# ---- control_unit ----
Figure 1. A small window of the routed layout (control_unit).
Region (36, 59) to (56, 79) um. Cells in grey, sequential cells in the stronger grey; small squares are vias.
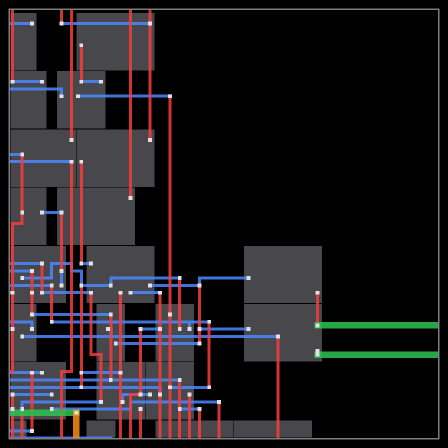

<file path="config.mk">
export PLATFORM = sky130hd
export DESIGN_NAME = control_unit
export DESIGN_NICKNAME = d
export VERILOG_FILES = /design/src/rtl/control_unit.sv
export SDC_FILE = /design/constraint.sdc
export NUM_CORES = 1
export LEC_CHECK = 0
export CAP_MARGIN = 40
export CORE_ASPECT_RATIO = 1.75
export CORE_MARGIN = 10
export CORE_UTILIZATION = 41
export CTS_CLUSTER_SIZE = 16
export DETAILED_ROUTE_END_ITERATION = 10
export GPL_ROUTABILITY_DRIVEN = 0
export PLACE_DENSITY = 0.92
export SLEW_MARGIN = 20
export SYNTH_ARGS = -nofsm -noshare
export SYNTH_HDL_FRONTEND = slang
export SYNTH_SLANG_ARGS = --single-unit
</file>
<file path="constraint.sdc">
create_clock -name clk -period 3 [get_ports clk]
set_input_delay 0.3 -clock clk [delete_from_list [all_inputs] [get_ports clk]]
set_output_delay 0.3 -clock clk [all_outputs]
set_load 0.01 [all_outputs]
</file>
<file path="src/rtl/control_unit.sv">
// Hardwired Moore control unit: step counter plus opcode decode driving every datapath strobe.
// Optional CU_MULDIV_EN macro enables the mul/div sequence; without it mul/div behave as nop.
module control_unit (
  input  logic        clk,
  input  logic        clear,
  input  logic [31:0] IR,
  output logic        dp_clear,
  output logic        run,
  output logic        PCout,
  output logic        MDRout,
  output logic        Zhighout,
  output logic        Zlowout,
  output logic        HIout,
  output logic        LOout,
  output logic        Inportout,
  output logic        Cout,
  output logic        BAout,
  output logic        Rout,
  output logic        PCin,
  output logic        IRin,
  output logic        MARin,
  output logic        Yin,
  output logic        Zin,
  output logic        MDRin,
  output logic        HIin,
  output logic        LOin,
  output logic        Rin,
  output logic        OutPort,
  output logic        Gra,
  output logic        Grb,
  output logic        Grc,
  output logic        read,
  output logic        write,
  output logic        AND,
  output logic        OR,
  output logic        ADD,
  output logic        SUB,
  output logic        MUL,
  output logic        DIV,
  output logic        SHR,
  output logic        SHL,
  output logic        ROR,
  output logic        ROL,
  output logic        NEG,
  output logic        NOT,
  output logic        IncPC
);

`ifdef CU_MULDIV_EN
  localparam bit MULDIV_EN = 1'b1;
`else
  localparam bit MULDIV_EN = 1'b0;
`endif

  localparam logic [4:0] OP_LD   = 5'b00000, OP_LDI  = 5'b00001, OP_ST   = 5'b00010;
  localparam logic [4:0] OP_ADD  = 5'b00011, OP_SUB  = 5'b00100, OP_AND  = 5'b00101;
  localparam logic [4:0] OP_OR   = 5'b00110, OP_ROR  = 5'b00111, OP_ROL  = 5'b01000;
  localparam logic [4:0] OP_SHR  = 5'b01001, OP_SHL  = 5'b01011;
  localparam logic [4:0] OP_ADDI = 5'b01100, OP_ANDI = 5'b01101, OP_ORI  = 5'b01110;
  localparam logic [4:0] OP_MUL  = 5'b01111, OP_DIV  = 5'b10000;
  localparam logic [4:0] OP_NEG  = 5'b10001, OP_NOT  = 5'b10010;
  localparam logic [4:0] OP_JR   = 5'b10100, OP_IN   = 5'b10110, OP_OUT  = 5'b10111;
  localparam logic [4:0] OP_MFHI = 5'b11000, OP_MFLO = 5'b11001, OP_HALT = 5'b11011;

  // T0..T7 encode their step number directly so the step index is state[2:0].
  typedef enum logic [3:0] {
    S_T0 = 4'd0, S_T1 = 4'd1, S_T2 = 4'd2, S_T3 = 4'd3,
    S_T4 = 4'd4, S_T5 = 4'd5, S_T6 = 4'd6, S_T7 = 4'd7,
    S_RESET = 4'd8, S_HALT = 4'd9
  } state_t;

  state_t      state, state_next;
  logic [4:0]  opcode;
  logic [2:0]  step, last_step;
  logic        is_alu, is_imm, is_unary, is_muldiv, is_mem, is_single, is_halt;
  logic        op_en;
  logic        ir_fields_unused;

  assign opcode           = IR[31:27];
  assign ir_fields_unused = ^IR[26:0];
  assign step             = state[2:0];

  assign is_alu    = opcode inside {OP_ADD, OP_SUB, OP_AND, OP_OR, OP_ROR, OP_ROL, OP_SHR, OP_SHL};
  assign is_imm    = opcode inside {OP_ADDI, OP_ANDI, OP_ORI};
  assign is_unary  = opcode inside {OP_NEG, OP_NOT};
  assign is_muldiv = MULDIV_EN && (opcode inside {OP_MUL, OP_DIV});
  assign is_mem    = opcode inside {OP_LD, OP_LDI, OP_ST};
  assign is_single = opcode inside {OP_JR, OP_IN, OP_OUT, OP_MFHI, OP_MFLO};
  assign is_halt   = (opcode == OP_HALT);

  always_comb begin
    last_step = 3'd2;
    if (is_single)                       last_step = 3'd3;
    else if (is_unary)                   last_step = 3'd4;
    else if (is_alu || is_imm)           last_step = 3'd5;
    else if (opcode == OP_LDI)           last_step = 3'd5;
    else if (is_muldiv || is_mem)        last_step = 3'd7;
  end

  always_ff @(posedge clk) begin
    if (clear) state <= S_RESET;
    else       state <= state_next;
  end

  always_comb begin
    state_next = state;
    case (state)
      S_RESET: state_next = S_T0;
      S_HALT:  state_next = S_HALT;
      default: begin
        if (step == last_step) state_next = is_halt ? S_HALT : S_T0;
        else                   state_next = state_t'({1'b0, step + 3'd1});
      end
    endcase
  end

  always_comb begin
    dp_clear = 1'b0; run = 1'b0;
    PCout = 1'b0; MDRout = 1'b0; Zhighout = 1'b0; Zlowout = 1'b0; HIout = 1'b0;
    LOout = 1'b0; Inportout = 1'b0; Cout = 1'b0; BAout = 1'b0; Rout = 1'b0;
    PCin = 1'b0; IRin = 1'b0; MARin = 1'b0; Yin = 1'b0; Zin = 1'b0;
    MDRin = 1'b0; HIin = 1'b0; LOin = 1'b0; Rin = 1'b0; OutPort = 1'b0;
    Gra = 1'b0; Grb = 1'b0; Grc = 1'b0; read = 1'b0; write = 1'b0;
    AND = 1'b0; OR = 1'b0; ADD = 1'b0; SUB = 1'b0; MUL = 1'b0; DIV = 1'b0;
    SHR = 1'b0; SHL = 1'b0; ROR = 1'b0; ROL = 1'b0; NEG = 1'b0; NOT = 1'b0;
    IncPC = 1'b0;
    op_en = 1'b0;

    case (state)
      S_RESET: dp_clear = 1'b1;
      S_HALT:  ;
      S_T0: begin run = 1'b1; PCout = 1'b1; MARin = 1'b1; IncPC = 1'b1; Zin = 1'b1; end
      S_T1: begin run = 1'b1; Zlowout = 1'b1; PCin = 1'b1; read = 1'b1; MDRin = 1'b1; end
      S_T2: begin run = 1'b1; MDRout = 1'b1; IRin = 1'b1; end
      S_T3: begin
        run = 1'b1;
        if (is_alu || is_imm) begin Grb = 1'b1; Rout = 1'b1; Yin = 1'b1; end
        else if (is_unary)    begin Grb = 1'b1; Rout = 1'b1; op_en = 1'b1; Zin = 1'b1; end
        else if (is_muldiv)   begin Gra = 1'b1; Rout = 1'b1; Yin = 1'b1; end
        else if (is_mem)      begin Grb = 1'b1; BAout = 1'b1; Yin = 1'b1; end
        else begin
          case (opcode)
            OP_JR:   begin Gra = 1'b1; Rout = 1'b1; PCin = 1'b1; end
            OP_IN:   begin Inportout = 1'b1; Gra = 1'b1; Rin = 1'b1; end
            OP_OUT:  begin Gra = 1'b1; Rout = 1'b1; OutPort = 1'b1; end
            OP_MFHI: begin HIout = 1'b1; Gra = 1'b1; Rin = 1'b1; end
            OP_MFLO: begin LOout = 1'b1; Gra = 1'b1; Rin = 1'b1; end
            default: ;
          endcase
        end
      end
      S_T4: begin
        run = 1'b1;
        if (is_alu)           begin Grc = 1'b1; Rout = 1'b1; op_en = 1'b1; Zin = 1'b1; end
        else if (is_imm)      begin Cout = 1'b1; op_en = 1'b1; Zin = 1'b1; end
        else if (is_unary)    begin Zlowout = 1'b1; Gra = 1'b1; Rin = 1'b1; end
        else if (is_muldiv)   begin Grb = 1'b1; Rout = 1'b1; op_en = 1'b1; Zin = 1'b1; end
        else if (is_mem)      begin Cout = 1'b1; op_en = 1'b1; Zin = 1'b1; end
      end
      S_T5: begin
        run = 1'b1;
        if (is_alu || is_imm || opcode == OP_LDI) begin Zlowout = 1'b1; Gra = 1'b1; Rin = 1'b1; end
        else if (is_muldiv)   begin Zlowout = 1'b1; LOin = 1'b1; end
        else if (is_mem)      begin Zlowout = 1'b1; MARin = 1'b1; end
      end
      S_T6: begin
        run = 1'b1;
        if (is_muldiv)             begin Zhighout = 1'b1; HIin = 1'b1; end
        else if (opcode == OP_LD)  begin read = 1'b1; MDRin = 1'b1; end
        else if (opcode == OP_ST)  begin Gra = 1'b1; Rout = 1'b1; MDRin = 1'b1; end
      end
      S_T7: begin
        run = 1'b1;
        if (opcode == OP_LD)       begin MDRout = 1'b1; Gra = 1'b1; Rin = 1'b1; end
        else if (opcode == OP_ST)  write = 1'b1;
      end
      default: ;
    endcase

    // Address arithmetic for ld/ldi/st reuses the adder.
    if (op_en) begin
      case (opcode)
        OP_ADD, OP_ADDI, OP_LD, OP_LDI, OP_ST: ADD = 1'b1;
        OP_SUB:           SUB = 1'b1;
        OP_AND, OP_ANDI:  AND = 1'b1;
        OP_OR, OP_ORI:    OR  = 1'b1;
        OP_ROR:           ROR = 1'b1;
        OP_ROL:           ROL = 1'b1;
        OP_SHR:           SHR = 1'b1;
        OP_SHL:           SHL = 1'b1;
        OP_MUL:           MUL = MULDIV_EN;
        OP_DIV:           DIV = MULDIV_EN;
        OP_NEG:           NEG = 1'b1;
        OP_NOT:           NOT = 1'b1;
        default: ;
      endcase
    end
  end

endmodule

</file>
# ---- gray_seq_monitor ----
===== config.mk =====
export PLATFORM = sky130hd
export DESIGN_NAME = gray_seq_monitor
export DESIGN_NICKNAME = d
export VERILOG_FILES = /design/src/rtl/gray_seq_monitor.sv
export SDC_FILE = /design/constraint.sdc
export NUM_CORES = 1
export LEC_CHECK = 0
export ABC_AREA = 1
export ABC_CLOCK_PERIOD_IN_PS = 2580
export CAP_MARGIN = 40
export CORE_UTILIZATION = 45
export CTS_BUF_LIST = sky130_fd_sc_hd__clkbuf_16
export DETAILED_ROUTE_END_ITERATION = 10
export PLACE_DENSITY_LB_ADDON = 0.15
export SLEW_MARGIN = 15
export SYNTH_ARGS = -nofsm -noshare
export SYNTH_HDL_FRONTEND = slang
export SYNTH_SLANG_ARGS = --single-unit

===== constraint.sdc =====
create_clock -name clock -period 2.58 [get_ports clock]
set_input_delay 0.258 -clock clock [delete_from_list [all_inputs] [get_ports clock]]
set_output_delay 0.258 -clock clock [all_outputs]
set_load 0.005 [all_outputs]

===== src/rtl/gray_seq_monitor.sv =====
// rtl/gray_seq_monitor.sv - Gray-code sequence monitor: converts, checks step order, locks and counts errors
module gray_seq_monitor #(
    parameter int WIDTH      = 4,
    parameter int LOCK_COUNT = 4
) (
    input  logic             clock,
    input  logic             reset,
    input  logic             enable,
    input  logic [WIDTH-1:0] gray_in,
    output logic [WIDTH-1:0] bin_out,
    output logic             bin_valid,
    output logic             locked,
    output logic             seq_error,
    output logic             wrap,
    output logic [7:0]       err_count
);
    typedef enum logic [1:0] {IDLE, SYNC, LOCKED} state_t;

    state_t           state_q, state_d;
    logic [7:0]       good_cnt_q, good_cnt_d;
    logic [WIDTH-1:0] prev_gray_q, prev_gray_d;
    logic [WIDTH-1:0] bin_q, bin_d;
    logic             valid_q, valid_d;
    logic             locked_q, locked_d;
    logic             serr_q, serr_d;
    logic             wrap_q, wrap_d;
    logic [7:0]       err_q, err_d;

    logic [WIDTH-1:0] bin_c;
    logic [WIDTH-1:0] diff;
    logic             one_bit, is_repeat, is_good, is_bad;

    // Each binary bit is the XOR of all Gray bits at and above it.
    always_comb begin
        bin_c = '0;
        for (int i = 0; i < WIDTH; i++) begin
            bin_c[i] = ^(gray_in >> i);
        end
    end

    // bin_q always holds the binary of prev_gray_q, so it doubles as the reference.
    assign diff      = gray_in ^ prev_gray_q;
    assign is_repeat = (diff == '0);
    assign one_bit   = !is_repeat && ((diff & (diff - WIDTH'(1))) == '0);
    assign is_good   = one_bit && (bin_c == bin_q + WIDTH'(1));
    assign is_bad    = !is_good && !is_repeat;

    always_comb begin
        state_d     = state_q;
        good_cnt_d  = good_cnt_q;
        prev_gray_d = prev_gray_q;
        bin_d       = bin_q;
        valid_d     = 1'b0;
        serr_d      = 1'b0;
        wrap_d      = 1'b0;
        err_d       = err_q;
        if (enable) begin
            prev_gray_d = gray_in;
            bin_d       = bin_c;
            valid_d     = 1'b1;
            case (state_q)
                IDLE: begin
                    good_cnt_d = 8'd0;
                    state_d    = SYNC;
                end
                SYNC: begin
                    if (is_good) begin
                        good_cnt_d = good_cnt_q + 8'd1;
                        if (good_cnt_q + 8'd1 >= 8'(LOCK_COUNT)) state_d = LOCKED;
                    end else if (is_bad) begin
                        good_cnt_d = 8'd0;
                    end
                end
                LOCKED: begin
                    if (is_good) begin
                        wrap_d = (bin_q == '1) && (bin_c == '0);
                    end else if (is_bad) begin
                        serr_d     = 1'b1;
                        good_cnt_d = 8'd0;
                        state_d    = SYNC;
                        if (err_q != 8'hFF) err_d = err_q + 8'd1;
                    end
                end
                default: state_d = IDLE;
            endcase
        end
        locked_d = (state_d == LOCKED);
    end

    always_ff @(posedge clock) begin
        if (reset) begin
            state_q     <= IDLE;
            good_cnt_q  <= 8'd0;
            prev_gray_q <= '0;
            bin_q       <= '0;
            valid_q     <= 1'b0;
            locked_q    <= 1'b0;
            serr_q      <= 1'b0;
            wrap_q      <= 1'b0;
            err_q       <= 8'd0;
        end else begin
            state_q     <= state_d;
            good_cnt_q  <= good_cnt_d;
            prev_gray_q <= prev_gray_d;
            bin_q       <= bin_d;
            valid_q     <= valid_d;
            locked_q    <= locked_d;
            serr_q      <= serr_d;
            wrap_q      <= wrap_d;
            err_q       <= err_d;
        end
    end

    assign bin_out   = bin_q;
    assign bin_valid = valid_q;
    assign locked    = locked_q;
    assign seq_error = serr_q;
    assign wrap      = wrap_q;
    assign err_count = err_q;
endmodule



==> screenshots <==
Nets reached from selected ports.
image #1
(4 px per um)
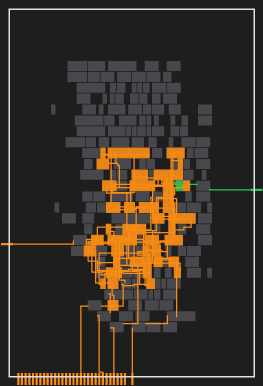
image #2
(6 px per um)
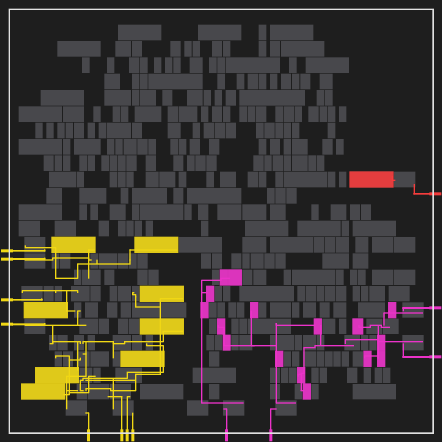
The one with the most cells is image #2.
| from | picture |
|---|---|
| control_unit | image #1 |
| gray_seq_monitor | image #2 |

Figure 2. A small window of the routed layout (gray_seq_monitor).
Region (43, 43) to (63, 63) um. Cells in grey, sequential cells in the stronger grey; small squares are vias.
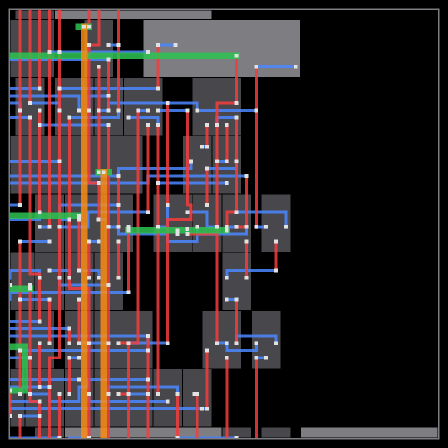
Green is met3. Blue is met1. Red is met2. Orange is met4.
Most frequent: nand2_1 (14), nand3_1 (5), nor2_1 (4). Sequential cells in the window: 1. Netlist names of flops here include good_cnt_q (1). 33 logic cells have their middle in the window.

==> flow_metrics.py, gray_seq_monitor <==
# Physical implementation metrics
metrics = {
    "final_timing": {
        "final-max-slew-violation-count": 0,
        "holdWs_ps": 503,
        "grt_setup_unrepaired": "no",
    },
    "synth": {
        "yosys_register_bits": 29,
        "count_of_flip_flops_with_a_built_in_enable_after_synthesis": 0,
        "top_cells_by_area": "dfxtp_1 (28%), nand2_1 (20%), nand3_1 (8.8%)",
    },
    "clock_network": {
        "cts_inserted_buffers": 5,
        "path_clk_slew_ps": 60,
    },
    "floorplanning": {
        "floorplan.io_pins": 23,
    },
    "drt": {
        "met1_length_um": 2490,
    },
    "status": {
        "outcome": "complete, no violations",
    },
    "worst_setup_path": {
        "worstRegToRegCells": 10,
        "critical_path_class": "in2reg",
        "worst_ep_arrival_time_ps": 2520,
        "timing.critical_path.from": "gray_in[2]",
    },
    "global_route": {
        "total_track_usage_pct": 21.6,
    },
    "place": {
        "placement.io_buffers": 22,
        "post_dp_cell_area_um2": 2410,
        "place.detailed.hpwl_um": 3540,
    },
    "final_layout": {
        "final_cell_utilization_of_the_core_pct": 58.4,
        "design_area_um2": 2580,
    },
}
gray_seq_monitor: power by group through the flow:
stage | clock network [mW] | logic [mW] | registers [mW]
finish | 0.663 | 0.205 | 0.470
global route | 0.695 | 0.229 | 0.472
CTS | 0.676 | 0.205 | 0.470
detailed placement | 0 | 0.204 | 0.479
global placement | 0 | 0.202 | 0.479
floorplan | 0 | 0.147 | 0.477
gray_seq_monitor: cell usage after synthesis (6+ instances only):
cell type	instances
nand4_1	6
nand3b_1	6
nand3_1	37
clkbuf_1	7
o21ai_0	15
ha_1	8
nor2_1	11
inv_1	33
dfxtp_1	29
nand2_2	10
inv_2	6
nand2_1	114
a21oi_1	26
gray_seq_monitor: registers in the layout, indices dropped and copies added, names as in the netlist:
signal       count
prev_gray_q      4
bin_out          3
err_count        8
locked           1
bin_valid        1
wrap             1
state_q          2
good_cnt_q       8
seq_error        1
gray_seq_monitor: final cells by class:
type	count	area share, %
clock inverter	3	1.60
timing repair buffer	32	11.5
inverter	40	5.83
tap	52	2.53
clock buffer	5	4.86
sequential	29	22.5
multi-input combinational	254	51.2
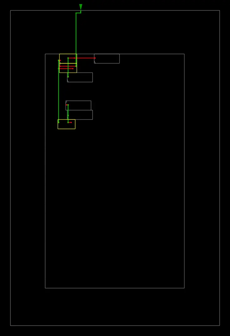
Figure 3: control_unit, clock nets.
Clock Power: 0.107 mW
clock network latency to the later pin of the worst-skew pair: 210 ps
number of sinks driven by the clock tree: 4
TritonCTS buffer count: 3
sequential cells: 4

## Picture notes: Figure 1
Blue is met1. Orange is met4. Green is met3. Red is met2.
Most frequent: clkdlybuf4s50_1 (6), a31o_2 (2). Sequential cells in the window: 0. 16 logic cells have their middle in the window.

==> flow_metrics.py, control_unit <==
# Physical implementation metrics
metrics = {
    "final_layout": {
        "layout_top_cells_excl_fill_tap": "clkdlybuf4s50_1 (41), nor2_1 (13), nand2_1 (10), nand3_1 (10)",
        "largest_registers": "state x4",
        "seqCellArea_um2": 80.1,
        "register_fraction_of_the_total_cell_area_pct": 4.79,
        "num-nonclk-buffers": 52,
        "leading_cell_type_in_the_layout_fill_and_taps_excluded": "clkdlybuf4s50_1",
        "fillerInstances": 248,
        "syn2layout_area_growth_pct": 39.5,
    },
    "synth": {
        "synth-simple-area-share_pct": 41.8,
        "postSynthSeqShare_pct": 6.68,
        "ys.warnings.count": 0,
        "synth-area-yosys_um2": 1200,
    },
    "floorplanning": {
        "floorplan.io_pins": 74,
        "fp.coreArea_um2": 2750,
        "tap-cell-count": 27,
    },
    "worst_setup_path": {
        "start_kind": "input port",
        "crit_buf_inv": 3,
        "crit_top_cell": "clkdlybuf4s50_1",
    },
    "drt": {
        "routed-via-count": 1449,
        "via_per_inst": 6.14,
    },
    "global_route": {
        "global_route.overflow_total": 0,
        "total_track_usage_pct": 13.9,
    },
    "hold_path": {
        "hold_start": "state[0]",
    },
    "clock_network": {
        "hold_buf_cts": 0,
        "root_buffer": "clkbuf_8",
    },
    "status": {
        "outcome": "complete, no violations",
    },
    "final_timing": {
        "finalClockSkew_ps": 1.63,
    },
}
==> control_unit: metal layers <==
layer	vias to the layer above	GRT usage, %	part of all wire, %
li1	689	-	-
met1	693	14.6	34
met2	58	25.5	57
met3	9	2.23	7.9
met4	0	5.33	1.7
met5	-	0	0
==> control_unit: stage by stage <==
step / std cells / worst slack, ps / area, um2
2_1_floorplan: 176 / 1140 / 1210
6_report: 236 / 150 / 1670
5_1_grt: 236 / 34.0 / 1670
3_3_place_gp: 233 / 172 / 1630
3_5_place_dp: 233 / 153 / 1630
4_1_cts: 236 / 152 / 1670
==> control_unit: power breakdown <==
part	internal [mW]	total (mW)	switching, mW	leakage [nW]
clock	0.0850	0.107	0.0222	0.0216
combinational	0.233	0.468	0.235	0.614
sequential	0.0672	0.0876	0.0205	0.0329
==> control_unit: cells by family (layout without fill, tap and decap cells) <==
kind of cell,count (synthesis),in the layout
adder cells (fa/ha/maj),4,4
AND-OR/OR-AND,46,46
AND/OR/NAND/NOR,86,86
other,1,5
XOR/XNOR,3,3
flip-flops,4,4
buffers and inverters,28,61

# ---- lcd_text_refresh_ctrl ----
Figure 4. Met2 routing (lcd_text_refresh_ctrl).
(4 px per um) Cells faint in the background.
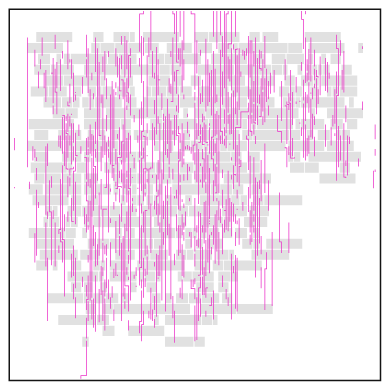

File: config.mk
export PLATFORM = sky130hd
export DESIGN_NAME = lcd_text_refresh_ctrl
export DESIGN_NICKNAME = d
export VERILOG_FILES = /design/src/rtl/lcd_text_refresh_ctrl.sv
export SDC_FILE = /design/constraint.sdc
export NUM_CORES = 1
export LEC_CHECK = 0
export CAP_MARGIN = 20
export CORE_MARGIN = 4
export CORE_UTILIZATION = 44
export CTS_BUF_LIST = sky130_fd_sc_hd__clkbuf_4 sky130_fd_sc_hd__clkbuf_8 sky130_fd_sc_hd__clkbuf_16
export DETAILED_ROUTE_END_ITERATION = 8
export GPL_ROUTABILITY_DRIVEN = 0
export PLACE_DENSITY = 0.74
export SLEW_MARGIN = 20
export SYNTH_ARGS = -nofsm -noshare
export SYNTH_HDL_FRONTEND = slang
export SYNTH_SLANG_ARGS = --single-unit
File: constraint.sdc
create_clock -name CLK -period 2.9 [get_ports CLK]
set_input_delay 0.58 -clock CLK [delete_from_list [all_inputs] [get_ports CLK]]
set_output_delay 0.58 -clock CLK [all_outputs]
set_load 0.02 [all_outputs]
File: src/rtl/lcd_text_refresh_ctrl.sv
// lcd_text_refresh_ctrl
//   HD44780-compatible character LCD controller, 4-bit bus, write-only.
//   After reset it runs the power-on init sequence, then refreshes a
//   ROWS x COLS text window forever. Each character is fetched through a
//   combinational index/char lookup answered by the parent core.
//
//   Build option: define LCD_HOLD_EN to add the 'hold' input, which parks
//   the refresh loop in IDLE at the end of a frame while asserted.
//
// Ports
//   CLK        in   system clock
//   rst_n      in   asynchronous active-low reset
//   hold       in   (LCD_HOLD_EN only) park after the current frame
//   index      out  [7:0] DDRAM address of the requested character
//   char_i     in   [7:0] ASCII code for index, same cycle
//   lcd_rs     out  0 = command, 1 = data
//   lcd_rw     out  tied 0
//   lcd_e      out  enable strobe
//   lcd_data   out  [3:0] nibble bus
//   ready      out  high once init has completed
//   frame_done out  one-cycle pulse at the end of every frame
module lcd_text_refresh_ctrl #(
  parameter int CYC_PER_US = 50,
  parameter int ROWS       = 2,
  parameter int COLS       = 16,
  parameter int E_CYC      = 12
) (
  input  logic       CLK,
  input  logic       rst_n,
`ifdef LCD_HOLD_EN
  input  logic       hold,
`endif
  output logic [7:0] index,
  input  logic [7:0] char_i,
  output logic       lcd_rs,
  output logic       lcd_rw,
  output logic       lcd_e,
  output logic [3:0] lcd_data,
  output logic       ready,
  output logic       frame_done
);

  if (ROWS < 1 || ROWS > 4) begin : g_err_rows
    $error("lcd_text_refresh_ctrl: ROWS must be in 1..4");
  end
  if (COLS < 1 || COLS > 20) begin : g_err_cols
    $error("lcd_text_refresh_ctrl: COLS must be in 1..20");
  end
  if (CYC_PER_US < 1 || E_CYC < 1) begin : g_err_time
    $error("lcd_text_refresh_ctrl: CYC_PER_US and E_CYC must be >= 1");
  end

  localparam int CW = $clog2(15000 * CYC_PER_US + E_CYC + 2);

  localparam logic [CW-1:0] ONE     = CW'(1);
  localparam logic [CW-1:0] C_PWRUP = CW'(15000 * CYC_PER_US - 1);
  localparam logic [CW-1:0] C_E     = CW'(E_CYC - 1);
  localparam logic [CW-1:0] D1      = CW'(CYC_PER_US - 1);
  localparam logic [CW-1:0] D40     = CW'(40 * CYC_PER_US - 1);
  localparam logic [CW-1:0] D100    = CW'(100 * CYC_PER_US - 1);
  localparam logic [CW-1:0] D1640   = CW'(1640 * CYC_PER_US - 1);
  localparam logic [CW-1:0] D4100   = CW'(4100 * CYC_PER_US - 1);

  localparam logic [1:0] ROW_LAST = 2'(ROWS - 1);
  localparam logic [4:0] COL_LAST = 5'(COLS - 1);

  typedef enum logic [2:0] {
    PWRUP, NIB_SETUP, NIB_PULSE, NIB_HOLD, DELAY, IDLE
  } state_e;

  // Rows 2/3 continue rows 0/1 in DDRAM on 4-line panels.
  function automatic logic [7:0] row_base(input logic [1:0] r);
    case (r)
      2'd0:    row_base = 8'h00;
      2'd1:    row_base = 8'h40;
      2'd2:    row_base = 8'(COLS);
      default: row_base = 8'(64 + COLS);
    endcase
  endfunction

  // Steps 0..3 are single nibbles (carried in the high half), 4..7 bytes.
  function automatic logic [7:0] init_byte(input logic [2:0] s);
    case (s)
      3'd0, 3'd1, 3'd2: init_byte = 8'h30;
      3'd3:             init_byte = 8'h20;
      3'd4:             init_byte = 8'h28;
      3'd5:             init_byte = 8'h06;
      3'd6:             init_byte = 8'h0C;
      default:          init_byte = 8'h01;
    endcase
  endfunction

  logic hold_w;
`ifdef LCD_HOLD_EN
  assign hold_w = hold;
`else
  assign hold_w = 1'b0;
`endif

  state_e        state_q, state_d;
  logic [CW-1:0] cnt_q, cnt_d;
  logic [3:0]    data_q, data_d;
  logic [3:0]    lo_nib_q, lo_nib_d;
  logic [7:0]    idx_q, idx_d;
  logic          rs_q, rs_d;
  logic          lo_q, lo_d;         // low nibble of a byte in flight
  logic          single_q, single_d; // current item is a lone init nibble
  logic          isdata_q, isdata_d; // current byte is a character
  logic [2:0]    step_q, step_d;
  logic [1:0]    row_q, row_d;
  logic [4:0]    col_q, col_d;
  logic          ready_q, ready_d;
  logic          fdone_q, fdone_d;

  // Sequencing: decides what goes on the bus next. Kept free of char_i so
  // index (and thus the parent's char lookup) never loops back into it.
  logic       launch, lo_start, park;
  logic       l_data, l_single;
  logic [7:0] l_cmd, l_idx;
  logic [1:0] l_row;
  logic [4:0] l_col;

  always_comb begin : seq_ctl
    launch   = 1'b0;
    lo_start = 1'b0;
    park     = 1'b0;
    l_data   = 1'b0;
    l_single = 1'b0;
    l_cmd    = 8'h00;
    l_row    = row_q;
    l_col    = col_q;
    step_d   = step_q;
    row_d    = row_q;
    col_d    = col_q;
    ready_d  = ready_q;
    fdone_d  = 1'b0;
    case (state_q)
      PWRUP: if (cnt_q == '0) begin
        launch   = 1'b1;
        l_single = 1'b1;
        l_cmd    = init_byte(3'd0);
      end
      DELAY: if (cnt_q == '0) begin
        if (!single_q && !lo_q) begin
          lo_start = 1'b1;
        end else if (!ready_q) begin
          if (step_q == 3'd7) begin
            ready_d = 1'b1;
            launch  = 1'b1;
            l_cmd   = 8'h80 | row_base(2'd0);
          end else begin
            step_d   = step_q + 3'd1;
            launch   = 1'b1;
            l_single = ~step_d[2];
            l_cmd    = init_byte(step_d);
          end
        end else if (!isdata_q) begin
          launch = 1'b1;
          l_data = 1'b1;
        end else if (col_q != COL_LAST) begin
          col_d  = col_q + 5'd1;
          l_col  = col_d;
          launch = 1'b1;
          l_data = 1'b1;
        end else begin
          col_d = 5'd0;
          if (row_q != ROW_LAST) begin
            row_d  = row_q + 2'd1;
            launch = 1'b1;
            l_cmd  = 8'h80 | row_base(row_d);
          end else begin
            row_d   = 2'd0;
            fdone_d = 1'b1;
            if (hold_w) begin
              park = 1'b1;
            end else begin
              launch = 1'b1;
              l_cmd  = 8'h80 | row_base(2'd0);
            end
          end
        end
      end
      IDLE: if (!hold_w) begin
        launch = 1'b1;
        l_cmd  = 8'h80 | row_base(2'd0);
      end
      default: ;
    endcase
    l_idx = l_data ? row_base(l_row) + {3'b000, l_col} : 8'h00;
  end

  // Post-nibble gap: 1 us between halves of a byte, otherwise the item's delay.
  logic [CW-1:0] dly;
  always_comb begin : gap_sel
    dly = D40;
    if (single_q) begin
      case (step_q)
        3'd0:    dly = D4100;
        3'd1:    dly = D100;
        default: dly = D40;
      endcase
    end else if (!lo_q) begin
      dly = D1;
    end else if (!ready_q && step_q == 3'd7) begin
      dly = D1640;
    end
  end

  logic [7:0] l_byte;
  always_comb begin : nib_fsm
    state_d  = state_q;
    cnt_d    = (cnt_q != '0) ? cnt_q - ONE : cnt_q;
    data_d   = data_q;
    lo_nib_d = lo_nib_q;
    idx_d    = idx_q;
    rs_d     = rs_q;
    lo_d     = lo_q;
    single_d = single_q;
    isdata_d = isdata_q;
    l_byte   = l_data ? char_i : l_cmd;
    case (state_q)
      NIB_SETUP: if (cnt_q == '0) begin
        state_d = NIB_PULSE;
        cnt_d   = C_E;
      end
      NIB_PULSE: if (cnt_q == '0) state_d = NIB_HOLD;
      NIB_HOLD: begin
        state_d = DELAY;
        cnt_d   = dly;
      end
      default: ;
    endcase
    if (lo_start) begin
      data_d  = lo_nib_q;
      lo_d    = 1'b1;
      state_d = NIB_SETUP;
      cnt_d   = ONE;
    end
    if (park) state_d = IDLE;
    // The character is captured on the edge that enters NIB_SETUP.
    if (launch) begin
      data_d   = l_byte[7:4];
      lo_nib_d = l_byte[3:0];
      rs_d     = l_data;
      idx_d    = l_idx;
      lo_d     = 1'b0;
      single_d = l_single;
      isdata_d = l_data;
      state_d  = NIB_SETUP;
      cnt_d    = ONE;
    end
  end

  always_ff @(posedge CLK or negedge rst_n) begin
    if (!rst_n) begin
      state_q  <= PWRUP;
      cnt_q    <= C_PWRUP;
      data_q   <= 4'h0;
      lo_nib_q <= 4'h0;
      idx_q    <= 8'h00;
      rs_q     <= 1'b0;
      lo_q     <= 1'b0;
      single_q <= 1'b0;
      isdata_q <= 1'b0;
      step_q   <= 3'd0;
      row_q    <= 2'd0;
      col_q    <= 5'd0;
      ready_q  <= 1'b0;
      fdone_q  <= 1'b0;
    end else begin
      state_q  <= state_d;
      cnt_q    <= cnt_d;
      data_q   <= data_d;
      lo_nib_q <= lo_nib_d;
      idx_q    <= idx_d;
      rs_q     <= rs_d;
      lo_q     <= lo_d;
      single_q <= single_d;
      isdata_q <= isdata_d;
      step_q   <= step_d;
      row_q    <= row_d;
      col_q    <= col_d;
      ready_q  <= ready_d;
      fdone_q  <= fdone_d;
    end
  end

  // index shows the new address in the launch cycle so char_i is valid there.
  assign index      = launch ? l_idx : idx_q;
  assign lcd_e      = (state_q == NIB_PULSE);
  assign lcd_rw     = 1'b0;
  assign lcd_rs     = rs_q;
  assign lcd_data   = data_q;
  assign ready      = ready_q;
  assign frame_done = fdone_q;

endmodule

# ---- gear_err_recovery ----
==> src/rtl/gear_err_recovery.sv <==
// GeAr error recovery: recomputes the exact sum one window per cycle (K cycles), flags mismatching windows, holds the result until i_ready.
// Single outstanding transaction; o_ready only in IDLE. Optional error counter under GEAR_ERR_STATS_EN.
module gear_err_recovery #(
  parameter int R    = 16,
  parameter int P    = 16,
  parameter int IP_W = 16,
  parameter int OC_W = 48,
  localparam int L   = R + P,
  localparam int K   = 1 + (OC_W - L) / R
) (
  input  logic            i_clk,
  input  logic            i_rstn,
  input  logic            i_valid,
  output logic            o_ready,
  input  logic [IP_W-1:0] i_p,
  input  logic [OC_W-1:0] i_c,
  input  logic [OC_W-1:0] i_s,
  output logic            o_valid,
  input  logic            i_ready,
  output logic [OC_W-1:0] o_s,
  output logic [K-1:0]    o_err_mask,
  output logic            o_err
`ifdef GEAR_ERR_STATS_EN
  ,
  input  logic            i_cnt_clr,
  output logic [15:0]     o_err_cnt
`endif
);

  localparam int CNT_W = (K > 1) ? $clog2(K) : 1;

  typedef enum logic [1:0] {
    IDLE,
    RUN,
    DONE
  } state_t;

  state_t           state_q, state_d;
  logic [CNT_W-1:0] cnt_q, cnt_d;
  logic             carry_q, carry_d;
  logic [OC_W-1:0]  p_q, p_d;
  logic [OC_W-1:0]  c_q, c_d;
  logic [OC_W-1:0]  s_q, s_d;
  logic [OC_W-1:0]  o_s_q, o_s_d;
  logic [K-1:0]     mask_q, mask_d;

  logic signed [IP_W-1:0] p_signed;
  logic [OC_W-1:0]        p_ext;
  logic [L:0]             sum_lo;
  logic [R:0]             sum_win;
  int                     win_lo;

  assign p_signed = i_p;
  assign p_ext    = OC_W'(p_signed);

  // Window j>0 covers bits [P+j*R, P+(j+1)*R); window 0 is the full first sub-adder.
  always_comb begin
    win_lo  = P + int'(cnt_q) * R;
    sum_lo  = {1'b0, p_q[L-1:0]} + {1'b0, c_q[L-1:0]};
    sum_win = {1'b0, p_q[win_lo +: R]} + {1'b0, c_q[win_lo +: R]} + (R+1)'(carry_q);
  end

  always_comb begin
    state_d = state_q;
    cnt_d   = cnt_q;
    carry_d = carry_q;
    p_d     = p_q;
    c_d     = c_q;
    s_d     = s_q;
    o_s_d   = o_s_q;
    mask_d  = mask_q;
    case (state_q)
      IDLE: begin
        if (i_valid) begin
          p_d     = p_ext;
          c_d     = i_c;
          s_d     = i_s;
          mask_d  = '0;
          carry_d = 1'b0;
          cnt_d   = '0;
          state_d = RUN;
        end
      end
      RUN: begin
        if (cnt_q == '0) begin
          o_s_d[L-1:0] = sum_lo[L-1:0];
          carry_d      = sum_lo[L];
          mask_d[0]    = (s_q[L-1:0] != sum_lo[L-1:0]);
        end else begin
          o_s_d[win_lo +: R] = sum_win[R-1:0];
          carry_d            = sum_win[R];
          mask_d[cnt_q]      = (s_q[win_lo +: R] != sum_win[R-1:0]);
        end
        if (cnt_q == CNT_W'(K - 1)) begin
          state_d = DONE;
        end else begin
          cnt_d = cnt_q + 1'b1;
        end
      end
      DONE: begin
        if (i_ready) begin
          state_d = IDLE;
        end
      end
      default: state_d = IDLE;
    endcase
  end

  always_ff @(posedge i_clk or negedge i_rstn) begin
    if (!i_rstn) begin
      state_q <= IDLE;
      cnt_q   <= '0;
      carry_q <= 1'b0;
      p_q     <= '0;
      c_q     <= '0;
      s_q     <= '0;
      o_s_q   <= '0;
      mask_q  <= '0;
    end else begin
      state_q <= state_d;
      cnt_q   <= cnt_d;
      carry_q <= carry_d;
      p_q     <= p_d;
      c_q     <= c_d;
      s_q     <= s_d;
      o_s_q   <= o_s_d;
      mask_q  <= mask_d;
    end
  end

  assign o_ready    = (state_q == IDLE);
  assign o_valid    = (state_q == DONE);
  assign o_s        = o_s_q;
  assign o_err_mask = mask_q;
  assign o_err      = |mask_q;

`ifdef GEAR_ERR_STATS_EN
  logic [15:0] err_cnt_q, err_cnt_d;

  // Clear takes priority over a same-cycle erroneous handshake.
  always_comb begin
    err_cnt_d = err_cnt_q;
    if (i_cnt_clr) begin
      err_cnt_d = '0;
    end else if (o_valid && i_ready && o_err && (err_cnt_q != 16'hFFFF)) begin
      err_cnt_d = err_cnt_q + 16'd1;
    end
  end

  always_ff @(posedge i_clk or negedge i_rstn) begin
    if (!i_rstn) begin
      err_cnt_q <= '0;
    end else begin
      err_cnt_q <= err_cnt_d;
    end
  end

  assign o_err_cnt = err_cnt_q;
`endif

endmodule

==> config.mk <==
export PLATFORM = sky130hd
export DESIGN_NAME = gear_err_recovery
export DESIGN_NICKNAME = d
export VERILOG_FILES = /design/src/rtl/gear_err_recovery.sv
export SDC_FILE = /design/constraint.sdc
export NUM_CORES = 1
export LEC_CHECK = 0
export CAP_MARGIN = 5
export CORE_MARGIN = 2
export CORE_UTILIZATION = 30
export CTS_CLUSTER_SIZE = 10
export DETAILED_ROUTE_END_ITERATION = 12
export HOLD_SLACK_MARGIN = 0.06
export PLACE_DENSITY = 0.57
export SYNTH_ARGS = -nofsm -noshare
export SYNTH_HDL_FRONTEND = slang
export SYNTH_SLANG_ARGS = --single-unit
==> constraint.sdc <==
create_clock -name i_clk -period 5.3 [get_ports i_clk]
set_clock_uncertainty 0.15 [all_clocks]
set_input_delay 0.795 -clock i_clk [delete_from_list [all_inputs] [get_ports i_clk]]
set_output_delay 0.795 -clock i_clk [all_outputs]
set_load 0.05 [all_outputs]
# ---- spi_master_flat ----
### src/rtl/spi_pkg.sv
// ============================================================================
//  Module      : spi_pkg
//  Description : Shared state encoding, command codes and counter-load helper
//                for the SPI master.
//  Revision    : 1.0 - initial release
// ============================================================================
`default_nettype none

package spi_pkg;

  typedef enum logic [2:0] {
    IDLE  = 3'd0,
    LEAD  = 3'd1,
    SEL   = 3'd2,
    SHIFT = 3'd3,
    TURN  = 3'd4,
    RECV  = 3'd5,
    GAP   = 3'd6
  } spi_state_t;

  localparam logic [1:0] CMD_WR_ADDR = 2'b00;
  localparam logic [1:0] CMD_WR_DATA = 2'b01;
  localparam logic [1:0] CMD_RD_ADDR = 2'b10;
  localparam logic [1:0] CMD_RD_DATA = 2'b11;

  // Bit-counter reload value on entry to a state: its dwell time minus one.
  function automatic logic [3:0] f_cnt_load(input spi_state_t s,
                                            input int shift_len,
                                            input int turn_len,
                                            input int recv_len,
                                            input int gap_len);
    int n;
    case (s)
      SHIFT:   n = shift_len;
      TURN:    n = turn_len;
      RECV:    n = recv_len;
      GAP:     n = gap_len;
      default: n = 1;
    endcase
    return 4'(n - 1);
  endfunction

endpackage

`default_nettype wire

### src/rtl/spi_master_if.sv
// ============================================================================
//  Module      : spi_master_if
//  Description : Request/response handshake and SPI pin bundle.
//  Revision    : 1.0 - initial release
// ============================================================================
`default_nettype none

interface spi_master_if #(
  parameter int ADDR_SIZE = 8
) ();
  logic                 req_valid;
  logic                 req_ready;
  logic [1:0]           req_cmd;
  logic [ADDR_SIZE-1:0] req_data;
  logic                 busy;
  logic [ADDR_SIZE-1:0] rx_data;
  logic                 rx_valid;
  logic                 MISO;
  logic                 MOSI;
  logic                 ss_n;

  modport master (
    input  req_valid, req_cmd, req_data, MISO,
    output req_ready, busy, rx_data, rx_valid, MOSI, ss_n
  );

  modport slave (
    output req_valid, req_cmd, req_data, MISO,
    input  req_ready, busy, rx_data, rx_valid, MOSI, ss_n
  );
endinterface

`default_nettype wire

### src/rtl/spi_master_sync2.sv
// ============================================================================
//  Module      : spi_sync2
//  Description : Two-flop MISO synchronizer, used when SPI_MASTER_MISO_SYNC_EN
//                is defined.
//  Revision    : 1.0 - initial release
// ============================================================================
`default_nettype none

module spi_sync2 (
  input  wire logic clk,
  input  wire logic rst,
  input  wire logic i_d,
  output logic      o_q
);
  logic r_meta;
  logic r_q;

  always_ff @(posedge clk) begin
    if (rst) begin
      r_meta <= 1'b0;
      r_q    <= 1'b0;
    end else begin
      r_meta <= i_d;
      r_q    <= r_meta;
    end
  end

  assign o_q = r_q;
endmodule

`default_nettype wire

### src/rtl/spi_master.sv
// ============================================================================
//  Module      : spi_master
//  Description : Single-clock SPI master issuing {cmd,payload} frames and
//                capturing read-data replies. Optional MISO synchronizer
//                enabled by SPI_MASTER_MISO_SYNC_EN.
//  Revision    : 1.0 - initial release
// ============================================================================
`default_nettype none

module spi_master #(
  parameter int ADDR_SIZE  = 8,
  parameter int RD_WAIT    = 1,
  parameter int GAP_CYCLES = 1
) (
  input  wire logic   clk,
  input  wire logic   rst,
  spi_master_if.master bus
);
  import spi_pkg::*;

  localparam int c_FRAME_BITS = ADDR_SIZE + 2;

  logic w_miso;
`ifdef SPI_MASTER_MISO_SYNC_EN
  localparam int c_SYNC_LAT = 2;
  spi_sync2 u_sync2 (
    .clk (clk),
    .rst (rst),
    .i_d (bus.MISO),
    .o_q (w_miso)
  );
`else
  localparam int c_SYNC_LAT = 0;
  assign w_miso = bus.MISO;
`endif

  localparam int c_TURN_LEN = RD_WAIT + c_SYNC_LAT;

  spi_state_t              r_state;
  spi_state_t              w_state_nxt;
  logic [3:0]              r_cnt;
  logic [c_FRAME_BITS-1:0] r_tx;
  logic [1:0]              r_cmd;
  logic                    r_ss_n;
  logic                    r_mosi;
  logic                    r_rx_en;
  logic                    r_rx_last;
  logic [ADDR_SIZE-2:0]    r_rx_sh;
  logic [ADDR_SIZE-1:0]    r_rx_data;
  logic                    r_rx_valid;
  logic                    w_ready;
  logic                    w_accept;
  logic                    w_ss_n_nxt;
  logic                    w_mosi_nxt;

  assign w_ready = (r_state == IDLE) && !rst;

  always_ff @(posedge clk) begin
    if (rst) r_state <= IDLE;
    else     r_state <= w_state_nxt;
  end

  // Pins are registered from the current state, so each state's levels
  // appear on the bus one cycle after the state is entered.
  always_comb begin
    w_state_nxt = r_state;
    w_accept    = 1'b0;
    w_ss_n_nxt  = (r_state == IDLE) || (r_state == GAP);
    w_mosi_nxt  = ((r_state == SEL) || (r_state == SHIFT)) ? r_tx[c_FRAME_BITS-1] : 1'b0;
    case (r_state)
      IDLE: begin
        if (bus.req_valid && w_ready) begin
          w_accept    = 1'b1;
          w_state_nxt = LEAD;
        end
      end
      LEAD:  w_state_nxt = SEL;
      SEL:   w_state_nxt = SHIFT;
      SHIFT: begin
        if (r_cnt == 4'd0) begin
          if (r_cmd == CMD_RD_DATA) w_state_nxt = (c_TURN_LEN == 0) ? RECV : TURN;
          else                      w_state_nxt = GAP;
        end
      end
      TURN:    if (r_cnt == 4'd0) w_state_nxt = RECV;
      RECV:    if (r_cnt == 4'd0) w_state_nxt = GAP;
      GAP:     if (r_cnt == 4'd0) w_state_nxt = IDLE;
      default: w_state_nxt = IDLE;
    endcase
  end

  always_ff @(posedge clk) begin
    if (rst) begin
      r_ss_n     <= 1'b1;
      r_mosi     <= 1'b0;
      r_cnt      <= 4'd0;
      r_tx       <= '0;
      r_cmd      <= 2'b00;
      r_rx_en    <= 1'b0;
      r_rx_last  <= 1'b0;
      r_rx_sh    <= '0;
      r_rx_data  <= '0;
      r_rx_valid <= 1'b0;
    end else begin
      r_ss_n     <= w_ss_n_nxt;
      r_mosi     <= w_mosi_nxt;
      r_rx_valid <= 1'b0;
      r_rx_en    <= (r_state == RECV);
      r_rx_last  <= (r_state == RECV) && (r_cnt == 4'd0);

      if (w_accept) begin
        r_tx  <= {bus.req_cmd, bus.req_data};
        r_cmd <= bus.req_cmd;
      end else if (r_state == SHIFT) begin
        r_tx <= {r_tx[c_FRAME_BITS-2:0], 1'b0};
      end

      if (w_state_nxt != r_state)
        r_cnt <= f_cnt_load(w_state_nxt, c_FRAME_BITS, c_TURN_LEN, ADDR_SIZE, GAP_CYCLES);
      else if (r_cnt != 4'd0)
        r_cnt <= r_cnt - 4'd1;

      // Sampling trails RECV by one cycle to line up with the registered pins.
      if (r_rx_en)
        r_rx_sh <= {r_rx_sh[ADDR_SIZE-3:0], w_miso};
      if (r_rx_last) begin
        r_rx_data  <= {r_rx_sh, w_miso};
        r_rx_valid <= 1'b1;
      end
    end
  end

  assign bus.req_ready = w_ready;
  assign bus.busy      = (r_state != IDLE);
  assign bus.rx_data   = r_rx_data;
  assign bus.rx_valid  = r_rx_valid;
  assign bus.MOSI      = r_mosi;
  assign bus.ss_n      = r_ss_n;
endmodule

`default_nettype wire

### src/flat_wrapper.sv
// flat-port wrapper written by rule: the top's interface ports become plain ports
module spi_master_flat import spi_pkg::*;
#(
  parameter int ADDR_SIZE  = 8,
  parameter int RD_WAIT    = 1,
  parameter int GAP_CYCLES = 1
)
  (clk, rst, bus_req_valid, bus_req_cmd, bus_req_data, bus_MISO, bus_req_ready, bus_busy, bus_rx_data, bus_rx_valid, bus_MOSI, bus_ss_n);
  spi_master_if #(.ADDR_SIZE(ADDR_SIZE)) bus_i ();
  input  wire logic clk;
  input  wire logic rst;
  input wire logic [$bits(bus_i.req_valid)-1:0] bus_req_valid;
  input wire logic [$bits(bus_i.req_cmd)-1:0] bus_req_cmd;
  input wire logic [$bits(bus_i.req_data)-1:0] bus_req_data;
  input wire logic [$bits(bus_i.MISO)-1:0] bus_MISO;
  output wire logic [$bits(bus_i.req_ready)-1:0] bus_req_ready;
  output wire logic [$bits(bus_i.busy)-1:0] bus_busy;
  output wire logic [$bits(bus_i.rx_data)-1:0] bus_rx_data;
  output wire logic [$bits(bus_i.rx_valid)-1:0] bus_rx_valid;
  output wire logic [$bits(bus_i.MOSI)-1:0] bus_MOSI;
  output wire logic [$bits(bus_i.ss_n)-1:0] bus_ss_n;
  assign bus_i.req_valid = bus_req_valid;
  assign bus_i.req_cmd = bus_req_cmd;
  assign bus_i.req_data = bus_req_data;
  assign bus_i.MISO = bus_MISO;
  assign bus_req_ready = bus_i.req_ready;
  assign bus_busy = bus_i.busy;
  assign bus_rx_data = bus_i.rx_data;
  assign bus_rx_valid = bus_i.rx_valid;
  assign bus_MOSI = bus_i.MOSI;
  assign bus_ss_n = bus_i.ss_n;
  spi_master #(.ADDR_SIZE(ADDR_SIZE), .RD_WAIT(RD_WAIT), .GAP_CYCLES(GAP_CYCLES)) u_core (.clk(clk), .rst(rst), .bus(bus_i));
endmodule
### config.mk
export PLATFORM = sky130hd
export DESIGN_NAME = spi_master_flat
export DESIGN_NICKNAME = d
export VERILOG_FILES = /design/src/rtl/spi_pkg.sv /design/src/rtl/spi_master_if.sv /design/src/rtl/spi_master_sync2.sv /design/src/rtl/spi_master.sv /design/src/flat_wrapper.sv
export SDC_FILE = /design/constraint.sdc
export NUM_CORES = 1
export LEC_CHECK = 0
export CORE_MARGIN = 2
export CORE_UTILIZATION = 45
export DETAILED_ROUTE_END_ITERATION = 8
export GPL_ROUTABILITY_DRIVEN = 0
export GPL_TIMING_DRIVEN = 0
export PLACE_DENSITY_LB_ADDON = 0.1
export SYNTH_ARGS = -nofsm -noshare
export SYNTH_HDL_FRONTEND = slang
export SYNTH_SLANG_ARGS = --single-unit
export TNS_END_PERCENT = 1
### constraint.sdc
create_clock -name clk -period 2.3 [get_ports clk]
set_input_delay 0.46 -clock clk [delete_from_list [all_inputs] [get_ports clk]]
set_output_delay 0.46 -clock clk [all_outputs]
set_load 0.02 [all_outputs]
# ---- fetch_ctrl_flat ----
**config.mk**
```make
export PLATFORM = sky130hd
export DESIGN_NAME = fetch_ctrl_flat
export DESIGN_NICKNAME = d
export VERILOG_FILES = /design/src/rtl/fetch_ctrl_pkg.sv /design/src/rtl/fetch_ctrl_if.sv /design/src/rtl/fetch_wait_timer.sv /design/src/rtl/fetch_ctrl.sv /design/src/flat_wrapper.sv
export SDC_FILE = /design/constraint.sdc
export NUM_CORES = 1
export LEC_CHECK = 0
export CORE_MARGIN = 2
export CORE_UTILIZATION = 30
export CTS_CLUSTER_SIZE = 16
export DETAILED_ROUTE_END_ITERATION = 8
export PLACE_DENSITY_LB_ADDON = 0.1
export SYNTH_ARGS = -nofsm -noshare
export SYNTH_HDL_FRONTEND = slang
export SYNTH_SLANG_ARGS = --single-unit
```
**constraint.sdc**
```tcl
create_clock -name clk -period 4 [get_ports clk]
set_clock_uncertainty 0.2 [all_clocks]
set_input_delay 0.8 -clock clk [delete_from_list [all_inputs] [get_ports clk]]
set_output_delay 0.8 -clock clk [all_outputs]
set_load 0.005 [all_outputs]
```
**src/rtl/fetch_ctrl_pkg.sv**
```systemverilog
// Shared types and constants for the rv32i fetch/execute sequencer.
package fetch_ctrl_pkg;
   typedef enum logic [1:0] {IDLE, FETCH, EXECUTE, MEM_WAIT} fetch_state_t;
   localparam int unsigned PC_STEP = 4;
endpackage

```
**src/rtl/fetch_ctrl_if.sv**
```systemverilog
// Handshake bundle between the sequencer and imem / decode / dmem.
interface fetch_ctrl_if #(parameter int ADDRESS = 32) ();
   logic               imem_valid;
   logic               is_mem;
   logic               redirect;
   logic [ADDRESS-1:0] redirect_addr;
   logic               dm_valid;
   logic [ADDRESS-1:0] pc;
   logic [ADDRESS-1:0] pre_pc;
   logic               imem_req;
   logic               instr_valid;
   logic               dmem_req;
   logic               commit;
   logic               timeout;

   modport master (
      input  imem_valid, is_mem, redirect, redirect_addr, dm_valid,
      output pc, pre_pc, imem_req, instr_valid, dmem_req, commit, timeout
   );
   modport slave (
      output imem_valid, is_mem, redirect, redirect_addr, dm_valid,
      input  pc, pre_pc, imem_req, instr_valid, dmem_req, commit, timeout
   );
endinterface

```
**src/rtl/fetch_wait_timer.sv**
```systemverilog
// Saturating MEM_WAIT cycle counter; hit fires on the cycle the count reaches TIMEOUT.
module fetch_wait_timer #(
   parameter int unsigned TIMEOUT = 255
) (
   input  logic clk,
   input  logic rst,
   input  logic clr,
   input  logic en,
   output logic hit
);
   localparam logic [15:0] LIMIT = 16'(TIMEOUT);

   logic [15:0] cnt_q, cnt_d;

   always_comb begin
      cnt_d = cnt_q;
      if (clr)
         cnt_d = '0;
      else if (en && cnt_q != LIMIT)
         cnt_d = cnt_q + 16'd1;
   end

   // Combinational so the flag sets on the same edge the count reaches TIMEOUT.
   assign hit = en && !clr && (cnt_q == LIMIT - 16'd1);

   always_ff @(posedge clk or negedge rst) begin
      if (!rst) cnt_q <= '0;
      else      cnt_q <= cnt_d;
   end
endmodule

```
**src/rtl/fetch_ctrl.sv**
```systemverilog
// Multi-cycle fetch/execute sequencer: owns pc/pre_pc, issues imem/dmem requests, pulses commit.
module fetch_ctrl
   import fetch_ctrl_pkg::*;
#(
   parameter int          ADDRESS   = 32,
   parameter logic [31:0] RESET_VEC = 32'h0,
   parameter int unsigned TIMEOUT   = 255
) (
   input  logic          clk,
   input  logic          rst,
   fetch_ctrl_if.master  bus
);
   localparam logic [ADDRESS-1:0] RST_PC = RESET_VEC[ADDRESS-1:0];
   localparam logic [ADDRESS-1:0] STEP   = ADDRESS'(PC_STEP);
   localparam logic [ADDRESS-1:0] ALIGN  = ~ADDRESS'(3);

   fetch_state_t       state_q, state_d;
   logic [ADDRESS-1:0] pc_q, pc_d, pre_pc_q, pre_pc_d;
   logic               timeout_q, timeout_d;
   logic               commit;
   logic               tmr_clr, tmr_en, tmr_hit;

   always_ff @(posedge clk or negedge rst) begin
      if (!rst) state_q <= IDLE;
      else      state_q <= state_d;
   end

   always_comb begin
      state_d = state_q;
      unique case (state_q)
         IDLE:     state_d = FETCH;
         FETCH:    if (bus.imem_valid) state_d = EXECUTE;
         EXECUTE:  state_d = bus.is_mem ? MEM_WAIT : FETCH;
         MEM_WAIT: if (bus.dm_valid) state_d = FETCH;
         default:  state_d = IDLE;
      endcase
   end

   // Moore strobes decode straight from state; commit also looks at the inputs.
   always_comb begin
      bus.imem_req    = (state_q == FETCH);
      bus.instr_valid = (state_q == EXECUTE) || (state_q == MEM_WAIT);
      bus.dmem_req    = (state_q == MEM_WAIT);
      commit          = ((state_q == EXECUTE) && !bus.is_mem) ||
                        ((state_q == MEM_WAIT) && bus.dm_valid);
   end

   assign tmr_clr = (state_q == EXECUTE) && bus.is_mem;
   assign tmr_en  = (state_q == MEM_WAIT) && !bus.dm_valid;

   fetch_wait_timer #(.TIMEOUT(TIMEOUT)) u_timer (
      .clk (clk),
      .rst (rst),
      .clr (tmr_clr),
      .en  (tmr_en),
      .hit (tmr_hit)
   );

   always_comb begin
      pc_d      = pc_q;
      pre_pc_d  = pre_pc_q;
      timeout_d = timeout_q | tmr_hit;
      if (commit) begin
         pre_pc_d = pc_q;
         if ((state_q == EXECUTE) && bus.redirect)
            pc_d = bus.redirect_addr & ALIGN;
         else
            pc_d = pc_q + STEP;
      end
   end

   always_ff @(posedge clk or negedge rst) begin
      if (!rst) begin
         pc_q      <= RST_PC;
         pre_pc_q  <= RST_PC;
         timeout_q <= 1'b0;
      end else begin
         pc_q      <= pc_d;
         pre_pc_q  <= pre_pc_d;
         timeout_q <= timeout_d;
      end
   end

   assign bus.pc      = pc_q;
   assign bus.pre_pc  = pre_pc_q;
   assign bus.commit  = commit;
   assign bus.timeout = timeout_q;
endmodule

```
**src/flat_wrapper.sv**
```systemverilog
// flat-port wrapper written by rule: the top's interface ports become plain ports
module fetch_ctrl_flat import fetch_ctrl_pkg::*;
#(
   parameter int          ADDRESS   = 32,
   parameter logic [31:0] RESET_VEC = 32'h0,
   parameter int unsigned TIMEOUT   = 255
)
  (clk, rst, bus_imem_valid, bus_is_mem, bus_redirect, bus_redirect_addr, bus_dm_valid, bus_pc, bus_pre_pc, bus_imem_req, bus_instr_valid, bus_dmem_req, bus_commit, bus_timeout);
  fetch_ctrl_if #(.ADDRESS(ADDRESS)) bus_i ();
  input  logic clk;
  input  logic rst;
  input wire logic [$bits(bus_i.imem_valid)-1:0] bus_imem_valid;
  input wire logic [$bits(bus_i.is_mem)-1:0] bus_is_mem;
  input wire logic [$bits(bus_i.redirect)-1:0] bus_redirect;
  input wire logic [$bits(bus_i.redirect_addr)-1:0] bus_redirect_addr;
  input wire logic [$bits(bus_i.dm_valid)-1:0] bus_dm_valid;
  output wire logic [$bits(bus_i.pc)-1:0] bus_pc;
  output wire logic [$bits(bus_i.pre_pc)-1:0] bus_pre_pc;
  output wire logic [$bits(bus_i.imem_req)-1:0] bus_imem_req;
  output wire logic [$bits(bus_i.instr_valid)-1:0] bus_instr_valid;
  output wire logic [$bits(bus_i.dmem_req)-1:0] bus_dmem_req;
  output wire logic [$bits(bus_i.commit)-1:0] bus_commit;
  output wire logic [$bits(bus_i.timeout)-1:0] bus_timeout;
  assign bus_i.imem_valid = bus_imem_valid;
  assign bus_i.is_mem = bus_is_mem;
  assign bus_i.redirect = bus_redirect;
  assign bus_i.redirect_addr = bus_redirect_addr;
  assign bus_i.dm_valid = bus_dm_valid;
  assign bus_pc = bus_i.pc;
  assign bus_pre_pc = bus_i.pre_pc;
  assign bus_imem_req = bus_i.imem_req;
  assign bus_instr_valid = bus_i.instr_valid;
  assign bus_dmem_req = bus_i.dmem_req;
  assign bus_commit = bus_i.commit;
  assign bus_timeout = bus_i.timeout;
  fetch_ctrl #(.ADDRESS(ADDRESS), .RESET_VEC(RESET_VEC), .TIMEOUT(TIMEOUT)) u_core (.clk(clk), .rst(rst), .bus(bus_i));
endmodule
```
Figure 5. Clock nets (lcd_text_refresh_ctrl).
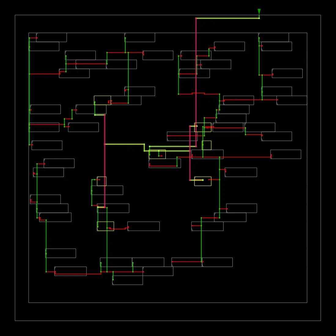
number of sinks driven by the clock tree: 54
clock network latency to the later pin of the worst-skew pair: 310 ps
sequential cells: 54
clock buf count: 6

## Picture notes: Figure 4
366 nets have wire on it. The longest straight run is 34.9 um.
met2 track utilization from global routing: 31.5%
count of vias placed by the detailed router: 2822
aggregate routed wire length: 8450 um

==> flow_metrics.py, lcd_text_refresh_ctrl <==
# Physical implementation metrics
metrics = {
    "worst_setup_path": {
        "worst_r2r_endpoint": "lcd_data[1]",
        "crit_top_cell": "ha_4",
        "critical_path_class": "reg2out",
        "endpoint": "index[4]",
        "critical_path_peak_fanout": 2,
    },
    "final_timing": {
        "grt_setup_unrepaired": "yes",
        "setup_violations": 8,
        "final-hold-violation-count": 0,
        "post_route_setup_slack_ps": -358,
        "final.min_clock_period_ps": 3260,
        "holdWs_ps": 269,
    },
    "job": {
        "tool_warnings": 35,
    },
    "synth": {
        "synth.net_count": 354,
    },
    "status": {
        "outcome": "finished, violations left",
        "failed_checks": "negative setup slack",
    },
    "final_layout": {
        "combGateArea_um2": 1770,
        "leading_cell_type_in_the_layout_fill_and_taps_excluded": "buf_4",
        "n_antenna_cell": 0,
    },
    "place": {
        "post_dp_cell_area_um2": 3890,
        "place.detailed.instances": 490,
    },
    "drt": {
        "via_per_inst": 5.58,
    },
    "global_route": {
        "first_global_vias": 2761,
    },
}
==> lcd_text_refresh_ctrl: registers in the layout (all words and copies together), names as in the netlist <==
register    cells
cnt_q          20
col_q           5
frame_done      1
idx_q           8
isdata_q        1
l_row           2
lcd_data        4
lo_nib_q        4
lo_q            1
ready           1
single_q        1
state_q         3
step_q          3
==> lcd_text_refresh_ctrl: per-stage QoR <==
stage	TNS [ps]	setup WS, ps
floorplan	-20.2	-20.2
global placement	-2630	-551
detailed placement	-3040	-597
CTS	-1660	-345
global route	-2260	-435
finish	-1700	-358
==> lcd_text_refresh_ctrl: logic make-up (layout without fill, tap and decap cells) <==
group	after synthesis	after routing	synth area share, %
flops	54	54	43.6
mux	5	5	1.75
compound gates	78	78	16.0
buf+inv	28	107	3.63
simple gates	133	133	24.4
fa+ha+maj	13	13	5.18
other cells	1	1	0.120
xor+xnor	19	19	5.30
==> lcd_text_refresh_ctrl: layer usage <==
layer | GRT usage (%) | vias to the layer above
li1 | - | 1349
met5 | 0 | -
met1 | 27.9 | 1349
met3 | 2.60 | 21
met2 | 31.5 | 103
met4 | 6.19 | 0
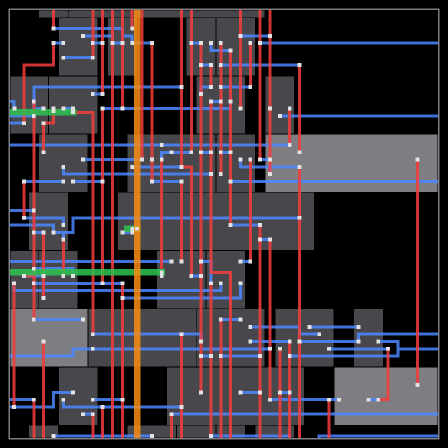
Figure 6: fetch_ctrl_flat, a small window of the routed layout.
Region (81, 81) to (101, 101) um. Cells in grey, sequential cells in the stronger grey; small squares are vias.
Orange is met4. Red is met2. Green is met3. Blue is met1.
Sequential cells in the window: 2. Netlist names of flops here include u_core.bus.pc (2). Most frequent: a21oi_1 (5), o21ai_0 (3), nand2_1 (3). 25 logic cells have their middle in the window.

==> flow_metrics.py, fetch_ctrl_flat <==
# Physical implementation metrics
metrics = {
    "clock_network": {
        "cts_post_setup_buffers_inserted": 0,
        "clock_tree_from_tritoncts": "done",
    },
    "worst_setup_path": {
        "timing.critical_path.from": "bus_is_mem",
        "critical-path-max-stage-delay_ps": 510,
    },
    "status": {
        "outcome": "complete, no violations",
    },
    "synth": {
        "postSynthAreaPerCell_um2": 8.40,
        "synth-simple-area-share_pct": 27.7,
        "yosys_most_used_dff": "dfrtp_1",
    },
    "global_route": {
        "groute.layer.met1.usage_pct": 23.7,
    },
    "final_layout": {
        "final_cell_utilization_of_the_core_pct": 41.8,
    },
    "floorplanning": {
        "floorplan.io_pins": 107,
    },
    "drt": {
        "routed-via-count": 3783,
        "drt_pre_antenna_iters": 5,
    },
}
==> fetch_ctrl_flat: Yosys cell counts (all sizes together) (6+ instances only) <==
library cell	instances	area (um2)
o22ai	9	56.3
and4	7	63.8
nand2	119	447
nand4	12	75.1
nor2	37	139
ha	7	87.6
buf	10	63.8
clkbuf	24	90.1
xor2	7	61.3
nor3	14	70.1
and3	7	43.8
dfrtp	79	1980
o21ai	22	110
o211ai	6	45.0
xnor2	7	61.3
a21oi	36	180
inv	10	37.5
or3	6	37.5
nand3	31	168
==> fetch_ctrl_flat: cell type report <==
class | count | area [um2]
multi-input combinational | 371 | 1970
sequential | 79 | 1980
clock buffer | 13 | 270
clock inverter | 3 | 40.0
fill | 1345 | 7770
timing repair buffer | 107 | 1060
tap | 176 | 220
inverter | 10 | 37.5
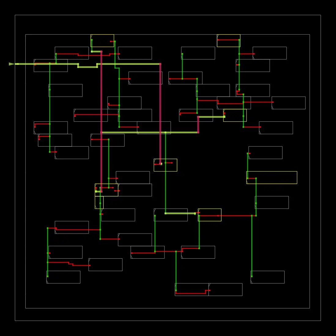
Figure 7: spi_master_flat, clock nets.
TritonCTS buffer count: 5
clock buf count: 6

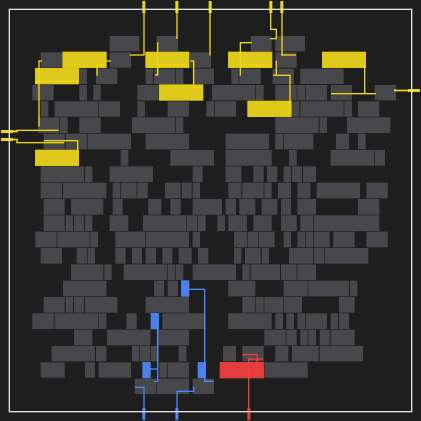
Figure 8: spi_master_flat, nets reached from selected ports.
(6 px per um)
Blue is bus_req_cmd, direction input, end cells 4, buffers 2, wire 42.4 um. Yellow is bus_rx_data, direction output, end cells 8, buffers 8, wire 140 um. Red is bus_MOSI, direction output, end cells 1, buffers 1, wire 16.9 um.
count of pins on the block boundary: 27
number of I/O port buffers: 25

==> flow_metrics.py, spi_master_flat <==
# Physical implementation metrics
metrics = {
    "status": {
        "outcome": "complete, no violations",
    },
    "final_layout": {
        "layout.nonclk_buf_share_pct": 15.3,
        "comb.multi_input.count": 132,
        "finish.net_count": 240,
        "layout_top_cells_excl_fill_tap": "dfxtp_1 (39), nor2_1 (27), clkdlybuf4s50_1 (25)",
        "seqCellArea_um2": 781,
        "leading_cell_type_in_the_layout_fill_and_taps_excluded": "dfxtp_1",
        "num-nonclk-buffers": 40,
        "n_antenna_cell": 0,
    },
    "worst_setup_path": {
        "timing.rr.start": "u_core.r_cnt[0]",
        "worst_ep_arrival_time_ps": 1760,
    },
    "synth": {
        "yosys_register_bits": 39,
        "yosys_most_used_dff": "dfxtp_1",
        "synth.net_count": 208,
        "postSynth.asyncResetShare_pct": 0,
        "synth-simple-area-share_pct": 21.2,
        "syn-cell-area_um2": 1780,
    },
    "drt": {
        "finalWirelength_um": 3600,
        "routedWlPerCell_um": 13.2,
        "via_per_inst": 5.48,
    },
    "place": {
        "place.detailed.hpwl_um": 2610,
        "dp_worst_setup_slack_ps": 169,
    },
    "clock_network": {
        "cts-resized-gates": 0,
        "cts-htree-levels": 2,
    },
    "global_route": {
        "grt_start_max_net_pins": 13,
        "grt_pass1_wl_um": 6300,
    },
}
spi_master_flat: cells in the mapped netlist, types with 2 or more instances:
cell type  number  area [um2]
inv_1           6        22.5
buf_1           2        7.51
ha_1            2        25.0
clkbuf_1        3        11.3
and2_1          2        12.5
nand2b_1        3        18.8
nand3_1        11        55.1
a211oi_1        2        15.0
nand3b_1        2        15.0
o21ai_0         3        15.0
buf_6           2        22.5
o21ai_2         2        17.5
a32oi_1         2        17.5
buf_2           6        30.0
nor3_1          2        10.0
mux2i_1        17         170
buf_4           2        15.0
nand2_1        21        78.8
a311oi_2        7         105
nor2_1         27         101
a21oi_1         8        40.0
dfxtp_1        39         781
spi_master_flat: metal layers:
layer  global-route usage (%)  up-vias  routed length, um
li1                         -      732                  -
met1                     24.4      719               1730
met2                     28.7       39               1630
met3                     4.05        7                185
met4                     8.42        0                 55
met5                        0        -                  0
spi_master_flat: critical path, cell delays in order, from the launching register on:
cell             delay [ps]
dfxtp_1                 370
nor4_4                  420
clkdlybuf4s50_1         680
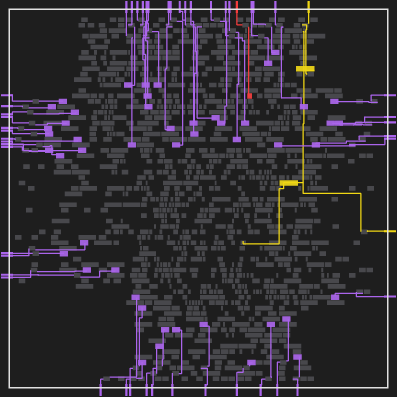
Figure 9: gear_err_recovery, nets reached from selected ports.
(2 px per um)
Purple is i_c, direction input, end cells 48, buffers 48, wire 1890 um. Yellow is o_err_mask, direction output, end cells 2, buffers 2, wire 240 um. Red is i_valid, direction input, end cells 1, buffers 1, wire 44.4 um.
count of pins on the block boundary: 169
number of I/O port buffers: 168

==> flow_metrics.py, gear_err_recovery <==
# Physical implementation metrics
metrics = {
    "synth": {
        "yosysTopAreaCellShare_pct": 40.7,
        "top_cells_by_area": "dfrtp_1 (41%), mux2_2 (14%), ha_1 (5.8%)",
    },
    "worst_setup_path": {
        "critical-path-top-delay-family": "AND-OR/OR-AND gates",
        "critical_path_peak_fanout": 20,
        "worst_ep_arrival_time_ps": 4230,
        "cp.required_ps": 5460,
        "endpoint_kind": "flip-flop",
    },
    "final_timing": {
        "post-route-period-util_pct": 76.6,
        "max_frequency_mhz": 246,
        "grt_setup_unrepaired": "no",
    },
    "final_layout": {
        "design_area_um2": 12800,
        "finish.cell_count_without_fillers": 1552,
        "seqCellArea_um2": 4150,
        "nNonClkInverters": 20,
        "comb_area_share_pct": 44.3,
    },
    "drt": {
        "routedWlPerCell_um": 18.4,
    },
    "clock_network": {
        "cts_inserted_buffers": 17,
        "clock_tree_from_tritoncts": "done",
        "number_of_sinks_driven_by_the_clock_tree": 166,
    },
    "place": {
        "dp_worst_setup_slack_ps": 1320,
        "place.detailed.hpwl_um": 22200,
    },
    "job": {
        "tool_warnings": 26,
    },
    "status": {
        "outcome": "complete, no violations",
    },
    "global_route": {
        "first_global_vias": 7814,
    },
    "floorplanning": {
        "dieHeight_um": 188,
        "fp.coreArea_um2": 33500,
    },
}
==> gear_err_recovery: kinds of logic after synthesis <==
logic type | count (synthesis) | share of synthesized area, %
simple gates | 205 | 10.0
xor+xnor | 94 | 8.90
buf+inv | 69 | 3.88
flops | 166 | 40.7
fa+ha+maj | 50 | 6.35
mux | 147 | 16.0
compound gates | 214 | 14.1
==> gear_err_recovery: path summary, 6_finish.rpt <==
check / end / slack, ps / from / cells past startpoint
max: o_err_mask[0] / 1240 / p_q[15] / 11
min: s_q[47] / 220 / i_rstn / 1
max reg2reg: o_err_mask[0] / 1240 / p_q[15] / 11
min reg2reg: o_s[17] / 330 / o_s[17] / 2
max in group asynchronous: s_q[40] / 3640 / i_rstn / 2
min in group i_clk: o_s[17] / 330 / o_s[17] / 2
==> gear_err_recovery: layer usage <==
layer  global-route usage [%]  wire (um)
met5                        0          0
met4                     5.98        668
met3                     3.95       1320
met2                     25.4      13100
met1                     22.6      13400
==> gear_err_recovery: state kept, by name (all words and copies together) (netlist names) <==
name        cells
state_q         2
carry_q         1
cnt_q           1
o_s            48
p_q            16
o_err_mask      2
c_q            48
s_q            48

==> notes/layouts.md <==
Pictures saved along the way, in no particular order.

Met2 routing.
(a)
(3 px per um) Cells faint in the background.
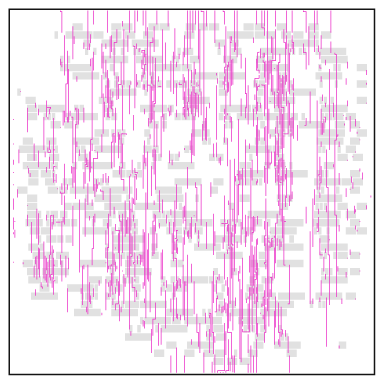
(b)
(2 px per um) Cells faint in the background.
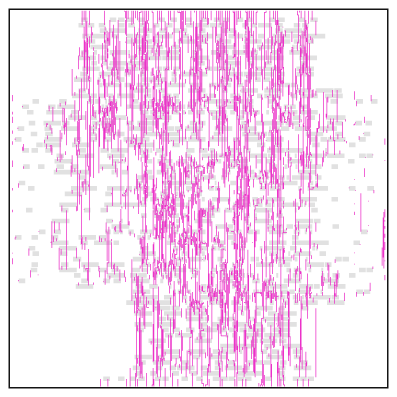
(c)
(6 px per um) Cells faint in the background.
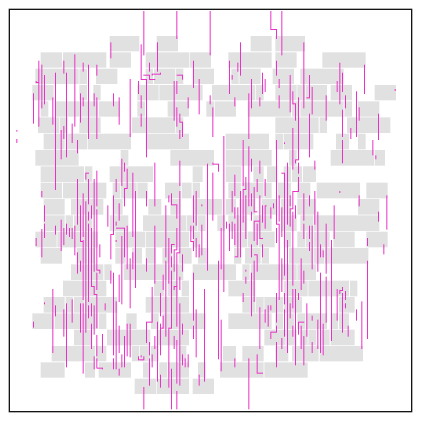
gear_err_recovery is (b).
spi_master_flat is (c).
fetch_ctrl_flat is (a).

Key to (b):
1084 nets have wire on it. The layer carries 13100 um of wire. The layer holds 46% of the routed length. The longest straight run is 68.0 um. The wires run mostly vertical.



==> gallery <==
Clock nets.
shot_01.png
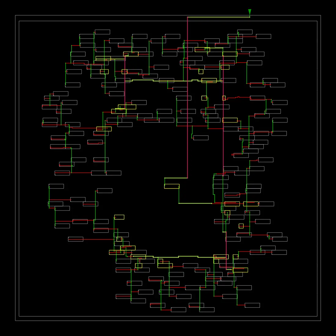
shot_02.png
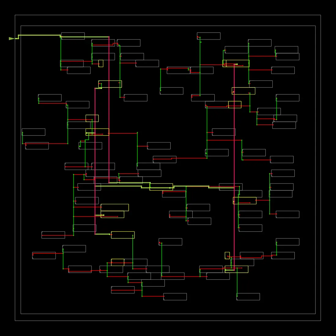
shot_03.png
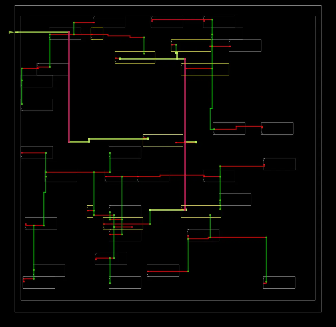
shot_01.png comes from gear_err_recovery.
shot_03.png comes from gray_seq_monitor.
shot_02.png comes from fetch_ctrl_flat.
- fewest sequential cells: shot_03.png
- most clock buffers: shot_01.png


==> notes/layouts.md <==
Pictures saved along the way, in no particular order.

A small window of the routed layout.
panel A
Region (59, 59) to (79, 79) um. Cells in grey, sequential cells in the stronger grey; small squares are vias.
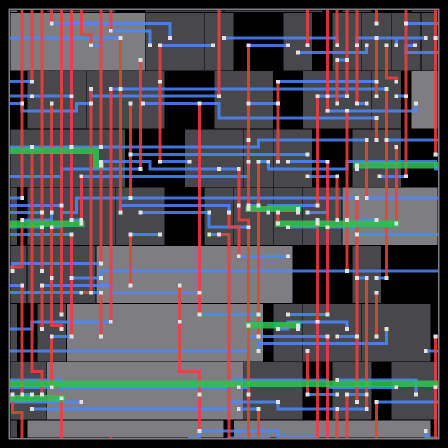
panel B
Region (40, 40) to (60, 60) um. Cells in grey, sequential cells in the stronger grey; small squares are vias.
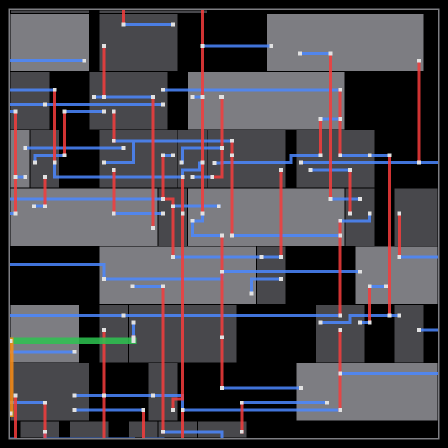
panel C
Region (131, 131) to (151, 151) um. Cells in grey, sequential cells in the stronger grey; small squares are vias.
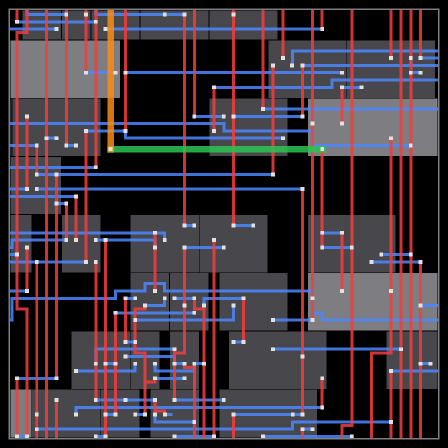
- panel B = spi_master_flat
- panel A = lcd_text_refresh_ctrl
- panel C = gear_err_recovery

Power and IR drop assume default switching activity.
